######## ascii_ps2_tx ########
`src/rtl/ascii_ps2_tx.sv`:
```
// ASCII-to-PS/2 set-2 keyboard emulator (device-to-host frames on ps2_clk/ps2_data).
// Define ASCII_PS2_TX_MON_EN to add the tx_byte/tx_strobe frame monitor ports.
module ascii_ps2_tx #(
    parameter int CLK_DIV    = 2000,
    parameter int GAP_CYCLES = 4000
) (
    input  logic       clk,
    input  logic       rst,
    input  logic [7:0] ascii,
    input  logic       valid,
    output logic       ready,
    output logic       err,
    output logic       busy,
    output logic       ps2_clk,
    output logic       ps2_data
`ifdef ASCII_PS2_TX_MON_EN
    ,
    output logic [7:0] tx_byte,
    output logic       tx_strobe
`endif
);

    localparam int CNT_MAX = (CLK_DIV > GAP_CYCLES) ? CLK_DIV : GAP_CYCLES;
    localparam int CNT_W   = $clog2(CNT_MAX + 1);
    localparam logic [CNT_W-1:0] DIV_LAST = CNT_W'(CLK_DIV - 1);
    localparam logic [CNT_W-1:0] GAP_LAST = CNT_W'(GAP_CYCLES - 1);

    typedef enum logic [2:0] {IDLE, LOAD, BIT_HI, BIT_LO, GAP} state_t;

    typedef struct packed {
        logic       mapped;
        logic       upper;
        logic [7:0] code;
    } scan_t;

    state_t            state;
    logic [CNT_W-1:0]  div_cnt;
    logic [10:0]       shift;
    logic [3:0]        bit_idx;
    logic [5:0][7:0]   seq;
    logic [2:0]        byte_idx;
    logic [2:0]        last_idx;
    scan_t             scan;

    // Letters fold onto lowercase; uppercase is remembered so the sequence gets shift wrapping.
    function automatic scan_t scan_lookup(input logic [7:0] c);
        scan_t      s;
        logic [7:0] lc;
        s.upper  = (c >= 8'h41) && (c <= 8'h5A);
        lc       = s.upper ? (c | 8'h20) : c;
        s.mapped = 1'b1;
        case (lc)
            8'h61: s.code = 8'h1C;  8'h62: s.code = 8'h32;
            8'h63: s.code = 8'h21;  8'h64: s.code = 8'h23;
            8'h65: s.code = 8'h24;  8'h66: s.code = 8'h2B;
            8'h67: s.code = 8'h34;  8'h68: s.code = 8'h33;
            8'h69: s.code = 8'h43;  8'h6A: s.code = 8'h3B;
            8'h6B: s.code = 8'h42;  8'h6C: s.code = 8'h4B;
            8'h6D: s.code = 8'h3A;  8'h6E: s.code = 8'h31;
            8'h6F: s.code = 8'h44;  8'h70: s.code = 8'h4D;
            8'h71: s.code = 8'h15;  8'h72: s.code = 8'h2D;
            8'h73: s.code = 8'h1B;  8'h74: s.code = 8'h2C;
            8'h75: s.code = 8'h3C;  8'h76: s.code = 8'h2A;
            8'h77: s.code = 8'h1D;  8'h78: s.code = 8'h22;
            8'h79: s.code = 8'h35;  8'h7A: s.code = 8'h1A;
            8'h30: s.code = 8'h45;  8'h31: s.code = 8'h16;
            8'h32: s.code = 8'h1E;  8'h33: s.code = 8'h26;
            8'h34: s.code = 8'h25;  8'h35: s.code = 8'h2E;
            8'h36: s.code = 8'h36;  8'h37: s.code = 8'h3D;
            8'h38: s.code = 8'h3E;  8'h39: s.code = 8'h46;
            8'h20: s.code = 8'h29;
            8'h0D: s.code = 8'h5A;
            default: begin
                s.code   = 8'h00;
                s.mapped = 1'b0;
            end
        endcase
        return s;
    endfunction

    assign scan = scan_lookup(ascii);

    always_ff @(posedge clk) begin
        if (rst) begin
            state     <= IDLE;
            ready     <= 1'b1;
            busy      <= 1'b0;
            err       <= 1'b0;
            ps2_clk   <= 1'b1;
            ps2_data  <= 1'b1;
            div_cnt   <= '0;
            shift     <= '0;
            bit_idx   <= '0;
            seq       <= '0;
            byte_idx  <= '0;
            last_idx  <= '0;
`ifdef ASCII_PS2_TX_MON_EN
            tx_byte   <= '0;
            tx_strobe <= 1'b0;
`endif
        end else begin
            err <= 1'b0;
`ifdef ASCII_PS2_TX_MON_EN
            tx_strobe <= 1'b0;
`endif
            case (state)
                IDLE: begin
                    div_cnt <= '0;
                    if (valid && ready) begin
                        if (!scan.mapped) begin
                            err <= 1'b1;
                        end else begin
                            byte_idx <= '0;
                            if (scan.upper) begin
                                seq      <= {8'h12, 8'hF0, scan.code, 8'hF0, scan.code, 8'h12};
                                last_idx <= 3'd5;
                            end else begin
                                seq      <= {8'h00, 8'h00, 8'h00, scan.code, 8'hF0, scan.code};
                                last_idx <= 3'd2;
                            end
                            state <= LOAD;
                            ready <= 1'b0;
                            busy  <= 1'b1;
                        end
                    end
                end

                LOAD: begin
                    // Frame LSB first: start 0, data, odd parity, stop 1.
                    shift    <= {1'b1, ~^seq[byte_idx], seq[byte_idx], 1'b0};
                    bit_idx  <= '0;
                    div_cnt  <= '0;
                    ps2_clk  <= 1'b1;
                    ps2_data <= 1'b0;
                    state    <= BIT_HI;
                end

                BIT_HI: begin
                    if (div_cnt == DIV_LAST) begin
                        div_cnt <= '0;
                        ps2_clk <= 1'b0;
                        state   <= BIT_LO;
                    end else begin
                        div_cnt <= div_cnt + 1'b1;
                    end
                end

                BIT_LO: begin
                    if (div_cnt == DIV_LAST) begin
                        div_cnt <= '0;
                        ps2_clk <= 1'b1;
                        if (bit_idx < 4'd10) begin
                            bit_idx  <= bit_idx + 1'b1;
                            shift    <= {1'b0, shift[10:1]};
                            ps2_data <= shift[1];
                            state    <= BIT_HI;
                        end else begin
                            ps2_data <= 1'b1;
                            state    <= GAP;
`ifdef ASCII_PS2_TX_MON_EN
                            tx_byte   <= seq[byte_idx];
                            tx_strobe <= 1'b1;
`endif
                        end
                    end else begin
                        div_cnt <= div_cnt + 1'b1;
                    end
                end

                GAP: begin
                    if (div_cnt == GAP_LAST) begin
                        div_cnt <= '0;
                        if (byte_idx == last_idx) begin
                            state <= IDLE;
                            ready <= 1'b1;
                            busy  <= 1'b0;
                        end else begin
                            byte_idx <= byte_idx + 1'b1;
                            state    <= LOAD;
                        end
                    end else begin
                        div_cnt <= div_cnt + 1'b1;
                    end
                end

                default: begin
                    state    <= IDLE;
                    ready    <= 1'b1;
                    busy     <= 1'b0;
                    ps2_clk  <= 1'b1;
                    ps2_data <= 1'b1;
                    div_cnt  <= '0;
                end
            endcase
        end
    end

endmodule

```
`config.mk`:
```
export PLATFORM = sky130hd
export DESIGN_NAME = ascii_ps2_tx
export DESIGN_NICKNAME = d
export VERILOG_FILES = /design/src/rtl/ascii_ps2_tx.sv
export SDC_FILE = /design/constraint.sdc
export NUM_CORES = 1
export LEC_CHECK = 0
export CORE_MARGIN = 1.5
export CORE_UTILIZATION = 30
export CTS_BUF_LIST = sky130_fd_sc_hd__clkbuf_4 sky130_fd_sc_hd__clkbuf_8 sky130_fd_sc_hd__clkbuf_16
export CTS_CLUSTER_DIAMETER = 50
export DETAILED_ROUTE_END_ITERATION = 10
export MAX_ROUTING_LAYER = met4
export PLACE_DENSITY = 0.57
export SETUP_SLACK_MARGIN = 0.3
export SLEW_MARGIN = 10
export SYNTH_ARGS = -nofsm -noshare
export SYNTH_HDL_FRONTEND = slang
export SYNTH_SLANG_ARGS = --single-unit
```
`constraint.sdc`:
```
create_clock -name clk -period 4.95 [get_ports clk]
set_clock_uncertainty 0.1 [all_clocks]
set_input_delay 0.99 -clock clk [delete_from_list [all_inputs] [get_ports clk]]
set_output_delay 0.99 -clock clk [all_outputs]
set_load 0.05 [all_outputs]
```
==> ascii_ps2_tx/met1.png <==
Drawn at 3 px/um. Cells faint in the background.
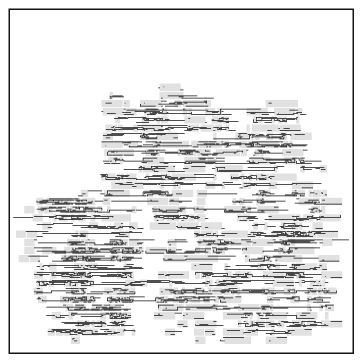
main direction = horizontal
nets with wire on the layer = 446
share of all routed wire = 48%
wire length on this layer = 4300 um
Final Routed Wirelength: 8970 um
M1 GR Usage: 18.8%
vias: 3318

==> cell usage in the layout (no fill, tap or decap), types with 6 or more instances in the layout <==
master,Yosys,layout
a211oi_1,7,7
a21oi_1,38,38
a311oi_1,9,9
and3_1,6,6
buf_4,2,9
clkbuf_16,0,9
clkdlybuf4s50_1,0,15
dfxtp_1,59,59
inv_1,8,8
mux2i_1,13,13
nand2_1,34,34
nand2b_1,15,15
nand3_1,19,19
nor2_1,62,62
nor3_1,17,17
o211ai_1,7,7
o21ai_0,16,16
xor2_1,13,13
==> area by class of cell <==
cell class | instances | area [um^2]
Clock buffer | 9 | 225
Fill cell | 1238 | 7740
Multi-Input combinational cell | 359 | 2320
Timing Repair Buffer | 25 | 238
Clock inverter | 7 | 92.6
Sequential cell | 59 | 1180
Tap cell | 147 | 184
Inverter | 8 | 30.0
==> logic make-up (layout without fill, tap and decap cells) <==
family                   Yosys count  count (layout)  share of synthesized area [%]
XOR/XNOR                          20              20                           5.47
adder cells (fa/ha/maj)            5               5                           1.69
flip-flops                        59              59                           31.9
buffers and inverters             48              49                           5.64
multiplexers                      16              16                           5.03
AND-OR/OR-AND                    116             116                           21.8
AND/OR/NAND/NOR                  202             202                           28.5
==> reports/metrics.yaml <==
grt:
  grt.overflow.total: 0
  grt_pass1_vias: 3095
power_and_ir_drop:
  switching_power_w: 0.000427
  ir_drop_v: 0.000166
  clk-power_w: 0.000663
  p_seq_share_pct: 36.0
  p_total_w: 0.00148
  power-top-group: "the clock network"
  pg_seq_w: 0.000532
  p_per_area_nw_per_um2: 346
  clkPwrFrac_pct: 44.9
cts:
  numCtsBuffers: 9
  clock.latency.late_pin_ns: 0.33
  cts-resized-gates: 0
place:
  numPortBuffers: 15
  pre_cts_slack_ns: 0.848
  finalWeightedCongestion: 0.894
floorplanning:
  io_pins: 16
  dieWidth_um: 114
logic_synthesis:
  ys_ff: 59
  syn_nets: 482
  synthTopCellsByArea: "dfxtp_1, nor2_1, a21oi_1"
  ys.flop_type: "dfxtp_1"
  synthCells: 466
  syn_avg_cell_area_um2: 7.96
  ys_warn_count: 0
critical_path:
  r2r_slack_ns: 2.44
  crit_end: "seq[22]"
  path_cells: "clkdlybuf4s50_1 > nand4bb_1 > a2111oi_2 > a211o_1 > nor3_2 > a21oi_2 > buf_12 > nor2_1 > a311oi_1"
  slowest_delay_ns: 0.82
routing:
  drc: 0
  drt-met1-wl_um: 4300
  wl_per_cell_um: 14.6
status:
  status: "complete, no violations"
final_layout:
  antenna_cells: 0
worst_hold_path:
  min_path_type: "reg2reg"
job:
  drv_cap: 0
sta:
  rsz0062_at_grt: "no"
  slew_violations: 0

######## dout_fifo ########
<file path="config.mk">
export PLATFORM = sky130hd
export DESIGN_NAME = dout_fifo
export DESIGN_NICKNAME = d
export VERILOG_FILES = /design/src/rtl/dout_fifo_pkg.sv /design/src/rtl/dout_ram_model_1w1r.sv /design/src/rtl/dout_fifo.sv
export SDC_FILE = /design/constraint.sdc
export NUM_CORES = 1
export LEC_CHECK = 0
export CAP_MARGIN = 40
export CORE_MARGIN = 2
export CORE_UTILIZATION = 29
export CTS_CLUSTER_SIZE = 10
export DETAILED_ROUTE_END_ITERATION = 12
export GPL_TIMING_DRIVEN = 0
export MAX_ROUTING_LAYER = met4
export SYNTH_ARGS = -nofsm -noshare
export SYNTH_HDL_FRONTEND = slang
export SYNTH_HIERARCHICAL = 1
export SYNTH_SLANG_ARGS = --single-unit
</file>
<file path="constraint.sdc">
create_clock -name CLK -period 8.3 [get_ports CLK]
set_clock_uncertainty 0.2 [all_clocks]
set_input_delay 1.66 -clock CLK [delete_from_list [all_inputs] [get_ports CLK]]
set_output_delay 1.66 -clock CLK [all_outputs]
set_load 0.05 [all_outputs]
</file>
<file path="src/rtl/dout_fifo_pkg.sv">
// Shared constants for the output-side FIFO of the AM mod/demod datapath.
// Holds the default word lengths, the Q-format saturation limits and the
// width of the saturation debug counter.
package dout_fifo_pkg;

    // Default word lengths: Q17.0 filter results in, Q15.0 samples out.
    localparam int unsigned DIN_WORDLENGTH_DEF  = 18;
    localparam int unsigned DOUT_WORDLENGTH_DEF = 16;
    localparam int unsigned DROP_LSBS_DEF       = 2;

    // Saturation limits of the default Q15.0 output word.
    localparam int DOUT_MAX_DEF = 32767;
    localparam int DOUT_MIN_DEF = -32768;

    // Width of the saturating saturation-event counter.
    localparam int unsigned SAT_CNT_WIDTH = 16;

    // Largest positive value of a signed word of the given width.
    function automatic int q_max(input int unsigned wl);
        return (1 << (wl - 1)) - 1;
    endfunction

    // Most negative value of a signed word of the given width.
    function automatic int q_min(input int unsigned wl);
        return -(1 << (wl - 1));
    endfunction

endpackage

</file>
<file path="src/rtl/dout_ram_model_1w1r.sv">
// Storage array for dout_fifo: one synchronous write port, one asynchronous
// read port. A depth of one (LOG2_DEPTH = 0) collapses to a single register
// so that no zero-width address is ever needed.
module dout_ram_model_1w1r #(
    parameter int unsigned LOG2_DEPTH = 2,
    parameter int unsigned WIDTH      = 16,
    // Address width, kept at least one bit for the single-entry build.
    parameter int unsigned ADR_W      = (LOG2_DEPTH > 0) ? LOG2_DEPTH : 1
) (
    input  logic             CLK,
    input  logic [ADR_W-1:0] WADR,
    input  logic             WEN,
    input  logic [WIDTH-1:0] WDAT,
    input  logic [ADR_W-1:0] RADR,
    output logic [WIDTH-1:0] RDAT
);

    localparam int unsigned DEPTH = 2 ** LOG2_DEPTH;

    if (LOG2_DEPTH == 0) begin : g_single
        logic [WIDTH-1:0] mem_q;
        // The only entry lives at address 0, so the addresses carry no information.
        logic             unused_adr;

        // Single-entry store.
        always_ff @(posedge CLK) begin
            if (WEN) begin
                mem_q <= WDAT;
            end
        end

        assign RDAT       = mem_q;
        assign unused_adr = ^{WADR, RADR};
    end else begin : g_array
        logic [WIDTH-1:0] mem_q [DEPTH];

        // Write port; contents are intentionally not reset.
        always_ff @(posedge CLK) begin
            if (WEN) begin
                mem_q[WADR] <= WDAT;
            end
        end

        assign RDAT = mem_q[RADR];
    end

endmodule

</file>
<file path="src/rtl/dout_fifo.sv">
// Output-side buffer of the AM mod/demod datapath. Accepts wide Q17.0
// results over an RTS/RTR handshake, requantizes them to Q15.0 with
// round-half-up and saturation, buffers them in a small circular FIFO and
// presents them downstream over a second RTS/RTR handshake. A sticky flag
// and a saturating counter record saturation events on accepted samples.
module dout_fifo
    import dout_fifo_pkg::*;
#(
    parameter int unsigned LOG2_DEPTH      = 2,
    parameter int unsigned DIN_WORDLENGTH  = DIN_WORDLENGTH_DEF,
    parameter int unsigned DOUT_WORDLENGTH = DOUT_WORDLENGTH_DEF,
    parameter int unsigned DROP_LSBS       = DROP_LSBS_DEF
) (
    input  logic                       CLK,
    input  logic                       RESET,
    input  logic                       DOUT_IN_RTS,
    output logic                       DOUT_IN_RTR,
    input  logic [DIN_WORDLENGTH-1:0]  DOUT_DIN_DAT,
    output logic                       DOUT_OUT_RTS,
    input  logic                       DOUT_OUT_RTR,
    output logic [DOUT_WORDLENGTH-1:0] DOUT_DAT,
    output logic                       DOUT_SAT_FLAG,
    output logic [SAT_CNT_WIDTH-1:0]   DOUT_SAT_CNT
);

    // Pointers keep one bit even for the single-entry build; they stay at 0 there.
    localparam int unsigned PTR_W = (LOG2_DEPTH > 0) ? LOG2_DEPTH : 1;
    localparam int unsigned CNT_W = LOG2_DEPTH + 1;
    // One guard bit so the rounding constant can never overflow the input range.
    localparam int unsigned R_W   = DIN_WORDLENGTH + 1;

    localparam logic [PTR_W-1:0] PTR_ONE   = PTR_W'(1);
    localparam logic [CNT_W-1:0] CNT_ONE   = CNT_W'(1);
    localparam logic [CNT_W-1:0] DEPTH_CNT = CNT_W'(2 ** LOG2_DEPTH);

    // Half an output LSB expressed in input LSBs; zero when nothing is dropped.
    localparam logic [R_W-1:0] RND = R_W'(2 ** DROP_LSBS) >> 1;

    // Output range limits, widened to the intermediate width for comparison.
    localparam logic signed [R_W-1:0] S_MAX = R_W'(q_max(DOUT_WORDLENGTH));
    localparam logic signed [R_W-1:0] S_MIN = R_W'(q_min(DOUT_WORDLENGTH));

    localparam logic [DOUT_WORDLENGTH-1:0] DOUT_MAX = {1'b0, {(DOUT_WORDLENGTH - 1){1'b1}}};
    localparam logic [DOUT_WORDLENGTH-1:0] DOUT_MIN = {1'b1, {(DOUT_WORDLENGTH - 1){1'b0}}};

    // Round-half-up and saturate one input word. Returns {sat, word}.
    function automatic logic [DOUT_WORDLENGTH:0] requant(
        input logic [DIN_WORDLENGTH-1:0] din
    );
        logic signed [R_W-1:0] r;
        logic signed [R_W-1:0] s;
        r = $signed({din[DIN_WORDLENGTH-1], din}) + $signed(RND);
        s = r >>> DROP_LSBS;
        if (s > S_MAX) begin
            return {1'b1, DOUT_MAX};
        end else if (s < S_MIN) begin
            return {1'b1, DOUT_MIN};
        end else begin
            return {1'b0, s[DOUT_WORDLENGTH-1:0]};
        end
    endfunction

    logic [PTR_W-1:0]           wptr_q, wptr_d;
    logic [PTR_W-1:0]           rptr_q, rptr_d;
    logic [CNT_W-1:0]           num_q, num_d;
    logic                       sat_flag_q, sat_flag_d;
    logic [SAT_CNT_WIDTH-1:0]   sat_cnt_q, sat_cnt_d;

    logic                       in_xfc;
    logic                       out_xfc;
    logic                       req_sat;
    logic [DOUT_WORDLENGTH-1:0] req_dat;

    // Handshake outputs drop combinationally while RESET is high.
    assign DOUT_IN_RTR  = (num_q < DEPTH_CNT) & ~RESET;
    assign DOUT_OUT_RTS = (num_q != '0) & ~RESET;

    assign in_xfc  = DOUT_IN_RTS & DOUT_IN_RTR;
    assign out_xfc = DOUT_OUT_RTS & DOUT_OUT_RTR;

    // Requantize the incoming word on the write path.
    always_comb begin
        {req_sat, req_dat} = requant(DOUT_DIN_DAT);
    end

    // Next-state for pointers, occupancy and saturation bookkeeping.
    always_comb begin
        wptr_d     = wptr_q;
        rptr_d     = rptr_q;
        num_d      = num_q;
        sat_flag_d = sat_flag_q;
        sat_cnt_d  = sat_cnt_q;

        if (in_xfc) begin
            wptr_d = (LOG2_DEPTH == 0) ? '0 : wptr_q + PTR_ONE;
        end
        if (out_xfc) begin
            rptr_d = (LOG2_DEPTH == 0) ? '0 : rptr_q + PTR_ONE;
        end

        if (in_xfc && !out_xfc) begin
            num_d = num_q + CNT_ONE;
        end else if (out_xfc && !in_xfc) begin
            num_d = num_q - CNT_ONE;
        end

        // Only accepted samples count; the counter sticks at all-ones.
        if (in_xfc && req_sat) begin
            sat_flag_d = 1'b1;
            if (sat_cnt_q != '1) begin
                sat_cnt_d = sat_cnt_q + SAT_CNT_WIDTH'(1);
            end
        end
    end

    // State register with synchronous reset; buffered words are discarded.
    always_ff @(posedge CLK) begin
        if (RESET) begin
            wptr_q     <= '0;
            rptr_q     <= '0;
            num_q      <= '0;
            sat_flag_q <= 1'b0;
            sat_cnt_q  <= '0;
        end else begin
            wptr_q     <= wptr_d;
            rptr_q     <= rptr_d;
            num_q      <= num_d;
            sat_flag_q <= sat_flag_d;
            sat_cnt_q  <= sat_cnt_d;
        end
    end

    assign DOUT_SAT_FLAG = sat_flag_q;
    assign DOUT_SAT_CNT  = sat_cnt_q;

    dout_ram_model_1w1r #(
        .LOG2_DEPTH (LOG2_DEPTH),
        .WIDTH      (DOUT_WORDLENGTH),
        .ADR_W      (PTR_W)
    ) u_ram (
        .CLK  (CLK),
        .WADR (wptr_q),
        .WEN  (in_xfc),
        .WDAT (req_dat),
        .RADR (rptr_q),
        .RDAT (DOUT_DAT)
    );

endmodule

</file>
==> dout_fifo/met1.png <==
Drawn at 3 px/um. Cells faint in the background.
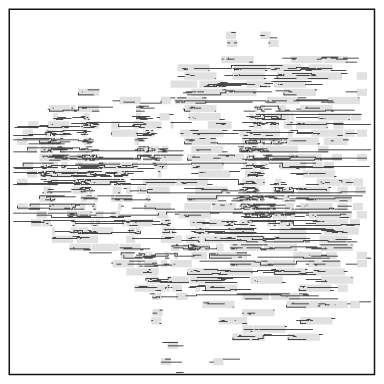
wire length on this layer = 4260 um
main direction = horizontal
M1 GR Usage: 17.0%
vias: 2668
Final Routed Wirelength: 9100 um

==> reports/metrics.yaml <==
status:
  status: "complete, no violations"
logic_synthesis:
  ys_warn_count: 6
  xor_share_pct: 4.61
  yosysCellCount: 296
  syn_avg_cell_area_um2: 13.5
  ys_area_um2: 3990
  postSynthSeqShare_pct: 60.2
final_layout:
  fillers: 1276
  drive_gt1_share_pct: 11.1
  buffers_excl_clock: 69
  seq_area_share_pct: 46.7
  lay_top_count: "edfxtp_1"
  comb_area_share_pct: 29.4
  logic_gates: 194
  seq_cells: 88
  nets: 393
power_and_ir_drop:
  p_leak_nw: 1.67
critical_path:
  critPathKind: "in2out"
  path_cells: "clkdlybuf4s50_1 > clkbuf_1 > nor2_1 > clkdlybuf4s50_1"
  cp_top_family: "buffers and inverters"
  slowest_delay_ns: 0.85
place:
  placed_cell_area_um2: 4830
floorplanning:
  fp_util_pct: 29.9
sta:
  worst_slew_pin_slew_ns: 0.837
  slew_violations: 0
worst_hold_path:
  min_path_type: "reg2reg"
routing:
  wl_per_cell_um: 16.6
  dr.pass1.iters: 4
  drc: 0
cts:
  htree_levels: 3
  cts_buffer_depth: 2
  clock_sinks: 88
  cts.clk_slew.worst_paths_ns: 0.06
grt:
  grt.overflow.total: 0
job:
  warning_count: 27
==> state kept, by name, summed over array words and instances, names as in the netlist <==
name and flops:
u_ram/g_array.mem_q 64, wptr_q 2, DOUT_SAT_CNT 16, rptr_q 2, DOUT_SAT_FLAG 1, num_q 3
==> metal layers <==
layer	vias up	routed length (um)	global-route usage (%)
li1	1275	-	-
met1	1315	4260	17.0
met2	65	4250	21.7
met3	13	456	3.48
met4	0	129	4.31
met5	-	0	-
==> path summary, 6_finish.rpt <==
kind | start | to | slack, ns | cells after the start
setup / recovery | RESET | DOUT_OUT_RTS | 2.90 | 4
hold / removal | DOUT_SAT_FLAG | DOUT_SAT_FLAG | 0.32 | 2
setup reg to reg | DOUT_SAT_CNT[0] | DOUT_SAT_CNT[1] | 5.88 | 7
hold reg to reg | DOUT_SAT_FLAG | DOUT_SAT_FLAG | 0.32 | 2
==> where the power goes <==
part	total (W)	internal, W	switching [W]
Clock	0.000425	0.000261	0.000164
Sequential	0.000508	0.000496	0.0000127
Combinational	0.000254	0.000104	0.000151

######## dest_reg_pipe ########
`config.mk`:
```
export PLATFORM = sky130hd
export DESIGN_NAME = dest_reg_pipe
export DESIGN_NICKNAME = d
export VERILOG_FILES = /design/src/rtl/dest_reg_pipe.sv
export SDC_FILE = /design/constraint.sdc
export NUM_CORES = 1
export LEC_CHECK = 0
export ABC_AREA = 1
export CORE_AREA = 8 8 63 70
export DETAILED_ROUTE_END_ITERATION = 10
export DIE_AREA = 0 0 71 78
export PLACE_DENSITY = 0.79
export SYNTH_ARGS = -nofsm -noshare
export SYNTH_HDL_FRONTEND = slang
export SYNTH_SLANG_ARGS = --single-unit
```
`constraint.sdc`:
```
create_clock -name clk -period 1.13 [get_ports clk]
set_input_delay 0.113 -clock clk [delete_from_list [all_inputs] [get_ports clk]]
set_output_delay 0.113 -clock clk [all_outputs]
set_load 0.05 [all_outputs]
```
`src/rtl/dest_reg_pipe.sv`:
```
// Destination-register tracking through ID/EX, EX/MEM and MEM/WB.
// Produces the load-use stall and the EX operand forward selects.
module dest_reg_pipe (
    input  logic       clk,
    input  logic       rst,
    input  logic [4:0] id_rs,
    input  logic [4:0] id_rt,
    input  logic [4:0] id_dst,
    input  logic       id_regwrite,
    input  logic       id_memread,
    input  logic       flush,
    output logic [4:0] ex_dst,
    output logic [4:0] mem_dst,
    output logic [4:0] wb_dst,
    output logic       ex_regwrite,
    output logic       mem_regwrite,
    output logic       wb_regwrite,
    output logic       load_stall,
    output logic [1:0] fwd_a,
    output logic [1:0] fwd_b
);

    logic [4:0] ex_rs;
    logic [4:0] ex_rt;
    logic       ex_memread;
    logic       bubble;
    logic       mem_live;
    logic       wb_live;

    assign bubble = load_stall | flush;

    // ID/EX: a stall or squash inserts an all-zero bubble
    always_ff @(posedge clk) begin
        if (rst || bubble) begin
            ex_rs       <= 5'd0;
            ex_rt       <= 5'd0;
            ex_dst      <= 5'd0;
            ex_regwrite <= 1'b0;
            ex_memread  <= 1'b0;
        end else begin
            ex_rs       <= id_rs;
            ex_rt       <= id_rt;
            ex_dst      <= id_dst;
            ex_regwrite <= id_regwrite;
            ex_memread  <= id_memread;
        end
    end

    // Older stages always advance so in-flight instructions complete
    always_ff @(posedge clk) begin
        if (rst) begin
            mem_dst      <= 5'd0;
            mem_regwrite <= 1'b0;
            wb_dst       <= 5'd0;
            wb_regwrite  <= 1'b0;
        end else begin
            mem_dst      <= ex_dst;
            mem_regwrite <= ex_regwrite;
            wb_dst       <= mem_dst;
            wb_regwrite  <= mem_regwrite;
        end
    end

    assign load_stall = ex_memread & (ex_dst != 5'd0) &
                        ((ex_dst == id_rs) | (ex_dst == id_rt));

    // Register $0 is hardwired, so a producer targeting it never forwards
    assign mem_live = mem_regwrite & (mem_dst != 5'd0);
    assign wb_live  = wb_regwrite & (wb_dst != 5'd0);

    always_comb begin
        fwd_a = 2'b00;
        if (mem_live && (mem_dst == ex_rs))
            fwd_a = 2'b10;
        else if (wb_live && (wb_dst == ex_rs))
            fwd_a = 2'b01;
    end

    always_comb begin
        fwd_b = 2'b00;
        if (mem_live && (mem_dst == ex_rt))
            fwd_b = 2'b10;
        else if (wb_live && (wb_dst == ex_rt))
            fwd_b = 2'b01;
    end

endmodule

```
==> dest_reg_pipe/met1.png <==
Drawn at 4 px/um. Cells faint in the background.
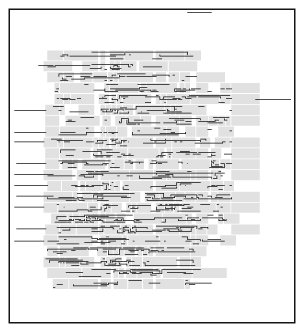
longest straight run = 31.3 um
wire length on this layer = 1550 um
share of all routed wire = 35%
nets with wire on the layer = 244
Final Routed Wirelength: 4440 um
M1 GR Usage: 13.8%
vias: 1416

==> dest_reg_pipe/met2.png <==
Drawn at 6 px/um.
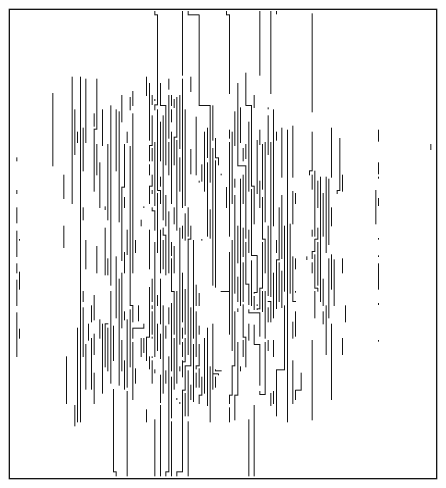
wire length on this layer = 2470 um
longest straight run = 57.5 um
GRT met2 Usage: 27.4%

==> dest_reg_pipe/met3.png <==
Drawn at 4 px/um. Cells faint in the background.
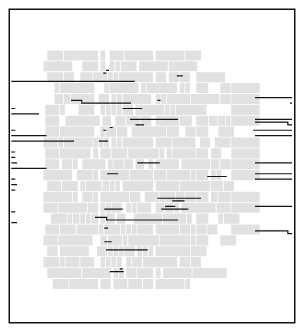
longest straight run = 30.6 um
main direction = horizontal
nets with wire on the layer = 42
share of all routed wire = 6.4%
met3 GRT Util: 5.01%

==> reports/metrics.yaml <==
status:
  status: "finished, violations left"
  violations: "setup timing"
logic_synthesis:
  synthDistinctLibCells: 16
  synthTopCellsByArea: "dfxtp_1, nor2_1, xnor2_1"
  yosys-top-cells-count: "nor2_1, inv_1, dfxtp_1, nand2_1, xnor2_1"
  synthCells: 169
  yosys.area.top_type: "dfxtp_1"
  syn_avg_cell_area_um2: 7.46
  synthArstFlopShare_pct: 0
  yosysCellCount: 169
  synth_top_cell_by_count: "nor2_1"
  ys_area_um2: 1260
  ys_warn_count: 0
final_layout:
  combGateArea_um2: 822
  regArea_um2: 637
  fin_util_pct: 82.9
  drive_gt1_share_pct: 52.9
  antenna_cells: 0
  buffers_excl_clock: 84
  n_all_inverters: 33
  seq_area_share_pct: 23.6
  fillers: 154
  seq_cells: 29
grt:
  grt_pass1_wl_um: 6460
  antenna_found_initial: 0
  grt_max_degree: 13
  grt_pass1_vias: 1518
critical_path:
  crit_start: "mem_dst[2]"
  start_kind: "register"
  slowest_stage: "dfxtp_4"
  slowest_delay_ns: 0.38
  required_ns: 1.02
  crit_end: "fwd_a[0]"
  cp_top_family: "simple AND/OR/NAND/NOR gates"
  r2r_slack_ns: -0.26
  crit_cells: 5
job:
  drv_cap: 0
cts:
  cts_tree: "yes"
  cts_setup_buffers: 2
  numCtsBuffers: 5
  clock_sinks: 29
  cts_buffer_depth: 2
  ctsHoldBuffers: 0
power_and_ir_drop:
  pg_seq_w: 0.00109
  combinationalPower_w: 0.000571
  ir_drop_v: 0.000847
  pwr-share-comb_pct: 24.9
  p_int_w: 0.00157
  p_sw_share_pct: 31.4
floorplanning:
  chip_area_um2: 5540
  fp_util_pct: 38.8
routing:
  wl_per_cell_um: 15.0
  antenna_left: 0
  routed_via_density: 4.77
place:
  placed_cell_area_um2: 2310
  finalWeightedCongestion: 0.830
sta:
  finalSetupViolations: 24
  final.setup.tns_ns: -6.70
  slew_violations: 0
  setup_slack_ns: -0.562
worst_hold_path:
  min_path_cells: 3
  hp-start: "id_dst[3]"
  min_to: "ex_dst[3]"
==> per-stage QoR <==
step	hold slack [ns]	cells	power, W	setup slack, ns
2_1_floorplan	0.185	169	0.00130	-0.441
5_1_grt	0.304	297	0.00238	-0.644
6_report	0.305	297	0.00229	-0.562
4_1_cts	0.271	295	0.00220	-0.533
3_3_place_gp	0.447	284	0.00156	-0.343
3_5_place_dp	0.450	284	0.00157	-0.388
==> layer usage <==
| metal | up-vias | wire length, um |
|---|---|---|
| li1 | 684 | - |
| met1 | 653 | 1550 |
| met2 | 64 | 2470 |
| met3 | 15 | 283 |
| met4 | 0 | 140 |
| met5 | - | 0 |
==> worst register-to-register path, cell delays in order (launching register included) <==
cell and delay (ns):
dfxtp_4 0.40, inv_2 0.05, nand2_1 0.05, nand2_1 0.06, nor2_2 0.13, nand3_1 0.10, nand2_2 0.11, nand2_4 0.07
buf_8 0.15, nand2_8 0.12, nor2_2 0.05
==> cell families after synthesis <==
family	count (synthesis)	share of synthesized area [%]
flops	29	46.1
simple gates	81	26.8
xor+xnor	22	15.3
buf+inv	35	11.0
compound gates	2	0.794

######## cook_sequencer ########
[src/rtl/cook_sequencer_pkg.sv]
// Shared state encodings, default parameters and power-level helper for cook_sequencer.
package cook_sequencer_pkg;

    localparam int unsigned BEEP_SECS_DEF   = 3;
    localparam int unsigned DUTY_WINDOW_DEF = 10;
    localparam int unsigned MAX_POWER       = 10;
    localparam int unsigned POWER_W         = 4;
    localparam int unsigned STATE_W         = 3;

    typedef enum logic [STATE_W-1:0] {
        ST_IDLE  = 3'd0,
        ST_ENTRY = 3'd1,
        ST_COOK  = 3'd2,
        ST_PAUSE = 3'd3,
        ST_DONE  = 3'd4
    } cook_state_e;

    // Out-of-range power requests (0 or above 10) run at full power.
    function automatic logic [POWER_W-1:0] eff_power(input logic [POWER_W-1:0] pl);
        if (pl == '0 || pl > POWER_W'(MAX_POWER)) begin
            return POWER_W'(MAX_POWER);
        end
        return pl;
    endfunction

endpackage

[src/rtl/btn_edge.sv]
// Falling-edge detector for an active-low, already-synchronous button level.
module btn_edge (
    input  logic clk,
    input  logic rst,
    input  logic btn_n_i,
    output logic fall_c_o
);

    logic prev_q;

    // Released level (1) after reset so a button held through reset does not fire.
    always_ff @(posedge clk or posedge rst) begin
        if (rst) begin
            prev_q <= 1'b1;
        end else begin
            prev_q <= btn_n_i;
        end
    end

    assign fall_c_o = prev_q & ~btn_n_i;

endmodule

[src/rtl/cook_sequencer.sv]
// Microwave cook sequencer: keypad entry, cook/pause/done control and magnetron drive.
// Define POWER_LEVEL_EN to duty-cycle mag_on by power_level over a DUTY_WINDOW-tick window.
module cook_sequencer
    import cook_sequencer_pkg::*;
#(
    parameter int unsigned BEEP_SECS   = BEEP_SECS_DEF,
    parameter int unsigned DUTY_WINDOW = DUTY_WINDOW_DEF
) (
    input  logic               clk,
    input  logic               clear,
    input  logic               tick_1hz,
    input  logic               start_n,
    input  logic               stop_n,
    input  logic               door_closed,
    input  logic               key_valid,
    input  logic               zero,
    input  logic [POWER_W-1:0] power_level,
    output logic               load_n,
    output logic               count_en,
    output logic               mag_on,
    output logic               beep,
    output logic [STATE_W-1:0] state
);

    localparam int unsigned BEEP_W = (BEEP_SECS > 0) ? $clog2(BEEP_SECS + 1) : 1;

    cook_state_e       state_q, state_d;
    logic [BEEP_W-1:0] beep_cnt_q, beep_cnt_d;
    logic              count_en_q, beep_q, mag_q, mag_d;
    logic              load_c, start_ev, stop_ev;

    btn_edge u_start_edge (
        .clk      (clk),
        .rst      (clear),
        .btn_n_i  (start_n),
        .fall_c_o (start_ev)
    );

    btn_edge u_stop_edge (
        .clk      (clk),
        .rst      (clear),
        .btn_n_i  (stop_n),
        .fall_c_o (stop_ev)
    );

    always_ff @(posedge clk or posedge clear) begin
        if (clear) begin
            state_q    <= ST_IDLE;
            beep_cnt_q <= '0;
            count_en_q <= 1'b0;
            beep_q     <= 1'b0;
            mag_q      <= 1'b0;
        end else begin
            state_q    <= state_d;
            beep_cnt_q <= beep_cnt_d;
            count_en_q <= (state_d == ST_COOK);
            beep_q     <= (state_d == ST_DONE);
            mag_q      <= mag_d;
        end
    end

    // Next state; priority door open > stop > zero > start > key.
    always_comb begin
        state_d    = state_q;
        load_c     = 1'b0;
        beep_cnt_d = '0;
        unique case (state_q)
            ST_IDLE: begin
                if (key_valid) begin
                    state_d = ST_ENTRY;
                    load_c  = 1'b1;
                end
            end
            ST_ENTRY: begin
                if (stop_ev) begin
                    state_d = ST_IDLE;
                end else if (start_ev && door_closed && !zero) begin
                    state_d = ST_COOK;
                end else if (key_valid) begin
                    load_c = 1'b1;
                end
            end
            ST_COOK: begin
                if (!door_closed || stop_ev) begin
                    state_d = ST_PAUSE;
                end else if (zero) begin
                    state_d = ST_DONE;
                end
            end
            ST_PAUSE: begin
                if (stop_ev) begin
                    state_d = ST_IDLE;
                end else if (start_ev && door_closed) begin
                    state_d = ST_COOK;
                end
            end
            ST_DONE: begin
                beep_cnt_d = beep_cnt_q;
                if (tick_1hz && beep_cnt_q != BEEP_W'(BEEP_SECS)) begin
                    beep_cnt_d = beep_cnt_q + BEEP_W'(1);
                end
                if (start_ev || stop_ev || key_valid) begin
                    state_d = ST_IDLE;
                end else if (beep_cnt_d == BEEP_W'(BEEP_SECS)) begin
                    state_d = ST_IDLE;
                end
            end
            default: begin
                state_d = ST_IDLE;
            end
        endcase
    end

`ifdef POWER_LEVEL_EN
    localparam int unsigned DUTY_W = (DUTY_WINDOW > 1) ? $clog2(DUTY_WINDOW) : 1;

    logic [DUTY_W-1:0] duty_q, duty_d;

    // Phase restarts on a fresh cook, holds across pause/resume.
    always_comb begin
        duty_d = duty_q;
        if (state_q == ST_ENTRY && state_d == ST_COOK) begin
            duty_d = '0;
        end else if (state_q == ST_COOK && tick_1hz) begin
            duty_d = (duty_q == DUTY_W'(DUTY_WINDOW - 1)) ? '0 : duty_q + DUTY_W'(1);
        end
        mag_d = (state_d == ST_COOK) && (32'(duty_d) < 32'(eff_power(power_level)));
    end

    always_ff @(posedge clk or posedge clear) begin
        if (clear) begin
            duty_q <= '0;
        end else begin
            duty_q <= duty_d;
        end
    end
`else
    localparam int unsigned unused_duty_window = DUTY_WINDOW;
    logic unused_power;

    assign unused_power = ^power_level;
    assign mag_d        = (state_d == ST_COOK);
`endif

    // Door gating keeps the magnetron off in the very cycle the door opens.
    assign mag_on   = mag_q & door_closed;
    assign load_n   = ~(load_c & ~clear);
    assign count_en = count_en_q;
    assign beep     = beep_q;
    assign state    = state_q;

endmodule

[config.mk]
export PLATFORM = sky130hd
export DESIGN_NAME = cook_sequencer
export DESIGN_NICKNAME = d
export VERILOG_FILES = /design/src/rtl/cook_sequencer_pkg.sv /design/src/rtl/btn_edge.sv /design/src/rtl/cook_sequencer.sv
export SDC_FILE = /design/constraint.sdc
export NUM_CORES = 1
export LEC_CHECK = 0
export CORE_AREA = 2 2 39 41
export CTS_CLUSTER_SIZE = 8
export DETAILED_ROUTE_END_ITERATION = 7
export DIE_AREA = 0 0 41 43
export DONT_BUFFER_PORTS = 1
export PLACE_DENSITY = 0.6
export SKIP_CTS_REPAIR_TIMING = 1
export SYNTH_ARGS = -nofsm -noshare
export SYNTH_HDL_FRONTEND = slang
export SYNTH_SLANG_ARGS = --single-unit
[constraint.sdc]
create_clock -name clk -period 1.4 [get_ports clk]
set_input_delay 0.21 -clock clk [delete_from_list [all_inputs] [get_ports clk]]
set_output_delay 0.21 -clock clk [all_outputs]
set_load 0.005 [all_outputs]
==> cook_sequencer/met1.png <==
Drawn at 8 px/um. Cells faint in the background.
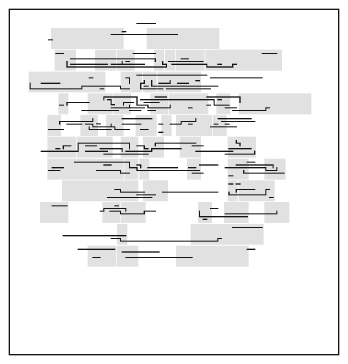
longest straight run = 12.4 um
share of all routed wire = 44%
nets with wire on the layer = 56
Final Routed Wirelength: 989 um
vias: 382
M1 GR Usage: 18.9%

==> cook_sequencer/met2.png <==
Drawn at 12 px/um.
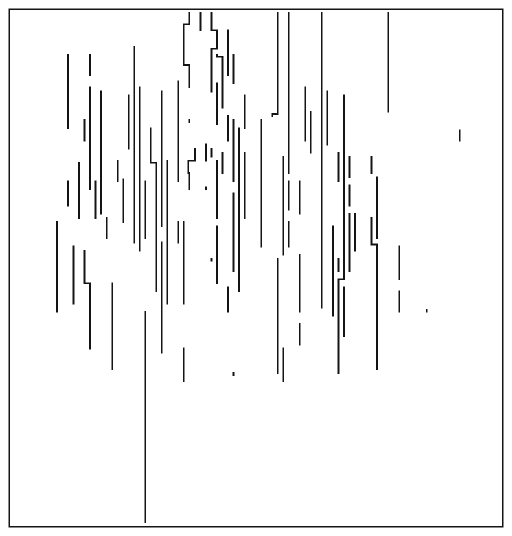
share of all routed wire = 47%
wire length on this layer = 468 um
nets with wire on the layer = 56
main direction = vertical
longest straight run = 24.6 um
GRT met2 Usage: 15.6%

==> reports/metrics.yaml <==
cts:
  root_buffer: "clkbuf_4"
  numCtsBuffers: 3
final_layout:
  regArea_um2: 230
  antenna_cells: 0
  nets: 68
  buffers_excl_clock: 6
  fin_util_pct: 42.1
floorplanning:
  dieWidth_um: 41
  fp_util_pct: 34.3
  die_h_um: 43
logic_synthesis:
  ys_area_um2: 474
  ys_sh_aoi_pct: 13.5
  ys.flop_type: "dfrtp_1"
  synthArstFlopShare_pct: 100
  syn_avg_cell_area_um2: 10.5
routing:
  wl_met2_um: 467
  drt-initial-drc-count: 4
  drt-met1-wl_um: 430
sta:
  finalSetupViolations: 0
  worst_slew_pin_slew_ns: 0.376
  final.setup.tns_ns: 0
power_and_ir_drop:
  clkPwrFrac_pct: 27.7
  p_seq_share_pct: 52.4
  p_leak_nw: 0.249
status:
  status: "complete, no violations"
critical_path:
  cp_top_family: "flip-flops"
  r2r-start: "u_stop_edge.prev_q"
  crit_path_end_kind: "output port"
job:
  warning_count: 31
place:
  numPortBuffers: 0
==> per-stage QoR <==
stage	setup slack [ns]	cells	hold slack, ns
global route	-0.0534	70	0.138
floorplan	0.144	45	0.0365
global placement	0.0622	62	0.0803
detailed placement	0.0238	62	0.0885
CTS	-0.0832	66	-0.197
finish	0.0120	70	0.137
==> cell usage in the layout, fill, tap and decap left out, drive strengths merged <==
master,Yosys,final
dlygate4sd3,0,3
inv,1,1
nor3b,1,1
a311oi,1,1
nand3b,1,1
and2,1,1
nor3,2,2
a21oi,4,4
nor2,3,3
nand2b,3,3
and2b,1,1
o211a,1,1
ha,1,1
o21ai,1,1
clkbuf,1,4
dfstp,2,2
buf,0,3
nand4,1,1
dfrtp,7,7
nor4,1,1
xnor2,1,1
mux2i,1,1
nor4b,1,1
o211ai,1,1
and4bb,1,1
nor2b,3,3
nand2,2,2
a31oi,2,2
==> flip-flops by register name, summed over array words and instances (netlist names) <==
register,count
beep_cnt_q,2
state,3
mag_q,1
beep,1
u_stop_edge.prev_q,1
u_start_edge.prev_q,1

######## mem_port_arbiter ########
$ cat config.mk
export PLATFORM = sky130hd
export DESIGN_NAME = mem_port_arbiter
export DESIGN_NICKNAME = d
export VERILOG_FILES = /design/src/rtl/mem_port_arbiter.sv
export SDC_FILE = /design/constraint.sdc
export NUM_CORES = 1
export LEC_CHECK = 0
export CORE_MARGIN = 2
export CORE_UTILIZATION = 41
export CTS_BUF_LIST = sky130_fd_sc_hd__clkbuf_4
export CTS_CLUSTER_DIAMETER = 120
export DETAILED_ROUTE_END_ITERATION = 12
export MAX_ROUTING_LAYER = met4
export PLACE_DENSITY = 0.94
export SYNTH_ARGS = -nofsm -noshare
export SYNTH_HDL_FRONTEND = slang
export SYNTH_SLANG_ARGS = --single-unit
$ cat constraint.sdc
create_clock -name clk -period 2.15 [get_ports clk]
set_input_delay 0.3225 -clock clk [delete_from_list [all_inputs] [get_ports clk]]
set_output_delay 0.3225 -clock clk [all_outputs]
set_load 0.01 [all_outputs]
$ cat src/rtl/mem_port_arbiter.sv
// Shares one memory port between instruction fetch and data load/store.
// Data has priority, but a waiting fetch is forced through after STARVE_LIMIT data grants.
module mem_port_arbiter #(
  parameter int STARVE_LIMIT = 3
) (
  input  logic        clk,
  input  logic        rst,
  input  logic        if_req,
  input  logic [31:0] if_addr,
  output logic [31:0] if_rdata,
  output logic        if_ready,
  input  logic        d_req,
  input  logic        d_we,
  input  logic [31:0] d_addr,
  input  logic [31:0] d_wdata,
  input  logic [3:0]  d_wstrb,
  output logic [31:0] d_rdata,
  output logic        d_ready,
  output logic        m_req,
  output logic        m_we,
  output logic [31:0] m_addr,
  output logic [31:0] m_wdata,
  output logic [3:0]  m_wstrb,
  input  logic        m_gnt,
  input  logic        m_rvalid,
  input  logic [31:0] m_rdata,
  output logic        stall_if,
  output logic        stall_mem
);

  typedef enum logic [1:0] {IDLE, ISSUE, WAIT, RESP} state_t;

  localparam int CNT_W = $clog2(STARVE_LIMIT + 1) + 1;
  localparam logic [CNT_W-1:0] CNT_MAX = CNT_W'(STARVE_LIMIT);
  localparam logic OWN_IF = 1'b0;
  localparam logic OWN_D  = 1'b1;

  state_t            state_q, state_d;
  logic              owner_q, owner_d;
  logic [CNT_W-1:0]  starve_cnt_q, starve_cnt_d;
  logic              m_req_q, m_req_d;
  logic              m_we_q, m_we_d;
  logic [31:0]       m_addr_q, m_addr_d;
  logic [31:0]       m_wdata_q, m_wdata_d;
  logic [3:0]        m_wstrb_q, m_wstrb_d;
  logic [31:0]       if_rdata_q, if_rdata_d;
  logic [31:0]       d_rdata_q, d_rdata_d;
  logic              if_ready_q, if_ready_d;
  logic              d_ready_q, d_ready_d;
  logic              pick_fetch;
  logic              grant_ok;

  always_comb begin
    state_d      = state_q;
    owner_d      = owner_q;
    starve_cnt_d = starve_cnt_q;
    m_req_d      = m_req_q;
    m_we_d       = m_we_q;
    m_addr_d     = m_addr_q;
    m_wdata_d    = m_wdata_q;
    m_wstrb_d    = m_wstrb_q;
    if_rdata_d   = if_rdata_q;
    d_rdata_d    = d_rdata_q;
    if_ready_d   = 1'b0;
    d_ready_d    = 1'b0;
    pick_fetch   = 1'b0;
    // Requesters still see their ready pulse this cycle and have not yet
    // dropped the completed request, so nothing is granted until it clears.
    grant_ok     = !if_ready_q && !d_ready_q;

    unique case (state_q)
      IDLE: begin
        if (grant_ok && (if_req || d_req)) begin
          pick_fetch = if_req && (!d_req || (starve_cnt_q == CNT_MAX));
          m_req_d    = 1'b1;
          state_d    = ISSUE;
          if (pick_fetch) begin
            owner_d      = OWN_IF;
            m_we_d       = 1'b0;
            m_addr_d     = if_addr;
            m_wdata_d    = 32'h0;
            m_wstrb_d    = 4'h0;
            starve_cnt_d = '0;
          end else begin
            owner_d   = OWN_D;
            m_we_d    = d_we;
            m_addr_d  = d_addr;
            m_wdata_d = d_wdata;
            m_wstrb_d = d_wstrb;
            if (if_req && (starve_cnt_q != CNT_MAX)) begin
              starve_cnt_d = starve_cnt_q + 1'b1;
            end
          end
        end
      end
      ISSUE: begin
        // A response in the grant cycle is not accepted; only WAIT captures.
        if (m_gnt) begin
          m_req_d = 1'b0;
          state_d = WAIT;
        end
      end
      WAIT: begin
        if (m_rvalid) begin
          state_d = RESP;
          if (owner_q == OWN_IF) begin
            if_rdata_d = m_rdata;
          end else if (!m_we_q) begin
            d_rdata_d = m_rdata;
          end
        end
      end
      RESP: begin
        if (owner_q == OWN_IF) begin
          if_ready_d = 1'b1;
        end else begin
          d_ready_d = 1'b1;
        end
        state_d = IDLE;
      end
      default: state_d = IDLE;
    endcase
  end

  always_ff @(posedge clk) begin
    if (rst) begin
      state_q      <= IDLE;
      owner_q      <= OWN_IF;
      starve_cnt_q <= '0;
      m_req_q      <= 1'b0;
      m_we_q       <= 1'b0;
      m_addr_q     <= 32'h0;
      m_wdata_q    <= 32'h0;
      m_wstrb_q    <= 4'h0;
      if_rdata_q   <= 32'h0;
      d_rdata_q    <= 32'h0;
      if_ready_q   <= 1'b0;
      d_ready_q    <= 1'b0;
    end else begin
      state_q      <= state_d;
      owner_q      <= owner_d;
      starve_cnt_q <= starve_cnt_d;
      m_req_q      <= m_req_d;
      m_we_q       <= m_we_d;
      m_addr_q     <= m_addr_d;
      m_wdata_q    <= m_wdata_d;
      m_wstrb_q    <= m_wstrb_d;
      if_rdata_q   <= if_rdata_d;
      d_rdata_q    <= d_rdata_d;
      if_ready_q   <= if_ready_d;
      d_ready_q    <= d_ready_d;
    end
  end

  assign m_req     = m_req_q;
  assign m_we      = m_we_q;
  assign m_addr    = m_addr_q;
  assign m_wdata   = m_wdata_q;
  assign m_wstrb   = m_wstrb_q;
  assign if_rdata  = if_rdata_q;
  assign d_rdata   = d_rdata_q;
  assign if_ready  = if_ready_q;
  assign d_ready   = d_ready_q;
  assign stall_if  = if_req & ~if_ready_q;
  assign stall_mem = d_req & ~d_ready_q;

endmodule
==> mem_port_arbiter/met4.png <==
Drawn at 2 px/um. Cells faint in the background.
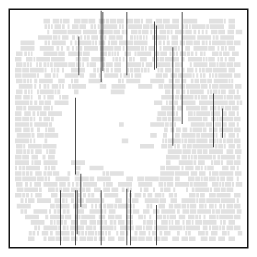
share of all routed wire = 3.1%
wire length on this layer = 538 um
main direction = vertical
longest straight run = 55.8 um
nets with wire on the layer = 16
vias: 5752
Final Routed Wirelength: 17400 um

==> reports/metrics.yaml <==
status:
  status: "complete, no violations"
power_and_ir_drop:
  pg_seq_w: 0.00339
  combinationalPower_w: 0.00315
  power-top-group: "sequential cells"
  p_seq_share_pct: 41.5
  p_total_w: 0.00817
  clk-power_w: 0.00163
final_layout:
  drive_gt1_share_pct: 6.20
  clk_share_pct: 3.05
  nClkBuffers: 19
  buffers_excl_clock: 297
  seq_area_share_pct: 32.6
  regArea_um2: 2840
  buffer_area_share_pct: 34.9
  logic_gates: 478
  fin_cells: 1126
  lay_top_cells: "clkdlybuf4s50_1, nand2_1, dfxtp_1, a21oi_1, nor2_1"
  syn_to_final_growth_pct: 62.1
  lay_top_count: "clkdlybuf4s50_1"
routing:
  drc: 0
  dr.pass1.iters: 5
  drt-met1-wl_um: 7010
  met3_length_um: 1340
  wl_per_cell_um: 15.5
cts:
  cts_setup_buffers: 0
  cts_tree: "yes"
  cts.clk_slew.worst_paths_ns: 0.12
  clock_sinks: 142
logic_synthesis:
  xor_share_pct: 0
  ys_sh_aoi_pct: 18.3
  ys_area_um2: 5370
  netlist_area_um2: 5370
  adder_share_pct: 1.40
  syn_avg_cell_area_um2: 7.90
  mux_area_share_pct: 0
floorplanning:
  nWellTaps: 172
  die_h_um: 118
  dieWidth_um: 118
  chip_area_um2: 14000
  fp_util_pct: 42.2
  io_pins: 277
  rows: 41
sta:
  setup_slack_ns: 0.156
  hold_viol: 0
  hold_slack_ns: 0.172
  slew_violations: 0
  skew_ns: 0.0159
  worst_slew_pin_slew_ns: 0.619
place:
  pre_cts_slack_ns: 0.179
  finalWeightedCongestion: 0.820
  dp_hpwl_um: 12500
critical_path:
  r2r_slack_ns: 0.16
  critPathArrivalTime_ns: 2.44
  r2r-start: "state_q[1]"
  start_kind: "register"
grt:
  top_usage_layer: "met2"
  grt_pass1_vias: 5667
==> mem_port_arbiter/final_congestion.png <==
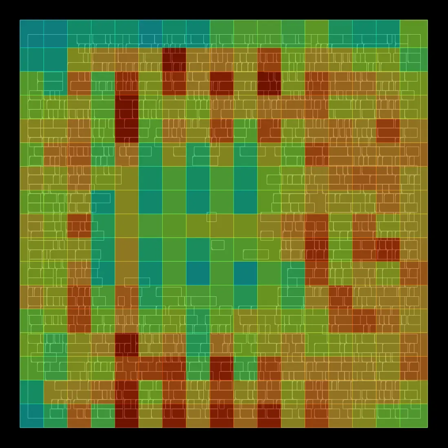
post-layout util: 68.4%
met3 GRT Util: 7.29%
M1 GR Usage: 28.9%

## repair_timing
item | 4_1_cts | 5_1_grt
setup endpoints to repair | 0 | 5
hold endpoints to repair | 0 | 0
resized | 0 | 1
## worst max-delay path: stages, from the launching register on
cell      delay, ns
dfxtp_1        0.35
inv_1          0.10
ha_1           0.23
nor3b_4        0.30
nor2b_4        0.24
buf_12         0.28
nor2_1         0.10
a211oi_1       0.27
## synth_stat cells
library cell  count  area (um^2)
nand4bb_1         1         11.3
a211oi_1         34          255
nor3b_1           1         7.51
clkbuf_1         42          158
nand3_1          37          185
and3_1            2         12.5
nor2b_1           4         25.0
a2111oi_0         1         8.76
nor3b_2           2         25.0
o21ai_1           1         5.00
o21a_1            1         7.51
nand4_1           2         12.5
dfxtp_1         142         2840
and3b_1           1         8.76
nand2_1         201          754
nand2b_1          3         18.8
and2_1            1         6.26
a21oi_1         136          681
o31a_1            1         8.76
ha_1              6         75.1
or2_2             1         6.26
buf_2            14         70.1
o31ai_1           2         15.0
inv_1             4         15.0
nor2_1           39          146
nand4b_1          1         8.76

######## prog_mem_resp_flat ########
$ cat config.mk
export PLATFORM = sky130hd
export DESIGN_NAME = prog_mem_resp_flat
export DESIGN_NICKNAME = d
export VERILOG_FILES = /design/src/rtl/prog_mem_resp_if.sv /design/src/rtl/prog_mem_resp.sv /design/src/flat_wrapper.sv
export SDC_FILE = /design/constraint.sdc
export NUM_CORES = 1
export LEC_CHECK = 0
export CAP_MARGIN = 20
export CELL_PAD_IN_SITES_DETAIL_PLACEMENT = 1
export CELL_PAD_IN_SITES_GLOBAL_PLACEMENT = 2
export CORE_ASPECT_RATIO = 1.4
export CORE_MARGIN = 3
export CORE_UTILIZATION = 46
export CTS_CLUSTER_SIZE = 20
export DETAILED_ROUTE_END_ITERATION = 16
export PLACE_DENSITY_LB_ADDON = 0.1
export SLEW_MARGIN = 5
export SYNTH_ARGS = -nofsm -noshare
export SYNTH_HDL_FRONTEND = slang
export SYNTH_SLANG_ARGS = --single-unit
$ cat constraint.sdc
create_clock -name clk_i -period 3.15 [get_ports clk_i]
set_clock_uncertainty 0.05 [all_clocks]
set_input_delay 0.7875 -clock clk_i [delete_from_list [all_inputs] [get_ports clk_i]]
set_output_delay 0.7875 -clock clk_i [all_outputs]
set_load 0.005 [all_outputs]
$ cat src/rtl/prog_mem_resp_if.sv
// Request/response bus between the CPU and the program memory.
// Signal names keep the memory-side _i/_o direction suffixes.
interface prog_mem_resp_if #(
    parameter int ADDR_W = 5,
    parameter int DATA_W = 8
);
    logic              req_i;
    logic              we_i;
    logic [ADDR_W-1:0] addr_i;
    logic [DATA_W-1:0] wdata_i;
    logic [DATA_W-1:0] rdata_o;
    logic              ack_o;
    logic              busy_o;
    logic              err_o;

    // CPU side: drives the request, observes the response.
    modport master (
        output req_i, we_i, addr_i, wdata_i,
        input  rdata_o, ack_o, busy_o, err_o
    );

    // Memory side: observes the request, drives the response.
    modport slave (
        input  req_i, we_i, addr_i, wdata_i,
        output rdata_o, ack_o, busy_o, err_o
    );
endinterface

$ cat src/rtl/prog_mem_resp.sv
// Program memory with fixed-latency request/acknowledge handshake.
// IDLE accepts a request, WAIT burns WAIT cycles, RESP pulses ack for one
// cycle. Reads and writes take effect on the edge that enters RESP.
module prog_mem_resp #(
    parameter int ADDR_W = 5,
    parameter int DATA_W = 8,
    parameter int DEPTH  = 32,
    parameter int WAIT   = 2
) (
    input  logic          clk_i,
    input  logic          reset,
    prog_mem_resp_if.slave bus
);
    // Index width covers DEPTH; DEPTH <= 2**ADDR_W keeps it within ADDR_W.
    localparam int              IDX_W   = (DEPTH > 1) ? $clog2(DEPTH) : 1;
    localparam logic [ADDR_W:0] DEPTH_V = (ADDR_W + 1)'(DEPTH);
    localparam logic [3:0]      WAIT_M1 = 4'(WAIT - 1);

    typedef enum logic [1:0] {S_IDLE, S_WAIT, S_RESP} state_t;

    state_t              state_q, state_d;
    logic [3:0]          cnt_q, cnt_d;
    logic                we_q, we_d;
    logic [ADDR_W-1:0]   addr_q, addr_d;
    logic [DATA_W-1:0]   wdata_q, wdata_d;
    logic [DATA_W-1:0]   rdata_q, rdata_d;
    logic                err_q, err_d;
    logic                enter_resp;
    logic                oor;
    logic [IDX_W-1:0]    idx;

    logic [DATA_W-1:0]   mem [0:(2**IDX_W)-1];

    // Next state, counter and request latch. The *_d latch values are the
    // ones in force on the RESP-entry edge, which matters when WAIT=0 and
    // the request is latched on that same edge.
    always_comb begin
        state_d = state_q;
        cnt_d   = cnt_q;
        we_d    = we_q;
        addr_d  = addr_q;
        wdata_d = wdata_q;
        case (state_q)
            S_IDLE: begin
                if (bus.req_i) begin
                    we_d    = bus.we_i;
                    addr_d  = bus.addr_i;
                    wdata_d = bus.wdata_i;
                    if (WAIT == 0) begin
                        state_d = S_RESP;
                    end else begin
                        state_d = S_WAIT;
                        cnt_d   = WAIT_M1;
                    end
                end
            end
            S_WAIT: begin
                if (cnt_q == 4'd0) state_d = S_RESP;
                else               cnt_d   = cnt_q - 4'd1;
            end
            S_RESP:  state_d = S_IDLE;
            default: state_d = S_IDLE;
        endcase
    end

    // RESP is only ever entered from IDLE or WAIT, so this marks the entry edge.
    // Out-of-range uses the full unsigned address so high words never alias.
    always_comb begin
        enter_resp = (state_d == S_RESP);
        oor        = ({1'b0, addr_d} >= DEPTH_V);
        idx        = addr_d[IDX_W-1:0];
        rdata_d    = rdata_q;
        err_d      = err_q;
        if (enter_resp) begin
            err_d = oor;
            if (!we_d) rdata_d = oor ? '0 : mem[idx];
        end
    end

    // Control and datapath registers; reset aborts any transaction in flight.
    always_ff @(posedge clk_i or posedge reset) begin
        if (reset) begin
            state_q <= S_IDLE;
            cnt_q   <= 4'd0;
            we_q    <= 1'b0;
            addr_q  <= '0;
            wdata_q <= '0;
            rdata_q <= '0;
            err_q   <= 1'b0;
        end else begin
            state_q <= state_d;
            cnt_q   <= cnt_d;
            we_q    <= we_d;
            addr_q  <= addr_d;
            wdata_q <= wdata_d;
            rdata_q <= rdata_d;
            err_q   <= err_d;
        end
    end

    // Memory write on RESP entry; contents are never cleared, and no write
    // can land while reset is held.
    always_ff @(posedge clk_i or posedge reset) begin
        if (reset) begin
        end else if (enter_resp && we_d && !oor) begin
            mem[idx] <= wdata_d;
        end
    end

    assign bus.rdata_o = rdata_q;
    assign bus.ack_o   = (state_q == S_RESP);
    assign bus.busy_o  = (state_q != S_IDLE);
    assign bus.err_o   = (state_q == S_RESP) && err_q;

endmodule
$ cat src/flat_wrapper.sv
// flat-port wrapper written by rule: the top's interface ports become plain ports
module prog_mem_resp_flat 
#(
    parameter int ADDR_W = 5,
    parameter int DATA_W = 8,
    parameter int DEPTH  = 32,
    parameter int WAIT   = 2
)
  (clk_i, reset, bus_req_i, bus_we_i, bus_addr_i, bus_wdata_i, bus_rdata_o, bus_ack_o, bus_busy_o, bus_err_o);
  prog_mem_resp_if #(.ADDR_W(ADDR_W), .DATA_W(DATA_W)) bus_i ();
  input  logic clk_i;
  input  logic reset;
  input wire logic [$bits(bus_i.req_i)-1:0] bus_req_i;
  input wire logic [$bits(bus_i.we_i)-1:0] bus_we_i;
  input wire logic [$bits(bus_i.addr_i)-1:0] bus_addr_i;
  input wire logic [$bits(bus_i.wdata_i)-1:0] bus_wdata_i;
  output wire logic [$bits(bus_i.rdata_o)-1:0] bus_rdata_o;
  output wire logic [$bits(bus_i.ack_o)-1:0] bus_ack_o;
  output wire logic [$bits(bus_i.busy_o)-1:0] bus_busy_o;
  output wire logic [$bits(bus_i.err_o)-1:0] bus_err_o;
  assign bus_i.req_i = bus_req_i;
  assign bus_i.we_i = bus_we_i;
  assign bus_i.addr_i = bus_addr_i;
  assign bus_i.wdata_i = bus_wdata_i;
  assign bus_rdata_o = bus_i.rdata_o;
  assign bus_ack_o = bus_i.ack_o;
  assign bus_busy_o = bus_i.busy_o;
  assign bus_err_o = bus_i.err_o;
  prog_mem_resp #(.ADDR_W(ADDR_W), .DATA_W(DATA_W), .DEPTH(DEPTH), .WAIT(WAIT)) u_core (.clk_i(clk_i), .reset(reset), .bus(bus_i));
endmodule
==> prog_mem_resp_flat/met1.png <==
Drawn at 2 px/um. Cells faint in the background.
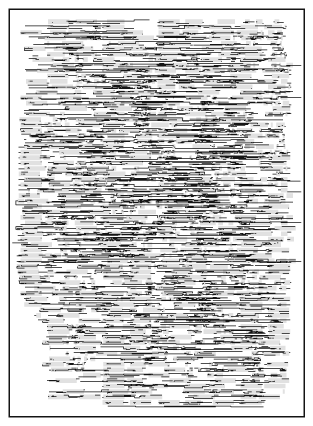
share of all routed wire = 40%
nets with wire on the layer = 965
main direction = horizontal
wire length on this layer = 15600 um
longest straight run = 68.5 um
vias: 8294
M1 GR Usage: 33.2%
Final Routed Wirelength: 38600 um

==> reports/metrics.yaml <==
job:
  drv_cap: 0
cts:
  cts_setup_buffers: 0
  cts.clk_slew.worst_paths_ns: 0.06
  numCtsBuffers: 28
  cts-resized-gates: 2
  clock.latency.late_pin_ns: 0.55
  cts_tree: "yes"
place:
  placed_cells: 1332
  numPortBuffers: 26
  dp_hpwl_um: 26300
  finalWeightedCongestion: 0.872
critical_path:
  worst-path-max-fanout: 21
  r2r-start: "u_core.state_q[0]"
  r2r_slack_ns: 0.29
  critPathKind: "in2reg"
logic_synthesis:
  synthDistinctLibCells: 59
  synthTopCellsByArea: "edfxtp_1, mux4_2, mux2i_1"
  netlist.area_leader.share_pct: 60.3
  ys_ff: 284
  netlist_area_um2: 12700
final_layout:
  logic_gates: 508
  n_all_inverters: 11
  nClkBuffers: 33
  comb_area_share_pct: 26.8
  seq_area_share_pct: 54.7
  regArea_um2: 8390
  syn_to_final_growth_pct: 20.3
  fin_util_pct: 56.6
  buffer_area_share_pct: 9.26
floorplanning:
  fp_util_pct: 47.1
  chip_area_um2: 29800
  nWellTaps: 365
power_and_ir_drop:
  switching_power_w: 0.00475
  p_int_w: 0.00887
  p_leak_nw: 5.43
sta:
  slew_violations: 0
  hold_slack_ns: 0.454
status:
  status: "complete, no violations"
grt:
  grt_pass1_vias: 9195
  grt.overflow.total: 0
  grt_max_degree: 44
-- critical path: stages --
cell and delay [ns]:
clkdlybuf4s50_1 0.52, buf_4 0.13, or3b_4 0.46, a21oi_4 0.22, inv_4 0.13, buf_12 0.19, mux2i_2 0.19, a221o_1 0.20
o211ai_1 0.25, o32a_1 0.41
-- power groups by stage --
stage,Clock [W],Combinational (W),Sequential [W]
finish,0.00334,0.00513,0.00516
floorplan,0,0.00278,0.00506
global route,0.00355,0.00550,0.00520
global placement,0,0.00486,0.00522
detailed placement,0,0.00502,0.00523
CTS,0.00341,0.00505,0.00516
-- cell families (layout without fill, tap and decap cells) --
group	Yosys count	after routing	share of synthesized area, %
multiplexers	142	142	15.9
flip-flops	284	284	65.8
adder cells (fa/ha/maj)	2	2	0.196
XOR/XNOR	2	2	0.137
AND-OR/OR-AND	106	106	6.27
AND/OR/NAND/NOR	255	255	9.22
buffers and inverters	65	229	2.47
other	1	1	0.0294
-- layer usage --
metal,global-route usage [%],up-vias,wire length [um]
met5,0,-,0
met3,2.92,59,1570
met4,8.84,0,1200
met2,47.4,240,20300
met1,33.2,4370,15600
li1,-,3625,-

######## drv_teclado_display_flat ########
==> drv_teclado_display_flat/met1.png <==
Drawn at 4 px/um. Cells faint in the background.
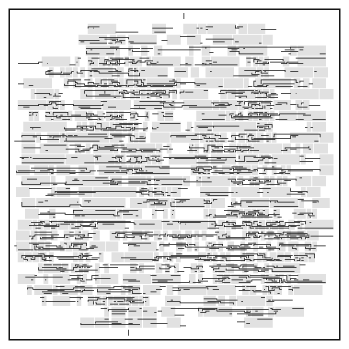
==> drv_teclado_display_flat/met2.png <==
Drawn at 6 px/um.
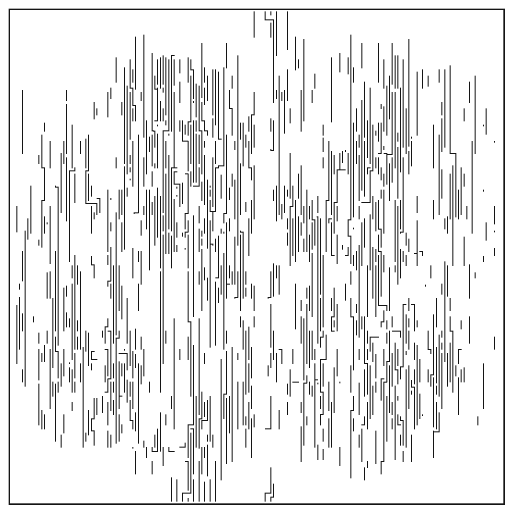
==> src/rtl/drv_teclado_display_pkg.sv <==
// Shared key codes, segment constants and decode helpers for the keypad/display driver.
package drv_teclado_pkg;

  typedef logic [4:0] code_t;
  typedef logic [6:0] seg_t;

  typedef enum logic [1:0] {
    SEL_U = 2'd0,
    SEL_D = 2'd1,
    SEL_C = 2'd2
  } digit_sel_e;

  localparam code_t KEY_A      = 5'd10;
  localparam code_t KEY_B      = 5'd11;
  localparam code_t KEY_C      = 5'd12;
  localparam code_t KEY_D      = 5'd13;
  localparam code_t KEY_STAR   = 5'd14;
  localparam code_t KEY_HASH   = 5'd15;
  localparam code_t CODE_BLANK = 5'h10;

  localparam seg_t SEG_BLANK = 7'h7F;

  // Active-low glyphs, bit order g,f,e,d,c,b,a.
  function automatic seg_t seg_decode(input code_t code);
    seg_t s;
    case (code)
      5'd0:    s = 7'b1000000;
      5'd1:    s = 7'b1111001;
      5'd2:    s = 7'b0100100;
      5'd3:    s = 7'b0110000;
      5'd4:    s = 7'b0011001;
      5'd5:    s = 7'b0010010;
      5'd6:    s = 7'b0000010;
      5'd7:    s = 7'b1111000;
      5'd8:    s = 7'b0000000;
      5'd9:    s = 7'b0010000;
      5'd10:   s = 7'b0001000;
      5'd11:   s = 7'b0000011;
      5'd12:   s = 7'b1000110;
      5'd13:   s = 7'b0100001;
      5'd14:   s = 7'b0000110;
      5'd15:   s = 7'b0001110;
      default: s = SEG_BLANK;
    endcase
    return s;
  endfunction

  function automatic code_t key_code(input logic [1:0] row, input logic [1:0] col);
    code_t k;
    case ({row, col})
      4'h0: k = 5'd1;
      4'h1: k = 5'd2;
      4'h2: k = 5'd3;
      4'h3: k = KEY_A;
      4'h4: k = 5'd4;
      4'h5: k = 5'd5;
      4'h6: k = 5'd6;
      4'h7: k = KEY_B;
      4'h8: k = 5'd7;
      4'h9: k = 5'd8;
      4'hA: k = 5'd9;
      4'hB: k = KEY_C;
      4'hC: k = KEY_STAR;
      4'hD: k = 5'd0;
      4'hE: k = KEY_HASH;
      default: k = KEY_D;
    endcase
    return k;
  endfunction

  function automatic logic [3:0] col_drive(input logic [1:0] idx);
    return ~(4'b0001 << idx);
  endfunction

  function automatic logic [2:0] anode_sel(input digit_sel_e sel);
    logic [2:0] a;
    case (sel)
      SEL_D:   a = 3'b101;
      SEL_C:   a = 3'b011;
      default: a = 3'b110;
    endcase
    return a;
  endfunction

endpackage

==> src/rtl/drv_teclado_display_if.sv <==
// Pin-side and datapath-side signals of the keypad/display driver.
// master = the driver block, slave = board pins plus datapath.
interface drv_teclado_display_if;
  import drv_teclado_pkg::*;

  logic [3:0] fila;
  logic [3:0] col;
  code_t      digito;
  logic       cambio_digito;
  code_t      c;
  code_t      d;
  code_t      u;
  logic [2:0] enable;
  seg_t       segmentos;

  modport master (
    input  fila, c, d, u,
    output col, digito, cambio_digito, enable, segmentos
  );

  modport slave (
    output fila, c, d, u,
    input  col, digito, cambio_digito, enable, segmentos
  );
endinterface

==> src/rtl/drv_teclado_display_seg7.sv <==
// Combinational 5-bit code to active-low 7-segment decoder.
// Latency: zero cycles. No backpressure.
module seg7_decode
  import drv_teclado_pkg::*;
(
  input  code_t code,
  output seg_t  seg
);
  assign seg = seg_decode(code);
endmodule

==> src/rtl/drv_teclado_display.sv <==
// 4x4 keypad scanner plus 3-digit multiplexed 7-segment driver; optional DRV_TECLADO_BLANK_LEAD_EN blanks leading zeros.
// Latency: key accepted on a scan tick (2-FF row sync ahead of it); display slot updates on each display tick.
// No backpressure: cambio_digito is a one-cycle strobe the consumer must take when it fires.
module drv_teclado_display
  import drv_teclado_pkg::*;
#(
  parameter int KEY_DIV  = 500000,
  parameter int DISP_DIV = 100000
) (
  input logic                   clk,
  input logic                   reset,
  drv_teclado_display_if.master bus
);

  localparam int KW = (KEY_DIV  > 1) ? $clog2(KEY_DIV)  : 1;
  localparam int DW = (DISP_DIV > 1) ? $clog2(DISP_DIV) : 1;
  localparam logic [KW-1:0] KEY_LAST  = KW'(KEY_DIV - 1);
  localparam logic [DW-1:0] DISP_LAST = DW'(DISP_DIV - 1);

  logic [KW-1:0] key_cnt;
  logic [DW-1:0] disp_cnt;
  logic          key_tick;
  logic          disp_tick;

  assign key_tick  = (key_cnt == KEY_LAST);
  assign disp_tick = (disp_cnt == DISP_LAST);

  always_ff @(posedge clk) begin
    if (reset) begin
      key_cnt  <= '0;
      disp_cnt <= '0;
    end else begin
      key_cnt  <= key_tick  ? '0 : key_cnt + KW'(1);
      disp_cnt <= disp_tick ? '0 : disp_cnt + DW'(1);
    end
  end

  logic [3:0] fila_m;
  logic [3:0] fila_s;
  logic [1:0] col_idx;
  logic [3:0] col_r;
  code_t      digito_r;
  logic       cambio_r;
  logic       released;
  logic [1:0] rel_cnt;
  logic       row_hit;
  logic [1:0] row_idx;

  assign row_hit = (fila_s != 4'hF);

  always_comb begin
    row_idx = 2'd3;
    if (!fila_s[0])      row_idx = 2'd0;
    else if (!fila_s[1]) row_idx = 2'd1;
    else if (!fila_s[2]) row_idx = 2'd2;
  end

  // The sample at a tick belongs to the column driven during the whole period just ending.
  always_ff @(posedge clk) begin
    if (reset) begin
      fila_m   <= 4'hF;
      fila_s   <= 4'hF;
      col_idx  <= 2'd0;
      col_r    <= 4'b1110;
      digito_r <= CODE_BLANK;
      cambio_r <= 1'b0;
      released <= 1'b1;
      rel_cnt  <= 2'd0;
    end else begin
      fila_m   <= bus.fila;
      fila_s   <= fila_m;
      cambio_r <= 1'b0;
      if (key_tick) begin
        col_idx <= col_idx + 2'd1;
        col_r   <= col_drive(col_idx + 2'd1);
        if (row_hit) begin
          rel_cnt <= 2'd0;
          if (released) begin
            digito_r <= key_code(row_idx, col_idx);
            cambio_r <= 1'b1;
            released <= 1'b0;
          end
        end else if (!released) begin
          // Re-arm only after a full sweep with every row idle.
          if (rel_cnt == 2'd3) begin
            released <= 1'b1;
            rel_cnt  <= 2'd0;
          end else begin
            rel_cnt <= rel_cnt + 2'd1;
          end
        end
      end
    end
  end

  code_t      c_show;
  code_t      d_show;
  code_t      code_nxt;
  seg_t       seg_nxt;
  digit_sel_e sel;
  digit_sel_e sel_nxt;
  logic [2:0] enable_r;
  seg_t       seg_r;

`ifdef DRV_TECLADO_BLANK_LEAD_EN
  assign c_show = (bus.c == 5'd0) ? CODE_BLANK : bus.c;
  assign d_show = ((bus.d == 5'd0) && ((bus.c == 5'd0) || bus.c[4])) ? CODE_BLANK : bus.d;
`else
  assign c_show = bus.c;
  assign d_show = bus.d;
`endif

  always_comb begin
    sel_nxt = SEL_U;
    if (!reset) begin
      case (sel)
        SEL_U:   sel_nxt = SEL_D;
        SEL_D:   sel_nxt = SEL_C;
        default: sel_nxt = SEL_U;
      endcase
    end
  end

  always_comb begin
    code_nxt = bus.u;
    case (sel_nxt)
      SEL_D:   code_nxt = d_show;
      SEL_C:   code_nxt = c_show;
      default: code_nxt = bus.u;
    endcase
  end

  seg7_decode u_seg7 (
    .code (code_nxt),
    .seg  (seg_nxt)
  );

  // Anode and segment registers load on the same edge so no slot ever shows a neighbour's glyph.
  always_ff @(posedge clk) begin
    if (reset) begin
      sel      <= SEL_U;
      enable_r <= anode_sel(SEL_U);
      seg_r    <= seg_nxt;
    end else if (disp_tick) begin
      sel      <= sel_nxt;
      enable_r <= anode_sel(sel_nxt);
      seg_r    <= seg_nxt;
    end
  end

  assign bus.col           = col_r;
  assign bus.digito        = digito_r;
  assign bus.cambio_digito = cambio_r;
  assign bus.enable        = enable_r;
  assign bus.segmentos     = seg_r;

endmodule

==> src/flat_wrapper.sv <==
// flat-port wrapper written by rule: the top's interface ports become plain ports
module drv_teclado_display_flat import drv_teclado_pkg::*;
#(
  parameter int KEY_DIV  = 500000,
  parameter int DISP_DIV = 100000
)
  (clk, reset, bus_fila, bus_c, bus_d, bus_u, bus_col, bus_digito, bus_cambio_digito, bus_enable, bus_segmentos);
  drv_teclado_display_if bus_i ();
  input logic clk;
  input logic reset;
  input wire logic [$bits(bus_i.fila)-1:0] bus_fila;
  input wire logic [$bits(bus_i.c)-1:0] bus_c;
  input wire logic [$bits(bus_i.d)-1:0] bus_d;
  input wire logic [$bits(bus_i.u)-1:0] bus_u;
  output wire logic [$bits(bus_i.col)-1:0] bus_col;
  output wire logic [$bits(bus_i.digito)-1:0] bus_digito;
  output wire logic [$bits(bus_i.cambio_digito)-1:0] bus_cambio_digito;
  output wire logic [$bits(bus_i.enable)-1:0] bus_enable;
  output wire logic [$bits(bus_i.segmentos)-1:0] bus_segmentos;
  assign bus_i.fila = bus_fila;
  assign bus_i.c = bus_c;
  assign bus_i.d = bus_d;
  assign bus_i.u = bus_u;
  assign bus_col = bus_i.col;
  assign bus_digito = bus_i.digito;
  assign bus_cambio_digito = bus_i.cambio_digito;
  assign bus_enable = bus_i.enable;
  assign bus_segmentos = bus_i.segmentos;
  drv_teclado_display #(.KEY_DIV(KEY_DIV), .DISP_DIV(DISP_DIV)) u_core (.clk(clk), .reset(reset), .bus(bus_i));
endmodule
==> config.mk <==
export PLATFORM = sky130hd
export DESIGN_NAME = drv_teclado_display_flat
export DESIGN_NICKNAME = d
export VERILOG_FILES = /design/src/rtl/drv_teclado_display_pkg.sv /design/src/rtl/drv_teclado_display_if.sv /design/src/rtl/drv_teclado_display_seg7.sv /design/src/rtl/drv_teclado_display.sv /design/src/flat_wrapper.sv
export SDC_FILE = /design/constraint.sdc
export NUM_CORES = 1
export LEC_CHECK = 0
export ABC_AREA = 1
export CAP_MARGIN = 0
export CORE_UTILIZATION = 56
export CTS_BUF_LIST = sky130_fd_sc_hd__clkbuf_8
export CTS_CLUSTER_DIAMETER = 150
export DETAILED_ROUTE_END_ITERATION = 8
export GPL_TIMING_DRIVEN = 0
export PLACE_DENSITY = 0.86
export SYNTH_ARGS = -nofsm -noshare
export SYNTH_HDL_FRONTEND = slang
export SYNTH_HIERARCHICAL = 1
export SYNTH_SLANG_ARGS = --single-unit
==> constraint.sdc <==
create_clock -name clk -period 3.25 [get_ports clk]
set_input_delay 0.65 -clock clk [delete_from_list [all_inputs] [get_ports clk]]
set_output_delay 0.65 -clock clk [all_outputs]
set_load 0.1 [all_outputs]
==> reports/metrics.yaml <==
sta:
  finalClockPeriodUsage_pct: 83.3
  skew_ns: 0.0129
  rsz0062_at_grt: "no"
  relSlewSlack_pct: 33.6
  setup_slack_ns: 0.544
  hold_viol: 0
  worst_slew_pin_slew_ns: 0.993
floorplanning:
  nWellTaps: 75
  chip_area_um2: 6760
  dieWidth_um: 82.2
  die_h_um: 82.2
final_layout:
  clk_share_pct: 5.28
  lay_top_cells: "nand2_1, dfxtp_1, inv_1, nor2_1, clkdlybuf4s50_1"
  logic_gates: 341
  nets: 580
  syn_to_final_growth_pct: 20.4
  seq_area_share_pct: 34.4
  final_cell_area_um2: 4340
  antenna_cells: 0
  fin_cells: 621
  n_all_inverters: 71
  buffer_area_share_pct: 10.6
  regArea_um2: 1490
  fillers: 480
  largest_class: "logic gates"
  buffers_excl_clock: 47
critical_path:
  worst-path-max-fanout: 11
  slowest_delay_ns: 0.41
  cp_common_cell: "inv_1"
  path_cells: "dlymetal6s2s_1 > nor3_2 > inv_1 > ha_1 > inv_2 > nor2_1 > a21oi_2 > inv_1 > ha_1 > inv_1 > nand2_1 > nand3_1 > nand3_1"
  cp_top_family: "buffers and inverters"
  crit_path_end_kind: "register"
  critPathArrivalTime_ns: 2.80
logic_synthesis:
  synthArstFlopShare_pct: 0
  ys.flop_type: "dfxtp_1"
  syn_avg_cell_area_um2: 7.34
  yosysCellCount: 491
  xor_share_pct: 2.43
  ys_warn_count: 10
  adder_share_pct: 6.25
  syn_nets: 530
  yosys.area.top_type: "dfxtp_1"
  ys_sh_aoi_pct: 9.37
  ys_area_um2: 3600
  yosys-top-cells-count: "nand2_1, dfxtp_1, inv_1, nor2_1"
power_and_ir_drop:
  p_per_area_nw_per_um2: 446
  p_leak_nw: 1.87
  p_total_w: 0.00194
  p_seq_share_pct: 47.2
routing:
  dr.pass1.iters: 7
  routed_via_density: 5.31
worst_hold_path:
  min_path_type: "reg2reg"
  min_path_cells: 1
  hp-start: "u_core/fila_m[0]"
place:
  placed_cells: 606
  finalWeightedCongestion: 0.909
  dp_hpwl_um: 5620
grt:
  grt_pass1_wl_um: 13200
  grt.overflow.total: 0
  grt_pass1_vias: 3058
  grt_max_degree: 17
cts:
  clock.latency.late_pin_ns: 0.34
  cts.clk_slew.worst_paths_ns: 0.08
job:
  drv_cap: 0
status:
  status: "complete, no violations"
About drv_teclado_display_flat/met1.png:
nets with wire on the layer = 529
wire length on this layer = 3440 um
Final Routed Wirelength: 7820 um
vias: 3300

About drv_teclado_display_flat/met2.png:
nets with wire on the layer = 484
share of all routed wire = 50%
GRT met2 Usage: 45.2%

how the worst max path moves through the flow:
stage | from | endpoint | slack [ns] | cells after the start
floorplan | reset | u_core/bus.segmentos[3] | 0.45 | 12
global placement | reset | u_core/bus.segmentos[3] | -0.51 | 13
detailed placement | reset | u_core/bus.segmentos[0] | -0.58 | 14
CTS | reset | u_core/bus.segmentos[1] | 0.02 | 12
global route | reset | u_core/bus.segmentos[3] | 0.36 | 12
finish | reset | u_core/bus.segmentos[0] | 0.54 | 13
repair_timing:
action,CTS,global route
buffers inserted,0,0
setup endpoints to repair,7,7
gates cloned,0,0
resized,3,2
endpoints found under the hold margin,0,0
metal layers:
metal	up-vias	track usage (%)	wire length, um
met5	-	0	0
met4	0	11.1	121
met3	14	4.95	343
met2	97	45.2	3920
met1	1523	29.3	3440
li1	1666	-	-
flip-flops by register name, indices dropped and copies added, names as in the netlist:
name and flops:
u_core/rel_cnt 2, u_core/fila_s 4, u_core/sel 2, u_core/key_cnt 19, u_core/bus.cambio_digito 1, u_core/bus.enable 3, u_core/bus.segmentos 7, u_core/bus.digito 5
u_core/fila_m 4, u_core/released 1, u_core/disp_cnt 17, u_core/col_idx 2, u_core/bus.col 4

######## udp_send ########
<file path="config.mk">
export PLATFORM = sky130hd
export DESIGN_NAME = udp_send
export DESIGN_NICKNAME = d
export VERILOG_FILES = /design/src/rtl/udp_send.sv
export SDC_FILE = /design/constraint.sdc
export NUM_CORES = 1
export LEC_CHECK = 0
export ABC_AREA = 1
export CORE_MARGIN = 5
export CORE_UTILIZATION = 32
export DETAILED_ROUTE_END_ITERATION = 6
export MAX_ROUTING_LAYER = met4
export PLACE_DENSITY = 0.63
export SKIP_LAST_GASP = 1
export SLEW_MARGIN = 20
export SYNTH_ARGS = -nofsm -noshare
export SYNTH_HDL_FRONTEND = slang
export SYNTH_SLANG_ARGS = --single-unit
</file>
<file path="constraint.sdc">
create_clock -name clk -period 2.8 [get_ports clk]
set_clock_uncertainty 0.15 [all_clocks]
set_input_delay 0.56 -clock clk [delete_from_list [all_inputs] [get_ports clk]]
set_output_delay 0.56 -clock clk [all_outputs]
set_load 0.01 [all_outputs]
</file>
<file path="src/rtl/udp_send.sv">
// udp_send: prepends the 8-byte UDP header to an application payload stream,
// enforces the declared payload length and serves the datagram over AXI-Stream.
module udp_send #(
  parameter int unsigned PAYLOAD_MAX = 1472,
  parameter bit          DEBUG       = 1'b0
) (
  input  logic        clk,
  input  logic        reset_n,
  input  logic [7:0]  udpdata_tdata_in,
  input  logic        udpdata_tvalid_in,
  input  logic        udpdata_tlast_in,
  output logic        udpdata_tready_out,
  input  logic [15:0] udpdata_length_in,
  input  logic [15:0] src_port_in,
  input  logic [15:0] dest_port_in,
  output logic [7:0]  udp_axis_tdata_out,
  output logic        udp_axis_tvalid_out,
  output logic        udp_axis_tlast_out,
  input  logic        udp_axis_tready_in,
  output logic        busy_out,
  output logic        len_err_out
);

  localparam int unsigned HdrBytes = 8;
  localparam int unsigned HdrIdxW  = 3;
  localparam int unsigned LenW     = 16;
  localparam int unsigned ByteW    = 8;

  typedef enum logic [2:0] {
    IDLE,
    HDR,
    DATA,
    PAD,
    DROP
  } state_e;

  state_e              state_q, state_d;
  logic [HdrIdxW-1:0]  hdr_idx_q, hdr_idx_d;
  logic [LenW-1:0]     byte_cnt_q, byte_cnt_d;
  logic [LenW-1:0]     len_q, len_d;
  logic [LenW-1:0]     src_q, src_d;
  logic [LenW-1:0]     dst_q, dst_d;
  logic                len_err_q, len_err_d;

  logic [LenW-1:0]     len_total;
  logic [LenW-1:0]     len_last;
  logic                len_ok;
  logic                last_beat;
  logic                out_fire;
  logic                in_fire;
  logic [ByteW-1:0]    hdr_byte;

  // Length bookkeeping: UDP length field, final payload index, legality of a new length.
  assign len_total = len_q + LenW'(HdrBytes);
  assign len_last  = len_q - LenW'(1);
  assign last_beat = (byte_cnt_q == len_last);
  assign len_ok    = (udpdata_length_in != '0) && (32'(udpdata_length_in) <= PAYLOAD_MAX);

  assign out_fire = udp_axis_tvalid_out && udp_axis_tready_in;
  assign in_fire  = udpdata_tvalid_in && udpdata_tready_out;

  assign busy_out    = (state_q != IDLE);
  assign len_err_out = len_err_q;

  // Header byte selected by hdr_idx, big-endian fields, checksum left as zero.
  always_comb begin
    hdr_byte = '0;
    case (hdr_idx_q)
      3'd0:    hdr_byte = src_q[15:8];
      3'd1:    hdr_byte = src_q[7:0];
      3'd2:    hdr_byte = dst_q[15:8];
      3'd3:    hdr_byte = dst_q[7:0];
      3'd4:    hdr_byte = len_total[15:8];
      3'd5:    hdr_byte = len_total[7:0];
      default: hdr_byte = '0;
    endcase
  end

  // Stream outputs per state; DATA is a zero-latency pass-through of the payload source.
  always_comb begin
    udpdata_tready_out  = 1'b0;
    udp_axis_tdata_out  = '0;
    udp_axis_tvalid_out = 1'b0;
    udp_axis_tlast_out  = 1'b0;
    case (state_q)
      HDR: begin
        udp_axis_tvalid_out = 1'b1;
        udp_axis_tdata_out  = hdr_byte;
      end
      DATA: begin
        udp_axis_tdata_out  = udpdata_tdata_in;
        udp_axis_tvalid_out = udpdata_tvalid_in;
        udpdata_tready_out  = udp_axis_tready_in;
        udp_axis_tlast_out  = last_beat;
      end
      PAD: begin
        udp_axis_tvalid_out = 1'b1;
        udp_axis_tlast_out  = last_beat;
      end
      DROP: begin
        udpdata_tready_out = 1'b1;
      end
      default: ;
    endcase
  end

  // Next-state, counter and field-latch logic.
  always_comb begin
    state_d    = state_q;
    hdr_idx_d  = hdr_idx_q;
    byte_cnt_d = byte_cnt_q;
    len_d      = len_q;
    src_d      = src_q;
    dst_d      = dst_q;
    len_err_d  = 1'b0;
    case (state_q)
      IDLE: begin
        if (udpdata_tvalid_in) begin
          src_d = src_port_in;
          dst_d = dest_port_in;
          len_d = udpdata_length_in;
          if (len_ok) begin
            state_d   = HDR;
            hdr_idx_d = '0;
          end else begin
            state_d   = DROP;
            len_err_d = 1'b1;
          end
        end
      end
      HDR: begin
        if (out_fire) begin
          hdr_idx_d = hdr_idx_q + HdrIdxW'(1);
          if (hdr_idx_q == HdrIdxW'(HdrBytes - 1)) begin
            state_d    = DATA;
            byte_cnt_d = '0;
          end
        end
      end
      DATA: begin
        if (in_fire) begin
          byte_cnt_d = byte_cnt_q + LenW'(1);
          if (last_beat) begin
            if (udpdata_tlast_in) begin
              state_d = IDLE;
            end else begin
              state_d   = DROP;
              len_err_d = 1'b1;
            end
          end else if (udpdata_tlast_in) begin
            state_d   = PAD;
            len_err_d = 1'b1;
          end
        end
      end
      PAD: begin
        if (out_fire) begin
          byte_cnt_d = byte_cnt_q + LenW'(1);
          if (last_beat) begin
            state_d = IDLE;
          end
        end
      end
      DROP: begin
        if (udpdata_tvalid_in && udpdata_tlast_in) begin
          state_d = IDLE;
        end
      end
      default: state_d = IDLE;
    endcase
  end

  // State and datapath registers; reset abandons any frame in flight.
  always_ff @(posedge clk or negedge reset_n) begin
    if (!reset_n) begin
      state_q    <= IDLE;
      hdr_idx_q  <= '0;
      byte_cnt_q <= '0;
      len_q      <= '0;
      src_q      <= '0;
      dst_q      <= '0;
      len_err_q  <= 1'b0;
    end else begin
      state_q    <= state_d;
      hdr_idx_q  <= hdr_idx_d;
      byte_cnt_q <= byte_cnt_d;
      len_q      <= len_d;
      src_q      <= src_d;
      dst_q      <= dst_d;
      len_err_q  <= len_err_d;
    end
  end

  // Optional probe capturing each accepted output beat for an on-chip logic analyser.
  if (DEBUG) begin : g_ila
    logic [ByteW+1:0] probe_q;
    logic [LenW-1:0]  probe_beats_q;

    // Capture the most recent output beat and a running beat count.
    always_ff @(posedge clk or negedge reset_n) begin
      if (!reset_n) begin
        probe_q       <= '0;
        probe_beats_q <= '0;
      end else if (out_fire) begin
        probe_q       <= {udp_axis_tlast_out, busy_out, udp_axis_tdata_out};
        probe_beats_q <= probe_beats_q + LenW'(1);
      end
    end
  end

endmodule

</file>
==> udp_send/met1.png <==
Drawn at 3 px/um. Cells faint in the background.
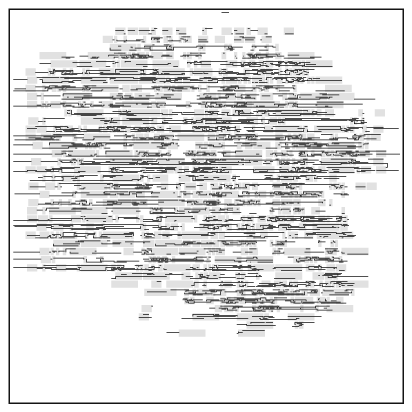
main direction = horizontal
share of all routed wire = 47%
nets with wire on the layer = 811
longest straight run = 35.4 um
wire length on this layer = 6820 um
M1 GR Usage: 24.0%
Final Routed Wirelength: 14600 um
vias: 4763

==> udp_send/met2.png <==
Drawn at 4 px/um.
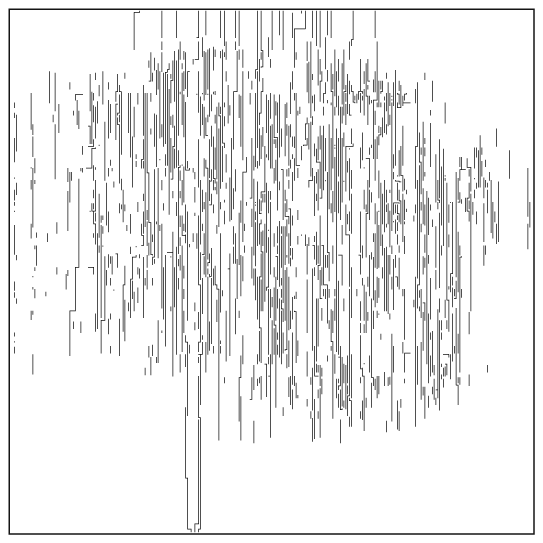
share of all routed wire = 47%
wire length on this layer = 6880 um
GRT met2 Usage: 27.6%

==> udp_send/met3.png <==
Drawn at 2 px/um. Cells faint in the background.
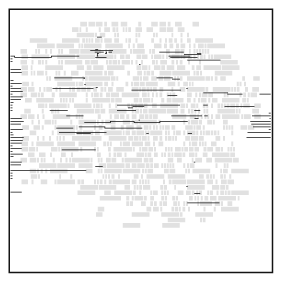
wire length on this layer = 713 um
main direction = horizontal
share of all routed wire = 4.9%
nets with wire on the layer = 85
met3 GRT Util: 3.50%

==> reports/metrics.yaml <==
sta:
  fmax_mhz: 342
  final.setup.tns_ns: -0.257
  hold_slack_ns: 0.0700
  hold_viol: 0
  finalClockPeriodUsage_pct: 104
  finalSetupViolations: 5
  setup_slack_ns: -0.126
  period_needed_ns: 2.93
final_layout:
  lay_top_cells: "nand2_1, buf_4, dfrtp_1, clkdlybuf4s50_1, inv_1"
  lay_top_count: "nand2_1"
  final_cell_area_um2: 6840
cts:
  clock_sinks: 71
  cts_buffer_depth: 2
  cts_setup_buffers: 15
  htree_levels: 3
  cts.clk_slew.worst_paths_ns: 0.06
  cts_tree: "yes"
  ctsHoldBuffers: 0
floorplanning:
  die_h_um: 131
logic_synthesis:
  yosysCellCount: 664
  yosys.area.top_type: "dfrtp_1"
  ys.flop_type: "dfrtp_1"
  yosys-top-cells-count: "nand2_1, dfrtp_1, inv_1, nor2_1, o21ai_0"
  postSynthSeqShare_pct: 38.0
  synthArstFlopShare_pct: 100
  ys_area_um2: 4670
  syn_avg_cell_area_um2: 7.04
  edf_count: 0
critical_path:
  r2r_slack_ns: 0.21
  crit_end: "udp_axis_tdata_out[7]"
  crit_start: "hdr_idx_q[1]"
  critPathArrivalTime_ns: 2.22
  r2r-end: "state_q[1]"
  critPathKind: "reg2out"
  slowest_delay_ns: 0.40
power_and_ir_drop:
  ir_drop_v: 0.000449
  clkPwrFrac_pct: 20.5
grt:
  grt_pass1_wl_um: 23100
  grt_pass1_vias: 4597
  grt.overflow.total: 0
routing:
  wl_per_cell_um: 14.6
  drt-initial-drc-count: 297
status:
  status: "finished, violations left"
  violations: "setup timing"
job:
  drv_cap: 0
place:
  placed_cell_area_um2: 6000
  placed_cells: 962
worst_hold_path:
  min_path_type: "in2async"
==> area by class of cell <==
type / count / area, um^2
fillers: 1383 / 7580
multi-input cells: 497 / 2840
flip-flops and latches: 71 / 1780
repair buffers: 158 / 1370
inverters: 76 / 297
well taps: 184 / 230
clock buffers: 9 / 225
clock inverters: 7 / 103
==> cell families after synthesis <==
family                     share of synthesized area [%]
AOI/OAI and AO/OA                                   10.7
xor gates and xnor gates                            3.75
adders and majority gates                           3.21
buffers and inverters                               8.54
DFF                                                 38.0
and+or+nand+nor                                     35.8
==> critical path, delay by kind of cell, from the launching register on <==
kind | cells | cell delay (ns)
compound gates | 2 | 0.50
flops | 1 | 0.40
buf+inv | 3 | 0.38
fa+ha+maj | 2 | 0.35
simple gates | 3 | 0.23
==> layer usage <==
layer  GRT usage [%]  share of wire [%]  vias up
met4            4.66                1.6        0
met3            3.50                4.9       21
li1                -                  -     2424
met5               -                  0        -
met1            24.0                 47     2180
met2            27.6                 47      138
==> state kept, by name, indices dropped and copies added (netlist names) <==
name         cells
hdr_idx_q        3
src_q           16
len_q           16
len_err_out      1
byte_cnt_q      16
dst_q           16
state_q          3

######## boc_trk_corr ########
===== config.mk =====
export PLATFORM = sky130hd
export DESIGN_NAME = boc_trk_corr
export DESIGN_NICKNAME = d
export VERILOG_FILES = /design/src/rtl/boc_trk_pkg.sv /design/src/rtl/boc_corr_arm.sv /design/src/rtl/boc_trk_corr.sv
export SDC_FILE = /design/constraint.sdc
export NUM_CORES = 1
export LEC_CHECK = 0
export CAP_MARGIN = 10
export CORE_MARGIN = 2
export CORE_UTILIZATION = 54
export CTS_CLUSTER_DIAMETER = 120
export DETAILED_ROUTE_END_ITERATION = 16
export GPL_TIMING_DRIVEN = 0
export HOLD_SLACK_MARGIN = 0.06
export MAX_ROUTING_LAYER = met4
export PLACE_DENSITY = 0.87
export SYNTH_ARGS = -nofsm -noshare
export SYNTH_HDL_FRONTEND = slang
export SYNTH_SLANG_ARGS = --single-unit

===== constraint.sdc =====
create_clock -name rx_clk -period 5.4 [get_ports rx_clk]
set_clock_uncertainty 0.2 [all_clocks]
set_input_delay 0.81 -clock rx_clk [delete_from_list [all_inputs] [get_ports rx_clk]]
set_output_delay 0.81 -clock rx_clk [all_outputs]
set_load 0.005 [all_outputs]

===== src/rtl/boc_trk_pkg.sv =====
// Shared types and constants for the BOC tracking correlator.
package boc_trk_pkg;

   localparam int ACC_WIDTH_DEF = 32;

   typedef enum logic {
      IDLE  = 1'b0,
      ACCUM = 1'b1
   } trk_state_e;

   localparam logic signed [ACC_WIDTH_DEF-1:0] ACC_MAX = {1'b0, {(ACC_WIDTH_DEF-1){1'b1}}};
   localparam logic signed [ACC_WIDTH_DEF-1:0] ACC_MIN = {1'b1, {(ACC_WIDTH_DEF-1){1'b0}}};

endpackage


===== src/rtl/boc_corr_arm.sv =====
// One signed saturating correlator arm: accumulates +/-sample, reloads on load, zeroes on clear.
module boc_corr_arm #(
   parameter int DATA_WIDTH = 24,
   parameter int ACC_WIDTH  = 32
) (
   input  logic                         clk_i,
   input  logic                         rst_ni,
   input  logic signed [DATA_WIDTH-1:0] sample_i,
   input  logic                         sign_i,
   input  logic                         en_i,
   input  logic                         load_i,
   input  logic                         clear_i,
   output logic signed [ACC_WIDTH-1:0]  sum_o,
   output logic                         sat_o
);

   localparam int EW = ACC_WIDTH + 1;
   localparam logic signed [ACC_WIDTH-1:0] SAT_MAX = {1'b0, {(ACC_WIDTH-1){1'b1}}};
   localparam logic signed [ACC_WIDTH-1:0] SAT_MIN = {1'b1, {(ACC_WIDTH-1){1'b0}}};

   logic signed [ACC_WIDTH-1:0] sum_q, sum_d;
   logic                        sat_q, sat_d;
   logic signed [EW-1:0]        smp_ext, contrib, base, total;

   // The extra guard bit makes overflow visible as a disagreement of the top two bits.
   function automatic logic is_clip(input logic signed [EW-1:0] v);
      return v[EW-1] ^ v[EW-2];
   endfunction

   function automatic logic signed [ACC_WIDTH-1:0] sat_clip(input logic signed [EW-1:0] v);
      if (!is_clip(v))
         return v[ACC_WIDTH-1:0];
      else if (v[EW-1])
         return SAT_MIN;
      else
         return SAT_MAX;
   endfunction

   always_comb begin
      smp_ext = {{(EW-DATA_WIDTH){sample_i[DATA_WIDTH-1]}}, sample_i};
      contrib = sign_i ? smp_ext : -smp_ext;
      base    = load_i ? '0 : {sum_q[ACC_WIDTH-1], sum_q};
      total   = base + contrib;
   end

   always_comb begin
      sum_d = sum_q;
      sat_d = sat_q;
      if (clear_i) begin
         sum_d = '0;
         sat_d = 1'b0;
      end else if (load_i) begin
         sum_d = sat_clip(total);
         sat_d = is_clip(total);
      end else if (en_i) begin
         sum_d = sat_clip(total);
         sat_d = sat_q | is_clip(total);
      end
   end

   always_ff @(posedge clk_i or negedge rst_ni) begin
      if (!rst_ni) begin
         sum_q <= '0;
         sat_q <= 1'b0;
      end else begin
         sum_q <= sum_d;
         sat_q <= sat_d;
      end
   end

   assign sum_o = sum_q;
   assign sat_o = sat_q;

endmodule


===== src/rtl/boc_trk_corr.sv =====
// E/P/L x I/Q tracking correlator: integrates over N PRN periods and dumps via valid/ready.
module boc_trk_corr
   import boc_trk_pkg::*;
#(
   parameter int DATA_WIDTH = 24,
   parameter int ACC_WIDTH  = ACC_WIDTH_DEF,
   parameter int INT_WIDTH  = 5,
   parameter int OVR_WIDTH  = 8
) (
   input  logic                         rx_clk,
   input  logic                         rx_rst_n,
   input  logic                         rx_trk_rst,
   input  logic signed [DATA_WIDTH-1:0] rx_data_real,
   input  logic signed [DATA_WIDTH-1:0] rx_data_imag,
   input  logic                         rx_loc_bocE,
   input  logic                         rx_loc_bocP,
   input  logic                         rx_loc_bocL,
   input  logic                         rx_prn_sop,
   input  logic [INT_WIDTH-1:0]         rx_int_len,
   input  logic                         rx_dump_ready,
   output logic                         tx_dump_valid,
   output logic signed [ACC_WIDTH-1:0]  tx_ie,
   output logic signed [ACC_WIDTH-1:0]  tx_qe,
   output logic signed [ACC_WIDTH-1:0]  tx_ip,
   output logic signed [ACC_WIDTH-1:0]  tx_qp,
   output logic signed [ACC_WIDTH-1:0]  tx_il,
   output logic signed [ACC_WIDTH-1:0]  tx_ql,
   output logic                         tx_dump_sat,
   output logic [OVR_WIDTH-1:0]         tx_ovr_cnt
);

   trk_state_e             state_q, state_d;
   logic [INT_WIDTH-1:0]   epoch_q, epoch_d;
   logic [INT_WIDTH-1:0]   len_q, len_d, len_sel;
   logic                   valid_q, valid_d;
   logic                   dsat_q, dsat_d;
   logic [OVR_WIDTH-1:0]   ovr_q, ovr_d;
   logic signed [ACC_WIDTH-1:0] dump_q [6];
   logic signed [ACC_WIDTH-1:0] dump_d [6];
   logic signed [ACC_WIDTH-1:0] arm_sum [6];
   logic [5:0]             arm_sat;
   logic [2:0]             loc;
   logic                   arm_en, arm_load, dump_evt;

   assign loc = {rx_loc_bocL, rx_loc_bocP, rx_loc_bocE};

   // Arm order: IE, QE, IP, QP, IL, QL (even = I, odd = Q).
   for (genvar g = 0; g < 6; g++) begin : g_arm
      boc_corr_arm #(
         .DATA_WIDTH(DATA_WIDTH),
         .ACC_WIDTH (ACC_WIDTH)
      ) u_arm (
         .clk_i   (rx_clk),
         .rst_ni  (rx_rst_n),
         .sample_i((g % 2 == 0) ? rx_data_real : rx_data_imag),
         .sign_i  (loc[g/2]),
         .en_i    (arm_en),
         .load_i  (arm_load),
         .clear_i (rx_trk_rst),
         .sum_o   (arm_sum[g]),
         .sat_o   (arm_sat[g])
      );
   end

   assign len_sel = (rx_int_len == '0) ? INT_WIDTH'(1) : rx_int_len;

   always_comb begin
      state_d  = state_q;
      epoch_d  = epoch_q;
      len_d    = len_q;
      arm_en   = 1'b0;
      arm_load = 1'b0;
      dump_evt = 1'b0;
      if (rx_trk_rst) begin
         state_d = IDLE;
         epoch_d = '0;
      end else begin
         case (state_q)
            IDLE: begin
               if (rx_prn_sop) begin
                  arm_load = 1'b1;
                  epoch_d  = '0;
                  len_d    = len_sel;
                  state_d  = ACCUM;
               end
            end
            ACCUM: begin
               arm_en = 1'b1;
               if (rx_prn_sop) begin
                  if (epoch_q == len_q - INT_WIDTH'(1)) begin
                     dump_evt = 1'b1;
                     arm_load = 1'b1;
                     epoch_d  = '0;
                     len_d    = len_sel;
                  end else begin
                     epoch_d = epoch_q + INT_WIDTH'(1);
                  end
               end
            end
            default: state_d = IDLE;
         endcase
      end
   end

   // A dump that finds the previous result still unconsumed is dropped and counted.
   always_comb begin
      valid_d = valid_q;
      dsat_d  = dsat_q;
      ovr_d   = ovr_q;
      for (int k = 0; k < 6; k++) dump_d[k] = dump_q[k];
      if (rx_trk_rst) begin
         valid_d = 1'b0;
         ovr_d   = '0;
      end else if (dump_evt) begin
         if (!valid_q || rx_dump_ready) begin
            for (int k = 0; k < 6; k++) dump_d[k] = arm_sum[k];
            dsat_d  = |arm_sat;
            valid_d = 1'b1;
         end else if (ovr_q != '1) begin
            ovr_d = ovr_q + OVR_WIDTH'(1);
         end
      end else if (valid_q && rx_dump_ready) begin
         valid_d = 1'b0;
      end
   end

   always_ff @(posedge rx_clk or negedge rx_rst_n) begin
      if (!rx_rst_n) begin
         state_q <= IDLE;
         epoch_q <= '0;
         len_q   <= INT_WIDTH'(1);
         valid_q <= 1'b0;
         dsat_q  <= 1'b0;
         ovr_q   <= '0;
         for (int k = 0; k < 6; k++) dump_q[k] <= '0;
      end else begin
         state_q <= state_d;
         epoch_q <= epoch_d;
         len_q   <= len_d;
         valid_q <= valid_d;
         dsat_q  <= dsat_d;
         ovr_q   <= ovr_d;
         for (int k = 0; k < 6; k++) dump_q[k] <= dump_d[k];
      end
   end

   assign tx_dump_valid = valid_q;
   assign tx_ie         = dump_q[0];
   assign tx_qe         = dump_q[1];
   assign tx_ip         = dump_q[2];
   assign tx_qp         = dump_q[3];
   assign tx_il         = dump_q[4];
   assign tx_ql         = dump_q[5];
   assign tx_dump_sat   = dsat_q;
   assign tx_ovr_cnt    = ovr_q;

endmodule


==> boc_trk_corr/met1.png <==
Drawn at 1.5 px/um. Cells faint in the background.
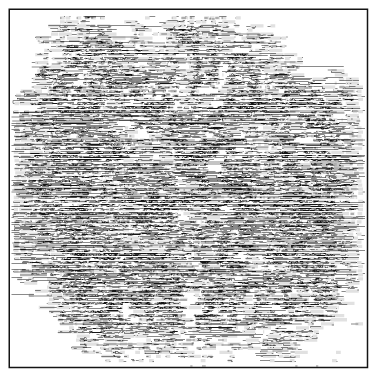
nets with wire on the layer = 3556
wire length on this layer = 38.1 mm
Final Routed Wirelength: 91700 um
M1 GR Usage: 41.2%

==> reports/metrics.yaml <==
status:
  status: "finished, violations left"
  violations: "setup timing"
routing:
  dr.pass1.iters: 6
  drt-met1-wl_um: 38100
power_and_ir_drop:
  p_seq_share_pct: 27.8
  power-top-group: "combinational cells"
  clk-power_w: 0.00340
  p_sw_share_pct: 39.6
critical_path:
  crit_cells: 20
  critPathKind: "in2reg"
  r2r_cells: 21
  path_cells: "clkbuf_1 > or4_4 > nor4_4 > nand2_2 > or4_4 > nor2_4 > buf_4 > or3_4 > nand2_1 > ha_1 > and3_1 > and3_1 > a221oi_2 > nand2_1 > a21oi_1 > nand2_2 > xnor2_4 > a21oi_4 > buf_4 > a221o_1"
  cp.buffers_inverters: 3
  crit_start: "rx_data_real[10]"
sta:
  finalClockPeriodUsage_pct: 100
  period_needed_ns: 5.42
  setup_slack_ns: -0.0174
  finalSetupViolations: 7
logic_synthesis:
  syn_nets: 3436
  synthTopCellsByArea: "dfrtp_1, ha_1, mux2_2"
  mux_area_share_pct: 7.89
  ys_ff: 411
  logic_family: "AND-OR/OR-AND gates"
  edf_count: 0
place:
  pre_cts_slack_ns: -2.48
final_layout:
  nets: 3783
  syn_to_final_growth_pct: 22.6
grt:
  grt.overflow.total: 0
cts:
  htree_levels: 2
  cts_tree: "yes"
floorplanning:
  chip_area_um2: 56500
  die_h_um: 238
==> boc_trk_corr/met2.png <==
Drawn at 2 px/um.
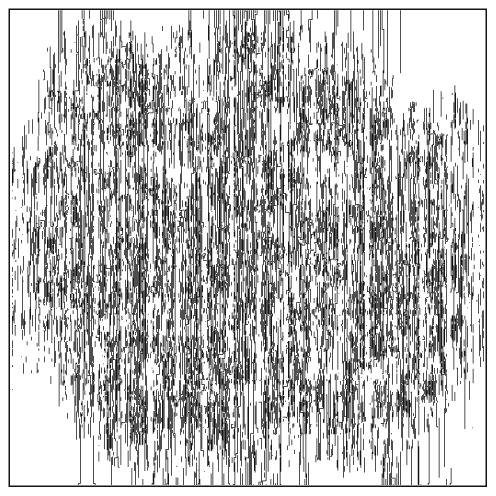
nets with wire on the layer = 3326
longest straight run = 86.9 um
share of all routed wire = 46%
wire length on this layer = 42.5 mm
main direction = vertical
vias: 26268
GRT met2 Usage: 50.4%

[what timing repair did]
action                                  in CTS  in global routing
endpoints found under the setup margin     198                190
pin swaps                                   17                 60
gates resized                              175                183
cloned                                       0                  7
setup buffers                               28                 40
[area by class of cell]
cell class	instances	area [um^2]
clock inverters	21	269
clock buffers	64	1350
inverters	56	210
multi-input cells	2523	19200
fillers	4200	17700
plain buffers	169	1010
repair buffers	311	3010
flip-flops and latches	411	10300
well taps	696	871
diodes	10	25.0
[stage by stage]
stage / hold WS (ns) / cells / util (%)
after global routing: 0.209 / 4258 / 67.1
after CTS: 0.148 / 4213 / 65.5
after global placement: 0.265 / 4100 / 60.8
after floorplan: 0.250 / 3172 / -
final: 0.115 / 4261 / 67.1
after detailed placement: 0.273 / 4104 / 61.0
[kinds of logic after synthesis]
family / after synthesis
buffers and inverters: 238
AND-OR/OR-AND: 822
multiplexers: 207
XOR/XNOR: 314
adder cells (fa/ha/maj): 230
AND/OR/NAND/NOR: 950
flip-flops: 411

######## rom_arbiter ########
==> src/rtl/rom_arbiter_pkg.sv <==
// rom_arbiter_pkg: shared FSM state encoding and requester IDs for the
// two-port ROM read arbiter.
package rom_arbiter_pkg;

    typedef enum logic [1:0] {
        IDLE  = 2'd0,
        ISSUE = 2'd1,
        DATA  = 2'd2
    } state_t;

    localparam logic OWNER_M0 = 1'b0;
    localparam logic OWNER_M1 = 1'b1;

endpackage : rom_arbiter_pkg

==> src/rtl/rom_arb_pick.sv <==
// rom_arb_pick: combinational grant selection between two ROM requesters.
// Build option ROM_ARB_FIXED_PRIO_EN: requester 0 always wins a tie and
// last_owner is ignored; otherwise a tie goes to whoever was not served last.
module rom_arb_pick
    import rom_arbiter_pkg::*;
(
    input  logic req0,
    input  logic req1,
    input  logic last_owner,
    output logic grant_valid,
    output logic grant_id
);

`ifdef ROM_ARB_FIXED_PRIO_EN
    logic unused_last_owner;
    assign unused_last_owner = last_owner;

    // Fixed priority: requester 0 wins whenever it is asking.
    always_comb begin
        grant_valid = req0 | req1;
        grant_id    = req0 ? OWNER_M0 : OWNER_M1;
    end
`else
    // Round-robin: a tie goes to the requester that was not served last.
    always_comb begin
        grant_valid = req0 | req1;
        if (req0 && req1) begin
            grant_id = (last_owner == OWNER_M0) ? OWNER_M1 : OWNER_M0;
        end else begin
            grant_id = req0 ? OWNER_M0 : OWNER_M1;
        end
    end
`endif

endmodule : rom_arb_pick

==> src/rtl/rom_arbiter.sv <==
// rom_arbiter: shares one synchronous ROM between an instruction-fetch
// requester (m0) and a bus-slave requester (m1). Each read is
// IDLE/DATA -> ISSUE -> DATA; the data phase re-arbitrates over the live
// requests so a requester that keeps req high gets one word every 2 cycles.
// Build option ROM_ARB_FIXED_PRIO_EN selects fixed priority (m0 first)
// instead of round-robin inside rom_arb_pick.
module rom_arbiter
    import rom_arbiter_pkg::*;
#(
    parameter int ADDR_W = 11,
    parameter int DATA_W = 32
) (
    input  logic              clk,
    input  logic              reset,
    input  logic              m0_req,
    input  logic [ADDR_W-1:0] m0_addr,
    output logic              m0_rdy,
    input  logic              m1_req,
    input  logic [ADDR_W-1:0] m1_addr,
    output logic              m1_rdy,
    output logic [DATA_W-1:0] rd_data,
    output logic [ADDR_W-1:0] rom_addr,
    input  logic [DATA_W-1:0] rom_douta,
    output logic              busy
);

    state_t            state_q;
    state_t            state_d;
    logic              owner_q;
    logic              last_owner_q;
    logic [ADDR_W-1:0] rom_addr_q;
    logic              grant_valid;
    logic              grant_id;
    logic              grant_en;

    rom_arb_pick u_pick (
        .req0        (m0_req),
        .req1        (m1_req),
        .last_owner  (last_owner_q),
        .grant_valid (grant_valid),
        .grant_id    (grant_id)
    );

    // State register; reset aborts any transaction in flight.
    always_ff @(posedge clk or negedge reset) begin
        if (!reset) begin
            state_q <= IDLE;
        end else begin
            state_q <= state_d;
        end
    end

    // Next state: grants are taken only from IDLE or from the data phase.
    always_comb begin
        state_d  = state_q;
        grant_en = 1'b0;
        case (state_q)
            IDLE: begin
                if (grant_valid) begin
                    grant_en = 1'b1;
                    state_d  = ISSUE;
                end
            end
            ISSUE: begin
                state_d = DATA;
            end
            DATA: begin
                if (grant_valid) begin
                    grant_en = 1'b1;
                    state_d  = ISSUE;
                end else begin
                    state_d = IDLE;
                end
            end
            default: begin
                state_d = IDLE;
            end
        endcase
    end

    // Grant capture: address, owner and round-robin history change only on a grant.
    always_ff @(posedge clk or negedge reset) begin
        if (!reset) begin
            rom_addr_q   <= '0;
            owner_q      <= OWNER_M0;
            last_owner_q <= OWNER_M1;
        end else if (grant_en) begin
            rom_addr_q   <= (grant_id == OWNER_M1) ? m1_addr : m0_addr;
            owner_q      <= grant_id;
            last_owner_q <= grant_id;
        end
    end

    // Outputs: ROM data passes straight through to the owner during DATA only.
    always_comb begin
        m0_rdy  = 1'b0;
        m1_rdy  = 1'b0;
        rd_data = '0;
        busy    = (state_q != IDLE);
        if (state_q == DATA) begin
            rd_data = rom_douta;
            m0_rdy  = (owner_q == OWNER_M0);
            m1_rdy  = (owner_q == OWNER_M1);
        end
    end

    assign rom_addr = rom_addr_q;

endmodule : rom_arbiter

==> config.mk <==
export PLATFORM = sky130hd
export DESIGN_NAME = rom_arbiter
export DESIGN_NICKNAME = d
export VERILOG_FILES = /design/src/rtl/rom_arbiter_pkg.sv /design/src/rtl/rom_arb_pick.sv /design/src/rtl/rom_arbiter.sv
export SDC_FILE = /design/constraint.sdc
export NUM_CORES = 1
export LEC_CHECK = 0
export ABC_AREA = 1
export CAP_MARGIN = 30
export CORE_MARGIN = 3
export CORE_UTILIZATION = 33
export DETAILED_ROUTE_END_ITERATION = 10
export GPL_TIMING_DRIVEN = 0
export PLACE_DENSITY = 0.93
export SLEW_MARGIN = 10
export SYNTH_ARGS = -nofsm -noshare
export SYNTH_HDL_FRONTEND = slang
export SYNTH_SLANG_ARGS = --single-unit
==> constraint.sdc <==
create_clock -name clk -period 1.66 [get_ports clk]
set_clock_uncertainty 0.05 [all_clocks]
set_input_delay 0.166 -clock clk [delete_from_list [all_inputs] [get_ports clk]]
set_output_delay 0.166 -clock clk [all_outputs]
set_load 0.01 [all_outputs]
==> reports/metrics.yaml <==
grt:
  grt_pass1_wl_um: 6330
  grt.overflow.total: 0
  grt_max_degree: 16
  antenna_found_initial: 0
status:
  status: "complete, no violations"
logic_synthesis:
  ys.flop_type: "dfrtp_1"
  synthCells: 179
  ys_area_um2: 1130
  netlist.area_leader.share_pct: 31.0
critical_path:
  start_kind: "register"
  critPathArrivalTime_ns: 1.35
floorplanning:
  core_um2: 3150
final_layout:
  lay_top_count: "clkdlybuf4s50_1"
place:
  pre_cts_slack_ns: -0.0761
  dp_hpwl_um: 3430
cts:
  cts.clk_slew.worst_paths_ns: 0.10
  ctsHoldBuffers: 0
sta:
  worst_slew_pin_slew_ns: 0.674
  period_needed_ns: 1.57
routing:
  wl_per_cell_um: 12.3
worst_hold_path:
  min_path_type: "in2async"
[metal layers]
layer,global-route usage (%),routed length (um),vias to the layer above
met5,0,0,-
met1,20.0,1550,618
met3,5.72,378,11
met2,36.2,2050,76
li1,-,-,718
met4,7.92,95,0
[power breakdown]
part | internal (W) | switching, W
sequential | 0.000444 | 0.0000428
clock | 0.0000896 | 0.000126
combinational | 0.000378 | 0.000324
total | 0.000912 | 0.000492
[worst paths after layout]
check / start / end / slack (ns) / cells past startpoint
max: state_q[0] / rd_data[17] / 0.09 / 5
min: reset / rom_addr[7] / 0.23 / 1
max reg2reg: last_owner_q / rom_addr[0] / 0.45 / 6
min reg2reg: rom_addr[9] / rom_addr[9] / 0.44 / 2
max in group asynchronous: reset / rom_addr[9] / 0.90 / 1
min in group clk: m1_addr[4] / rom_addr[4] / 0.44 / 5
[logic make-up after synthesis]
| logic type | share of synthesized area, % |
|---|---|
| AND-OR/OR-AND | 2.33 |
| buffers and inverters | 25.6 |
| flip-flops | 33.4 |
| AND/OR/NAND/NOR | 38.7 |
[registers in the layout, summed over array words and instances, names as in the netlist]
| signal | cells |
|---|---|
| state_q | 2 |
| rom_addr | 11 |
| owner_q | 1 |
| last_owner_q | 1 |
==> rom_arbiter/met1.png <==
Drawn at 6 px/um. Cells faint in the background.
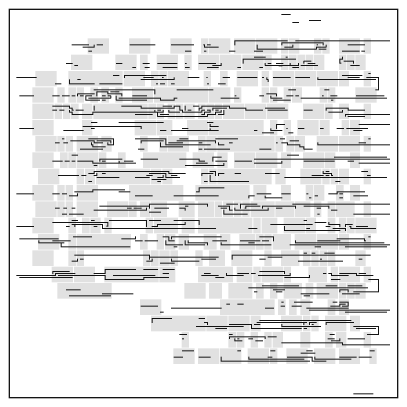
longest straight run = 23.0 um
nets with wire on the layer = 312
share of all routed wire = 38%
wire length on this layer = 1550 um
main direction = horizontal
vias: 1423
M1 GR Usage: 20.0%
Final Routed Wirelength: 4070 um

==> rom_arbiter/met2.png <==
Drawn at 8 px/um.
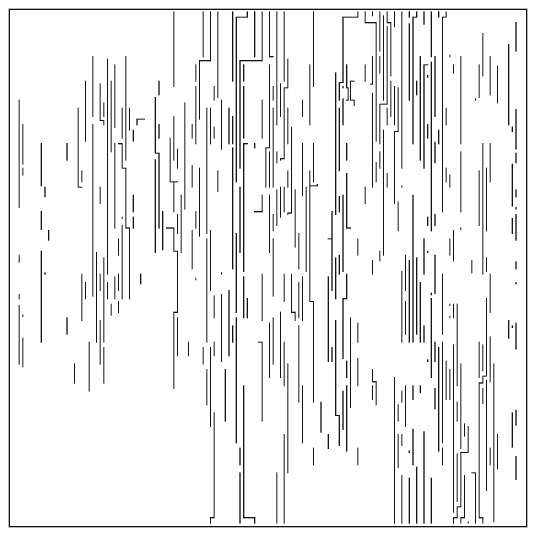
main direction = vertical
nets with wire on the layer = 279
GRT met2 Usage: 36.2%


######## valid_ack_tx_ctrl ########
==> valid_ack_tx_ctrl/met1.png <==
Drawn at 4 px/um. Cells faint in the background.
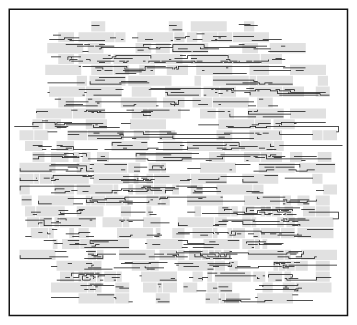
==> valid_ack_tx_ctrl/met2.png <==
Drawn at 6 px/um.
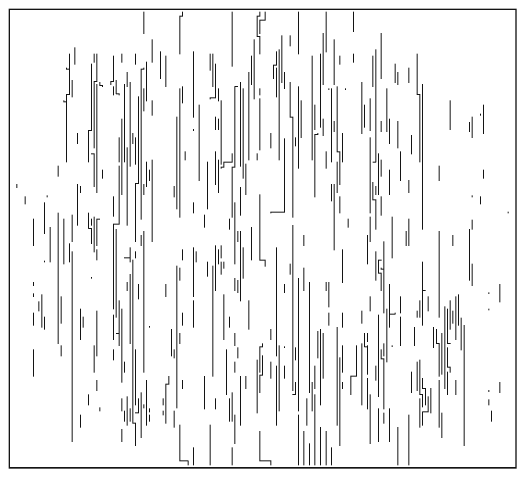
==> valid_ack_tx_ctrl/met3.png <==
Drawn at 3 px/um. Cells faint in the background.
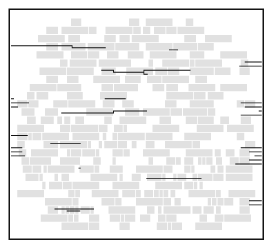
### config.mk
export PLATFORM = sky130hd
export DESIGN_NAME = valid_ack_tx_ctrl
export DESIGN_NICKNAME = d
export VERILOG_FILES = /design/src/rtl/valid_ack_pkg.sv /design/src/rtl/valid_ack_tx_ctrl_sync_fifo.sv /design/src/rtl/valid_ack_tx_ctrl.sv
export SDC_FILE = /design/constraint.sdc
export NUM_CORES = 1
export LEC_CHECK = 0
export CORE_ASPECT_RATIO = 0.9
export CORE_MARGIN = 2
export CORE_UTILIZATION = 50
export DETAILED_ROUTE_END_ITERATION = 10
export PLACE_DENSITY_LB_ADDON = 0.15
export SYNTH_ARGS = -nofsm -noshare
export SYNTH_HDL_FRONTEND = slang
export SYNTH_SLANG_ARGS = --single-unit
### constraint.sdc
create_clock -name clk -period 3.27 [get_ports clk]
set_input_delay 0.4905 -clock clk [delete_from_list [all_inputs] [get_ports clk]]
set_output_delay 0.4905 -clock clk [all_outputs]
set_load 0.1 [all_outputs]
### src/rtl/valid_ack_pkg.sv
// valid_ack_pkg: shared types and constants for the valid/ack transmit controller.
package valid_ack_pkg;
    typedef enum logic [1:0] {
        IDLE    = 2'd0,
        REQ     = 2'd1,
        ACK_LOW = 2'd2
    } state_t;
    localparam bit MODE_FOUR_PHASE = 1'b1;
    localparam bit MODE_TWO_PHASE  = 1'b0;
    localparam int SENT_W          = 16;
endpackage

### src/rtl/valid_ack_tx_ctrl_sync_fifo.sv
// sync_fifo: power-of-two circular buffer with occupancy count; head is shown combinationally.
module sync_fifo #(
    parameter int DATA_W = 8,
    parameter int DEPTH  = 4
)(
    input  logic                     clk,
    input  logic                     rst,
    input  logic                     push,
    input  logic                     pop,
    input  logic [DATA_W-1:0]        wdata,
    output logic [DATA_W-1:0]        rdata,
    output logic [$clog2(DEPTH):0]   level,
    output logic                     full,
    output logic                     empty
);
    localparam int AW = $clog2(DEPTH);
    logic [DATA_W-1:0] mem [DEPTH];
    logic [AW-1:0]     wr_ptr, rd_ptr;
    logic              do_push, do_pop;
    assign full    = level == (AW+1)'(DEPTH);
    assign empty   = level == '0;
    assign do_push = push & ~full;
    assign do_pop  = pop & ~empty;
    assign rdata   = mem[rd_ptr];
    // Storage is cleared on reset so the link data reads zero while idle.
    always_ff @(posedge clk or posedge rst) begin
        if (rst) begin
            wr_ptr <= '0;
            rd_ptr <= '0;
            level  <= '0;
            for (int i = 0; i < DEPTH; i++) mem[i] <= '0;
        end else begin
            if (do_push) mem[wr_ptr] <= wdata;
            wr_ptr <= wr_ptr + AW'(do_push);
            rd_ptr <= rd_ptr + AW'(do_pop);
            level  <= level + (AW+1)'(do_push) - (AW+1)'(do_pop);
        end
    end
endmodule

### src/rtl/valid_ack_tx_ctrl.sv
// valid_ack_tx_ctrl: FIFO-buffered sender for a four-phase or two-phase valid/ack link,
// with ack-timeout flag and completed-transfer counter.
module valid_ack_tx_ctrl
    import valid_ack_pkg::*;
#(
    parameter int DATA_W     = 8,
    parameter int DEPTH      = 4,
    parameter bit FOUR_PHASE = 1'b1,
    parameter int TIMEOUT    = 16
)(
    input  logic                   clk,
    input  logic                   rst,
    input  logic                   in_valid,
    output logic                   in_ready,
    input  logic [DATA_W-1:0]      in_data,
    output logic                   tx_valid,
    output logic [DATA_W-1:0]      tx_data,
    input  logic                   tx_ack,
    output logic [$clog2(DEPTH):0] level,
    output logic                   timeout_err,
    input  logic                   err_clr,
    output logic [SENT_W-1:0]      sent_cnt
);
    localparam int LW = $clog2(DEPTH) + 1;
    localparam int TW = $clog2(TIMEOUT + 2);
    localparam bit FP = (FOUR_PHASE == MODE_FOUR_PHASE);
    state_t            state, state_nxt;
    logic              full, empty, push, done, more;
    logic              tx_valid_nxt, tmo_set, err_nxt;
    logic [TW-1:0]     tmo_cnt, tmo_nxt;
    logic [SENT_W-1:0] sent_nxt;
    assign in_ready = ~full;
    assign push     = in_valid & in_ready;
    assign done     = (state == REQ) & (FP ? tx_ack : (tx_ack == tx_valid));
    // Another word remains after this pop, counting one arriving on the same edge.
    assign more     = (level > LW'(1)) | push;
    sync_fifo #(.DATA_W(DATA_W), .DEPTH(DEPTH)) u_fifo (
        .clk   (clk),
        .rst   (rst),
        .push  (push),
        .pop   (done),
        .wdata (in_data),
        .rdata (tx_data),
        .level (level),
        .full  (full),
        .empty (empty)
    );
    always_ff @(posedge clk or posedge rst) begin
        if (rst) begin
            state       <= IDLE;
            tx_valid    <= 1'b0;
            tmo_cnt     <= '0;
            timeout_err <= 1'b0;
            sent_cnt    <= '0;
        end else begin
            state       <= state_nxt;
            tx_valid    <= tx_valid_nxt;
            tmo_cnt     <= tmo_nxt;
            timeout_err <= err_nxt;
            sent_cnt    <= sent_nxt;
        end
    end
    always_comb begin
        state_nxt = (state == IDLE) ? (empty ? IDLE : REQ)
                  : (state == REQ)  ? (!done ? REQ : FP ? ACK_LOW : more ? REQ : IDLE)
                  : (tx_ack ? ACK_LOW : IDLE);
    end
    always_comb begin
        tx_valid_nxt = tx_valid;
        if (state == IDLE && !empty) tx_valid_nxt = FP ? 1'b1 : ~tx_valid;
        if (done) tx_valid_nxt = FP ? 1'b0 : (more ? ~tx_valid : tx_valid);
        // Counter restarts for each request and saturates so the flag fires once.
        tmo_nxt  = (state != REQ || done) ? '0
                 : (tmo_cnt == TW'(TIMEOUT)) ? tmo_cnt : tmo_cnt + TW'(1);
        tmo_set  = (TIMEOUT != 0) && (state == REQ) && !done && (tmo_cnt == TW'(TIMEOUT - 1));
        err_nxt  = tmo_set | (timeout_err & ~err_clr);
        sent_nxt = sent_cnt + SENT_W'(done);
    end
endmodule

==> reports/metrics.yaml <==
status:
  status: "complete, no violations"
routing:
  drc: 0
  drt-initial-drc-count: 32
  top_layer_used: "met4"
  routed_via_density: 5.20
critical_path:
  crit_end: "in_ready"
  cp.buffers_inverters: 2
  slowest_stage: "clkdlybuf4s50_1"
  path_cells: "nor3b_4 > inv_1 > clkdlybuf4s50_1"
grt:
  track_usage_pct: 16.9
  grt.overflow.total: 0
logic_synthesis:
  netlist.area_leader.share_pct: 55.3
  adder_share_pct: 4.15
  ys_warn_count: 0
  yosys.area.top_type: "dfrtp_1"
  ys_ff: 64
  ys_area_um2: 2890
final_layout:
  syn_to_final_growth_pct: 22.1
  fillers: 448
  lay_top_cells: "dfrtp_1, clkdlybuf4s50_1, mux2_2, buf_4, inv_1"
  reg_top3: "u_fifo.mem x32, sent_cnt x16, tmo_cnt x5"
  n_all_inverters: 16
  fin_util_pct: 62.8
  nets: 280
  regArea_um2: 1600
  largest_reg_flops: 32
  lay_top_count: "dfrtp_1"
place:
  placed_cell_area_um2: 3350
  dp_hpwl_um: 3330
  finalWeightedCongestion: 0.720
cts:
  cts_buffer_depth: 2
  htree_levels: 3
  cts_setup_buffers: 0
sta:
  period_needed_ns: 2.66
  final.setup.tns_ns: 0
  relSlewSlack_pct: 34.4
  skew_ns: 0.00825
  finalSetupViolations: 0
worst_hold_path:
  min_to: "sent_cnt[15]"
floorplanning:
  io_pins: 43
  nWellTaps: 70
## Picture notes: valid_ack_tx_ctrl/met1.png
longest straight run = 26.7 um
wire length on this layer = 2480 um
share of all routed wire = 50%
nets with wire on the layer = 244
Final Routed Wirelength: 4970 um
M1 GR Usage: 23.8%
vias: 1732

## Picture notes: valid_ack_tx_ctrl/met2.png
share of all routed wire = 44%
longest straight run = 31.6 um
nets with wire on the layer = 245
GRT met2 Usage: 24.4%

## Picture notes: valid_ack_tx_ctrl/met3.png
longest straight run = 20.2 um
share of all routed wire = 4.8%
met3 GRT Util: 5.96%

synthesized netlist by cell type (all sizes together):
library cell / instances
nand3: 10
and2: 1
xor2: 13
xnor2: 9
fa: 1
nor4: 4
and3: 1
dfrtp: 64
and2b: 1
nand4: 3
buf: 5
nor2b: 1
and3b: 1
a21oi: 2
inv: 16
o22ai: 1
a21bo: 1
mux2: 32
mux4: 8
or3: 1
mux2i: 1
nor4bb: 1
or4b: 1
nor3: 6
nand2: 4
nor2: 9
nor3b: 1
and4bb: 2
ha: 8
stage by stage:
step | setup slack, ns | hold slack (ns)
floorplan | 0.357 | 0.475
global placement | 0.676 | 0.458
detailed placement | 0.661 | 0.473
CTS | 0.588 | 0.483
global route | 0.490 | 0.487
finish | 0.614 | 0.477
routing by layer:
metal	vias to the layer above	GRT usage, %
li1	828	-
met1	860	23.8
met2	37	24.4
met3	7	5.96
met4	0	5.81
met5	-	0
worst reg2reg max path, cell delays in order (launching register included):
cell     delay, ns
dfrtp_1       0.47
or3_2         0.53
and2_1        0.19
ha_1          0.27
inv_1         0.06
ha_1          0.13
inv_1         0.04
fa_1          0.37
xnor2_1       0.14
xnor2_1       0.13


## Gallery

M2 wires.
shot_01.png
Drawn at 2 px/um.
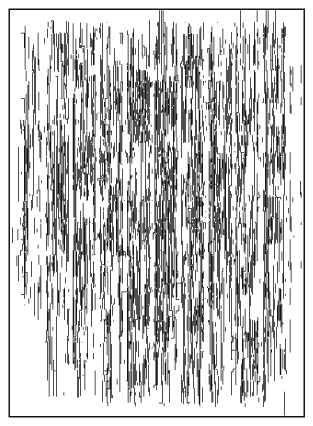
shot_02.png
Drawn at 4 px/um.
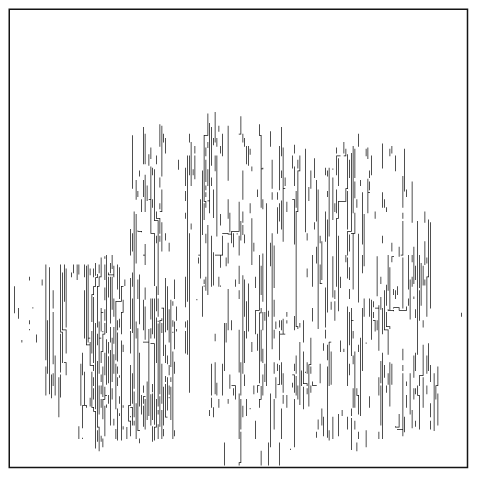
shot_03.png
Drawn at 4 px/um.
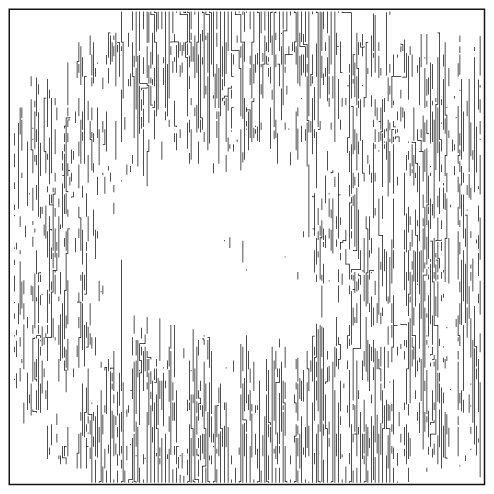
shot_04.png
Drawn at 4 px/um.
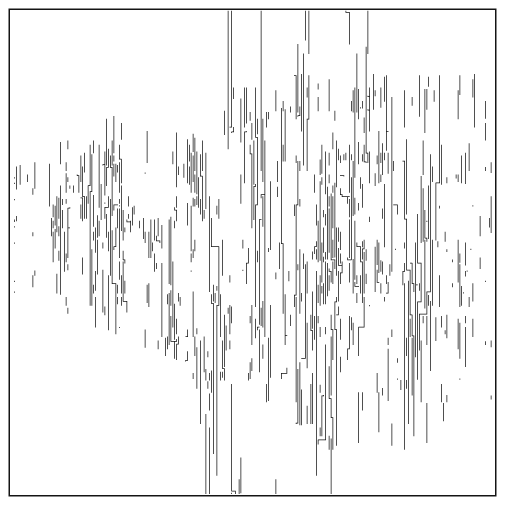
mem_port_arbiter -> shot_03.png
ascii_ps2_tx -> shot_02.png
prog_mem_resp_flat -> shot_01.png
dout_fifo -> shot_04.png


==> screenshots <==
M4 wires.
picture 1
Drawn at 1.5 px/um. Cells faint in the background.
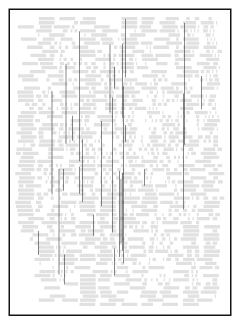
picture 2
Drawn at 2 px/um. Cells faint in the background.
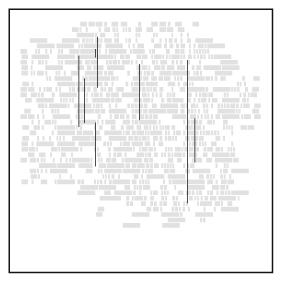
picture 3
Drawn at 4 px/um. Cells faint in the background.
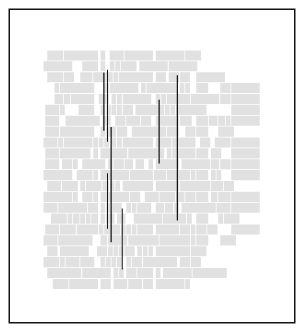
picture 4
Drawn at 1 px/um. Cells faint in the background.
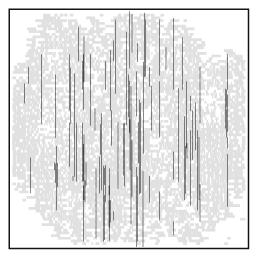
picture 5
Drawn at 2 px/um. Cells faint in the background.
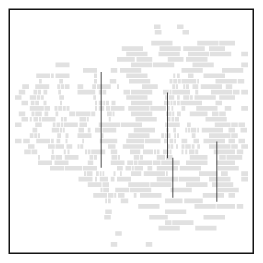
picture 6
Drawn at 2 px/um. Cells faint in the background.
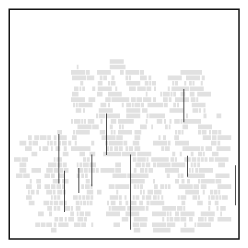
Picture 6 comes from ascii_ps2_tx.
Picture 2 comes from udp_send.
Picture 3 comes from dest_reg_pipe.
Picture 1 comes from prog_mem_resp_flat.
Picture 4 comes from boc_trk_corr.
Picture 5 comes from dout_fifo.

Key to picture 4:
wire length on this layer = 4700 um
share of all routed wire = 5.1%
main direction = vertical

No activity file was given, so power comes from the tool's default toggle rates.
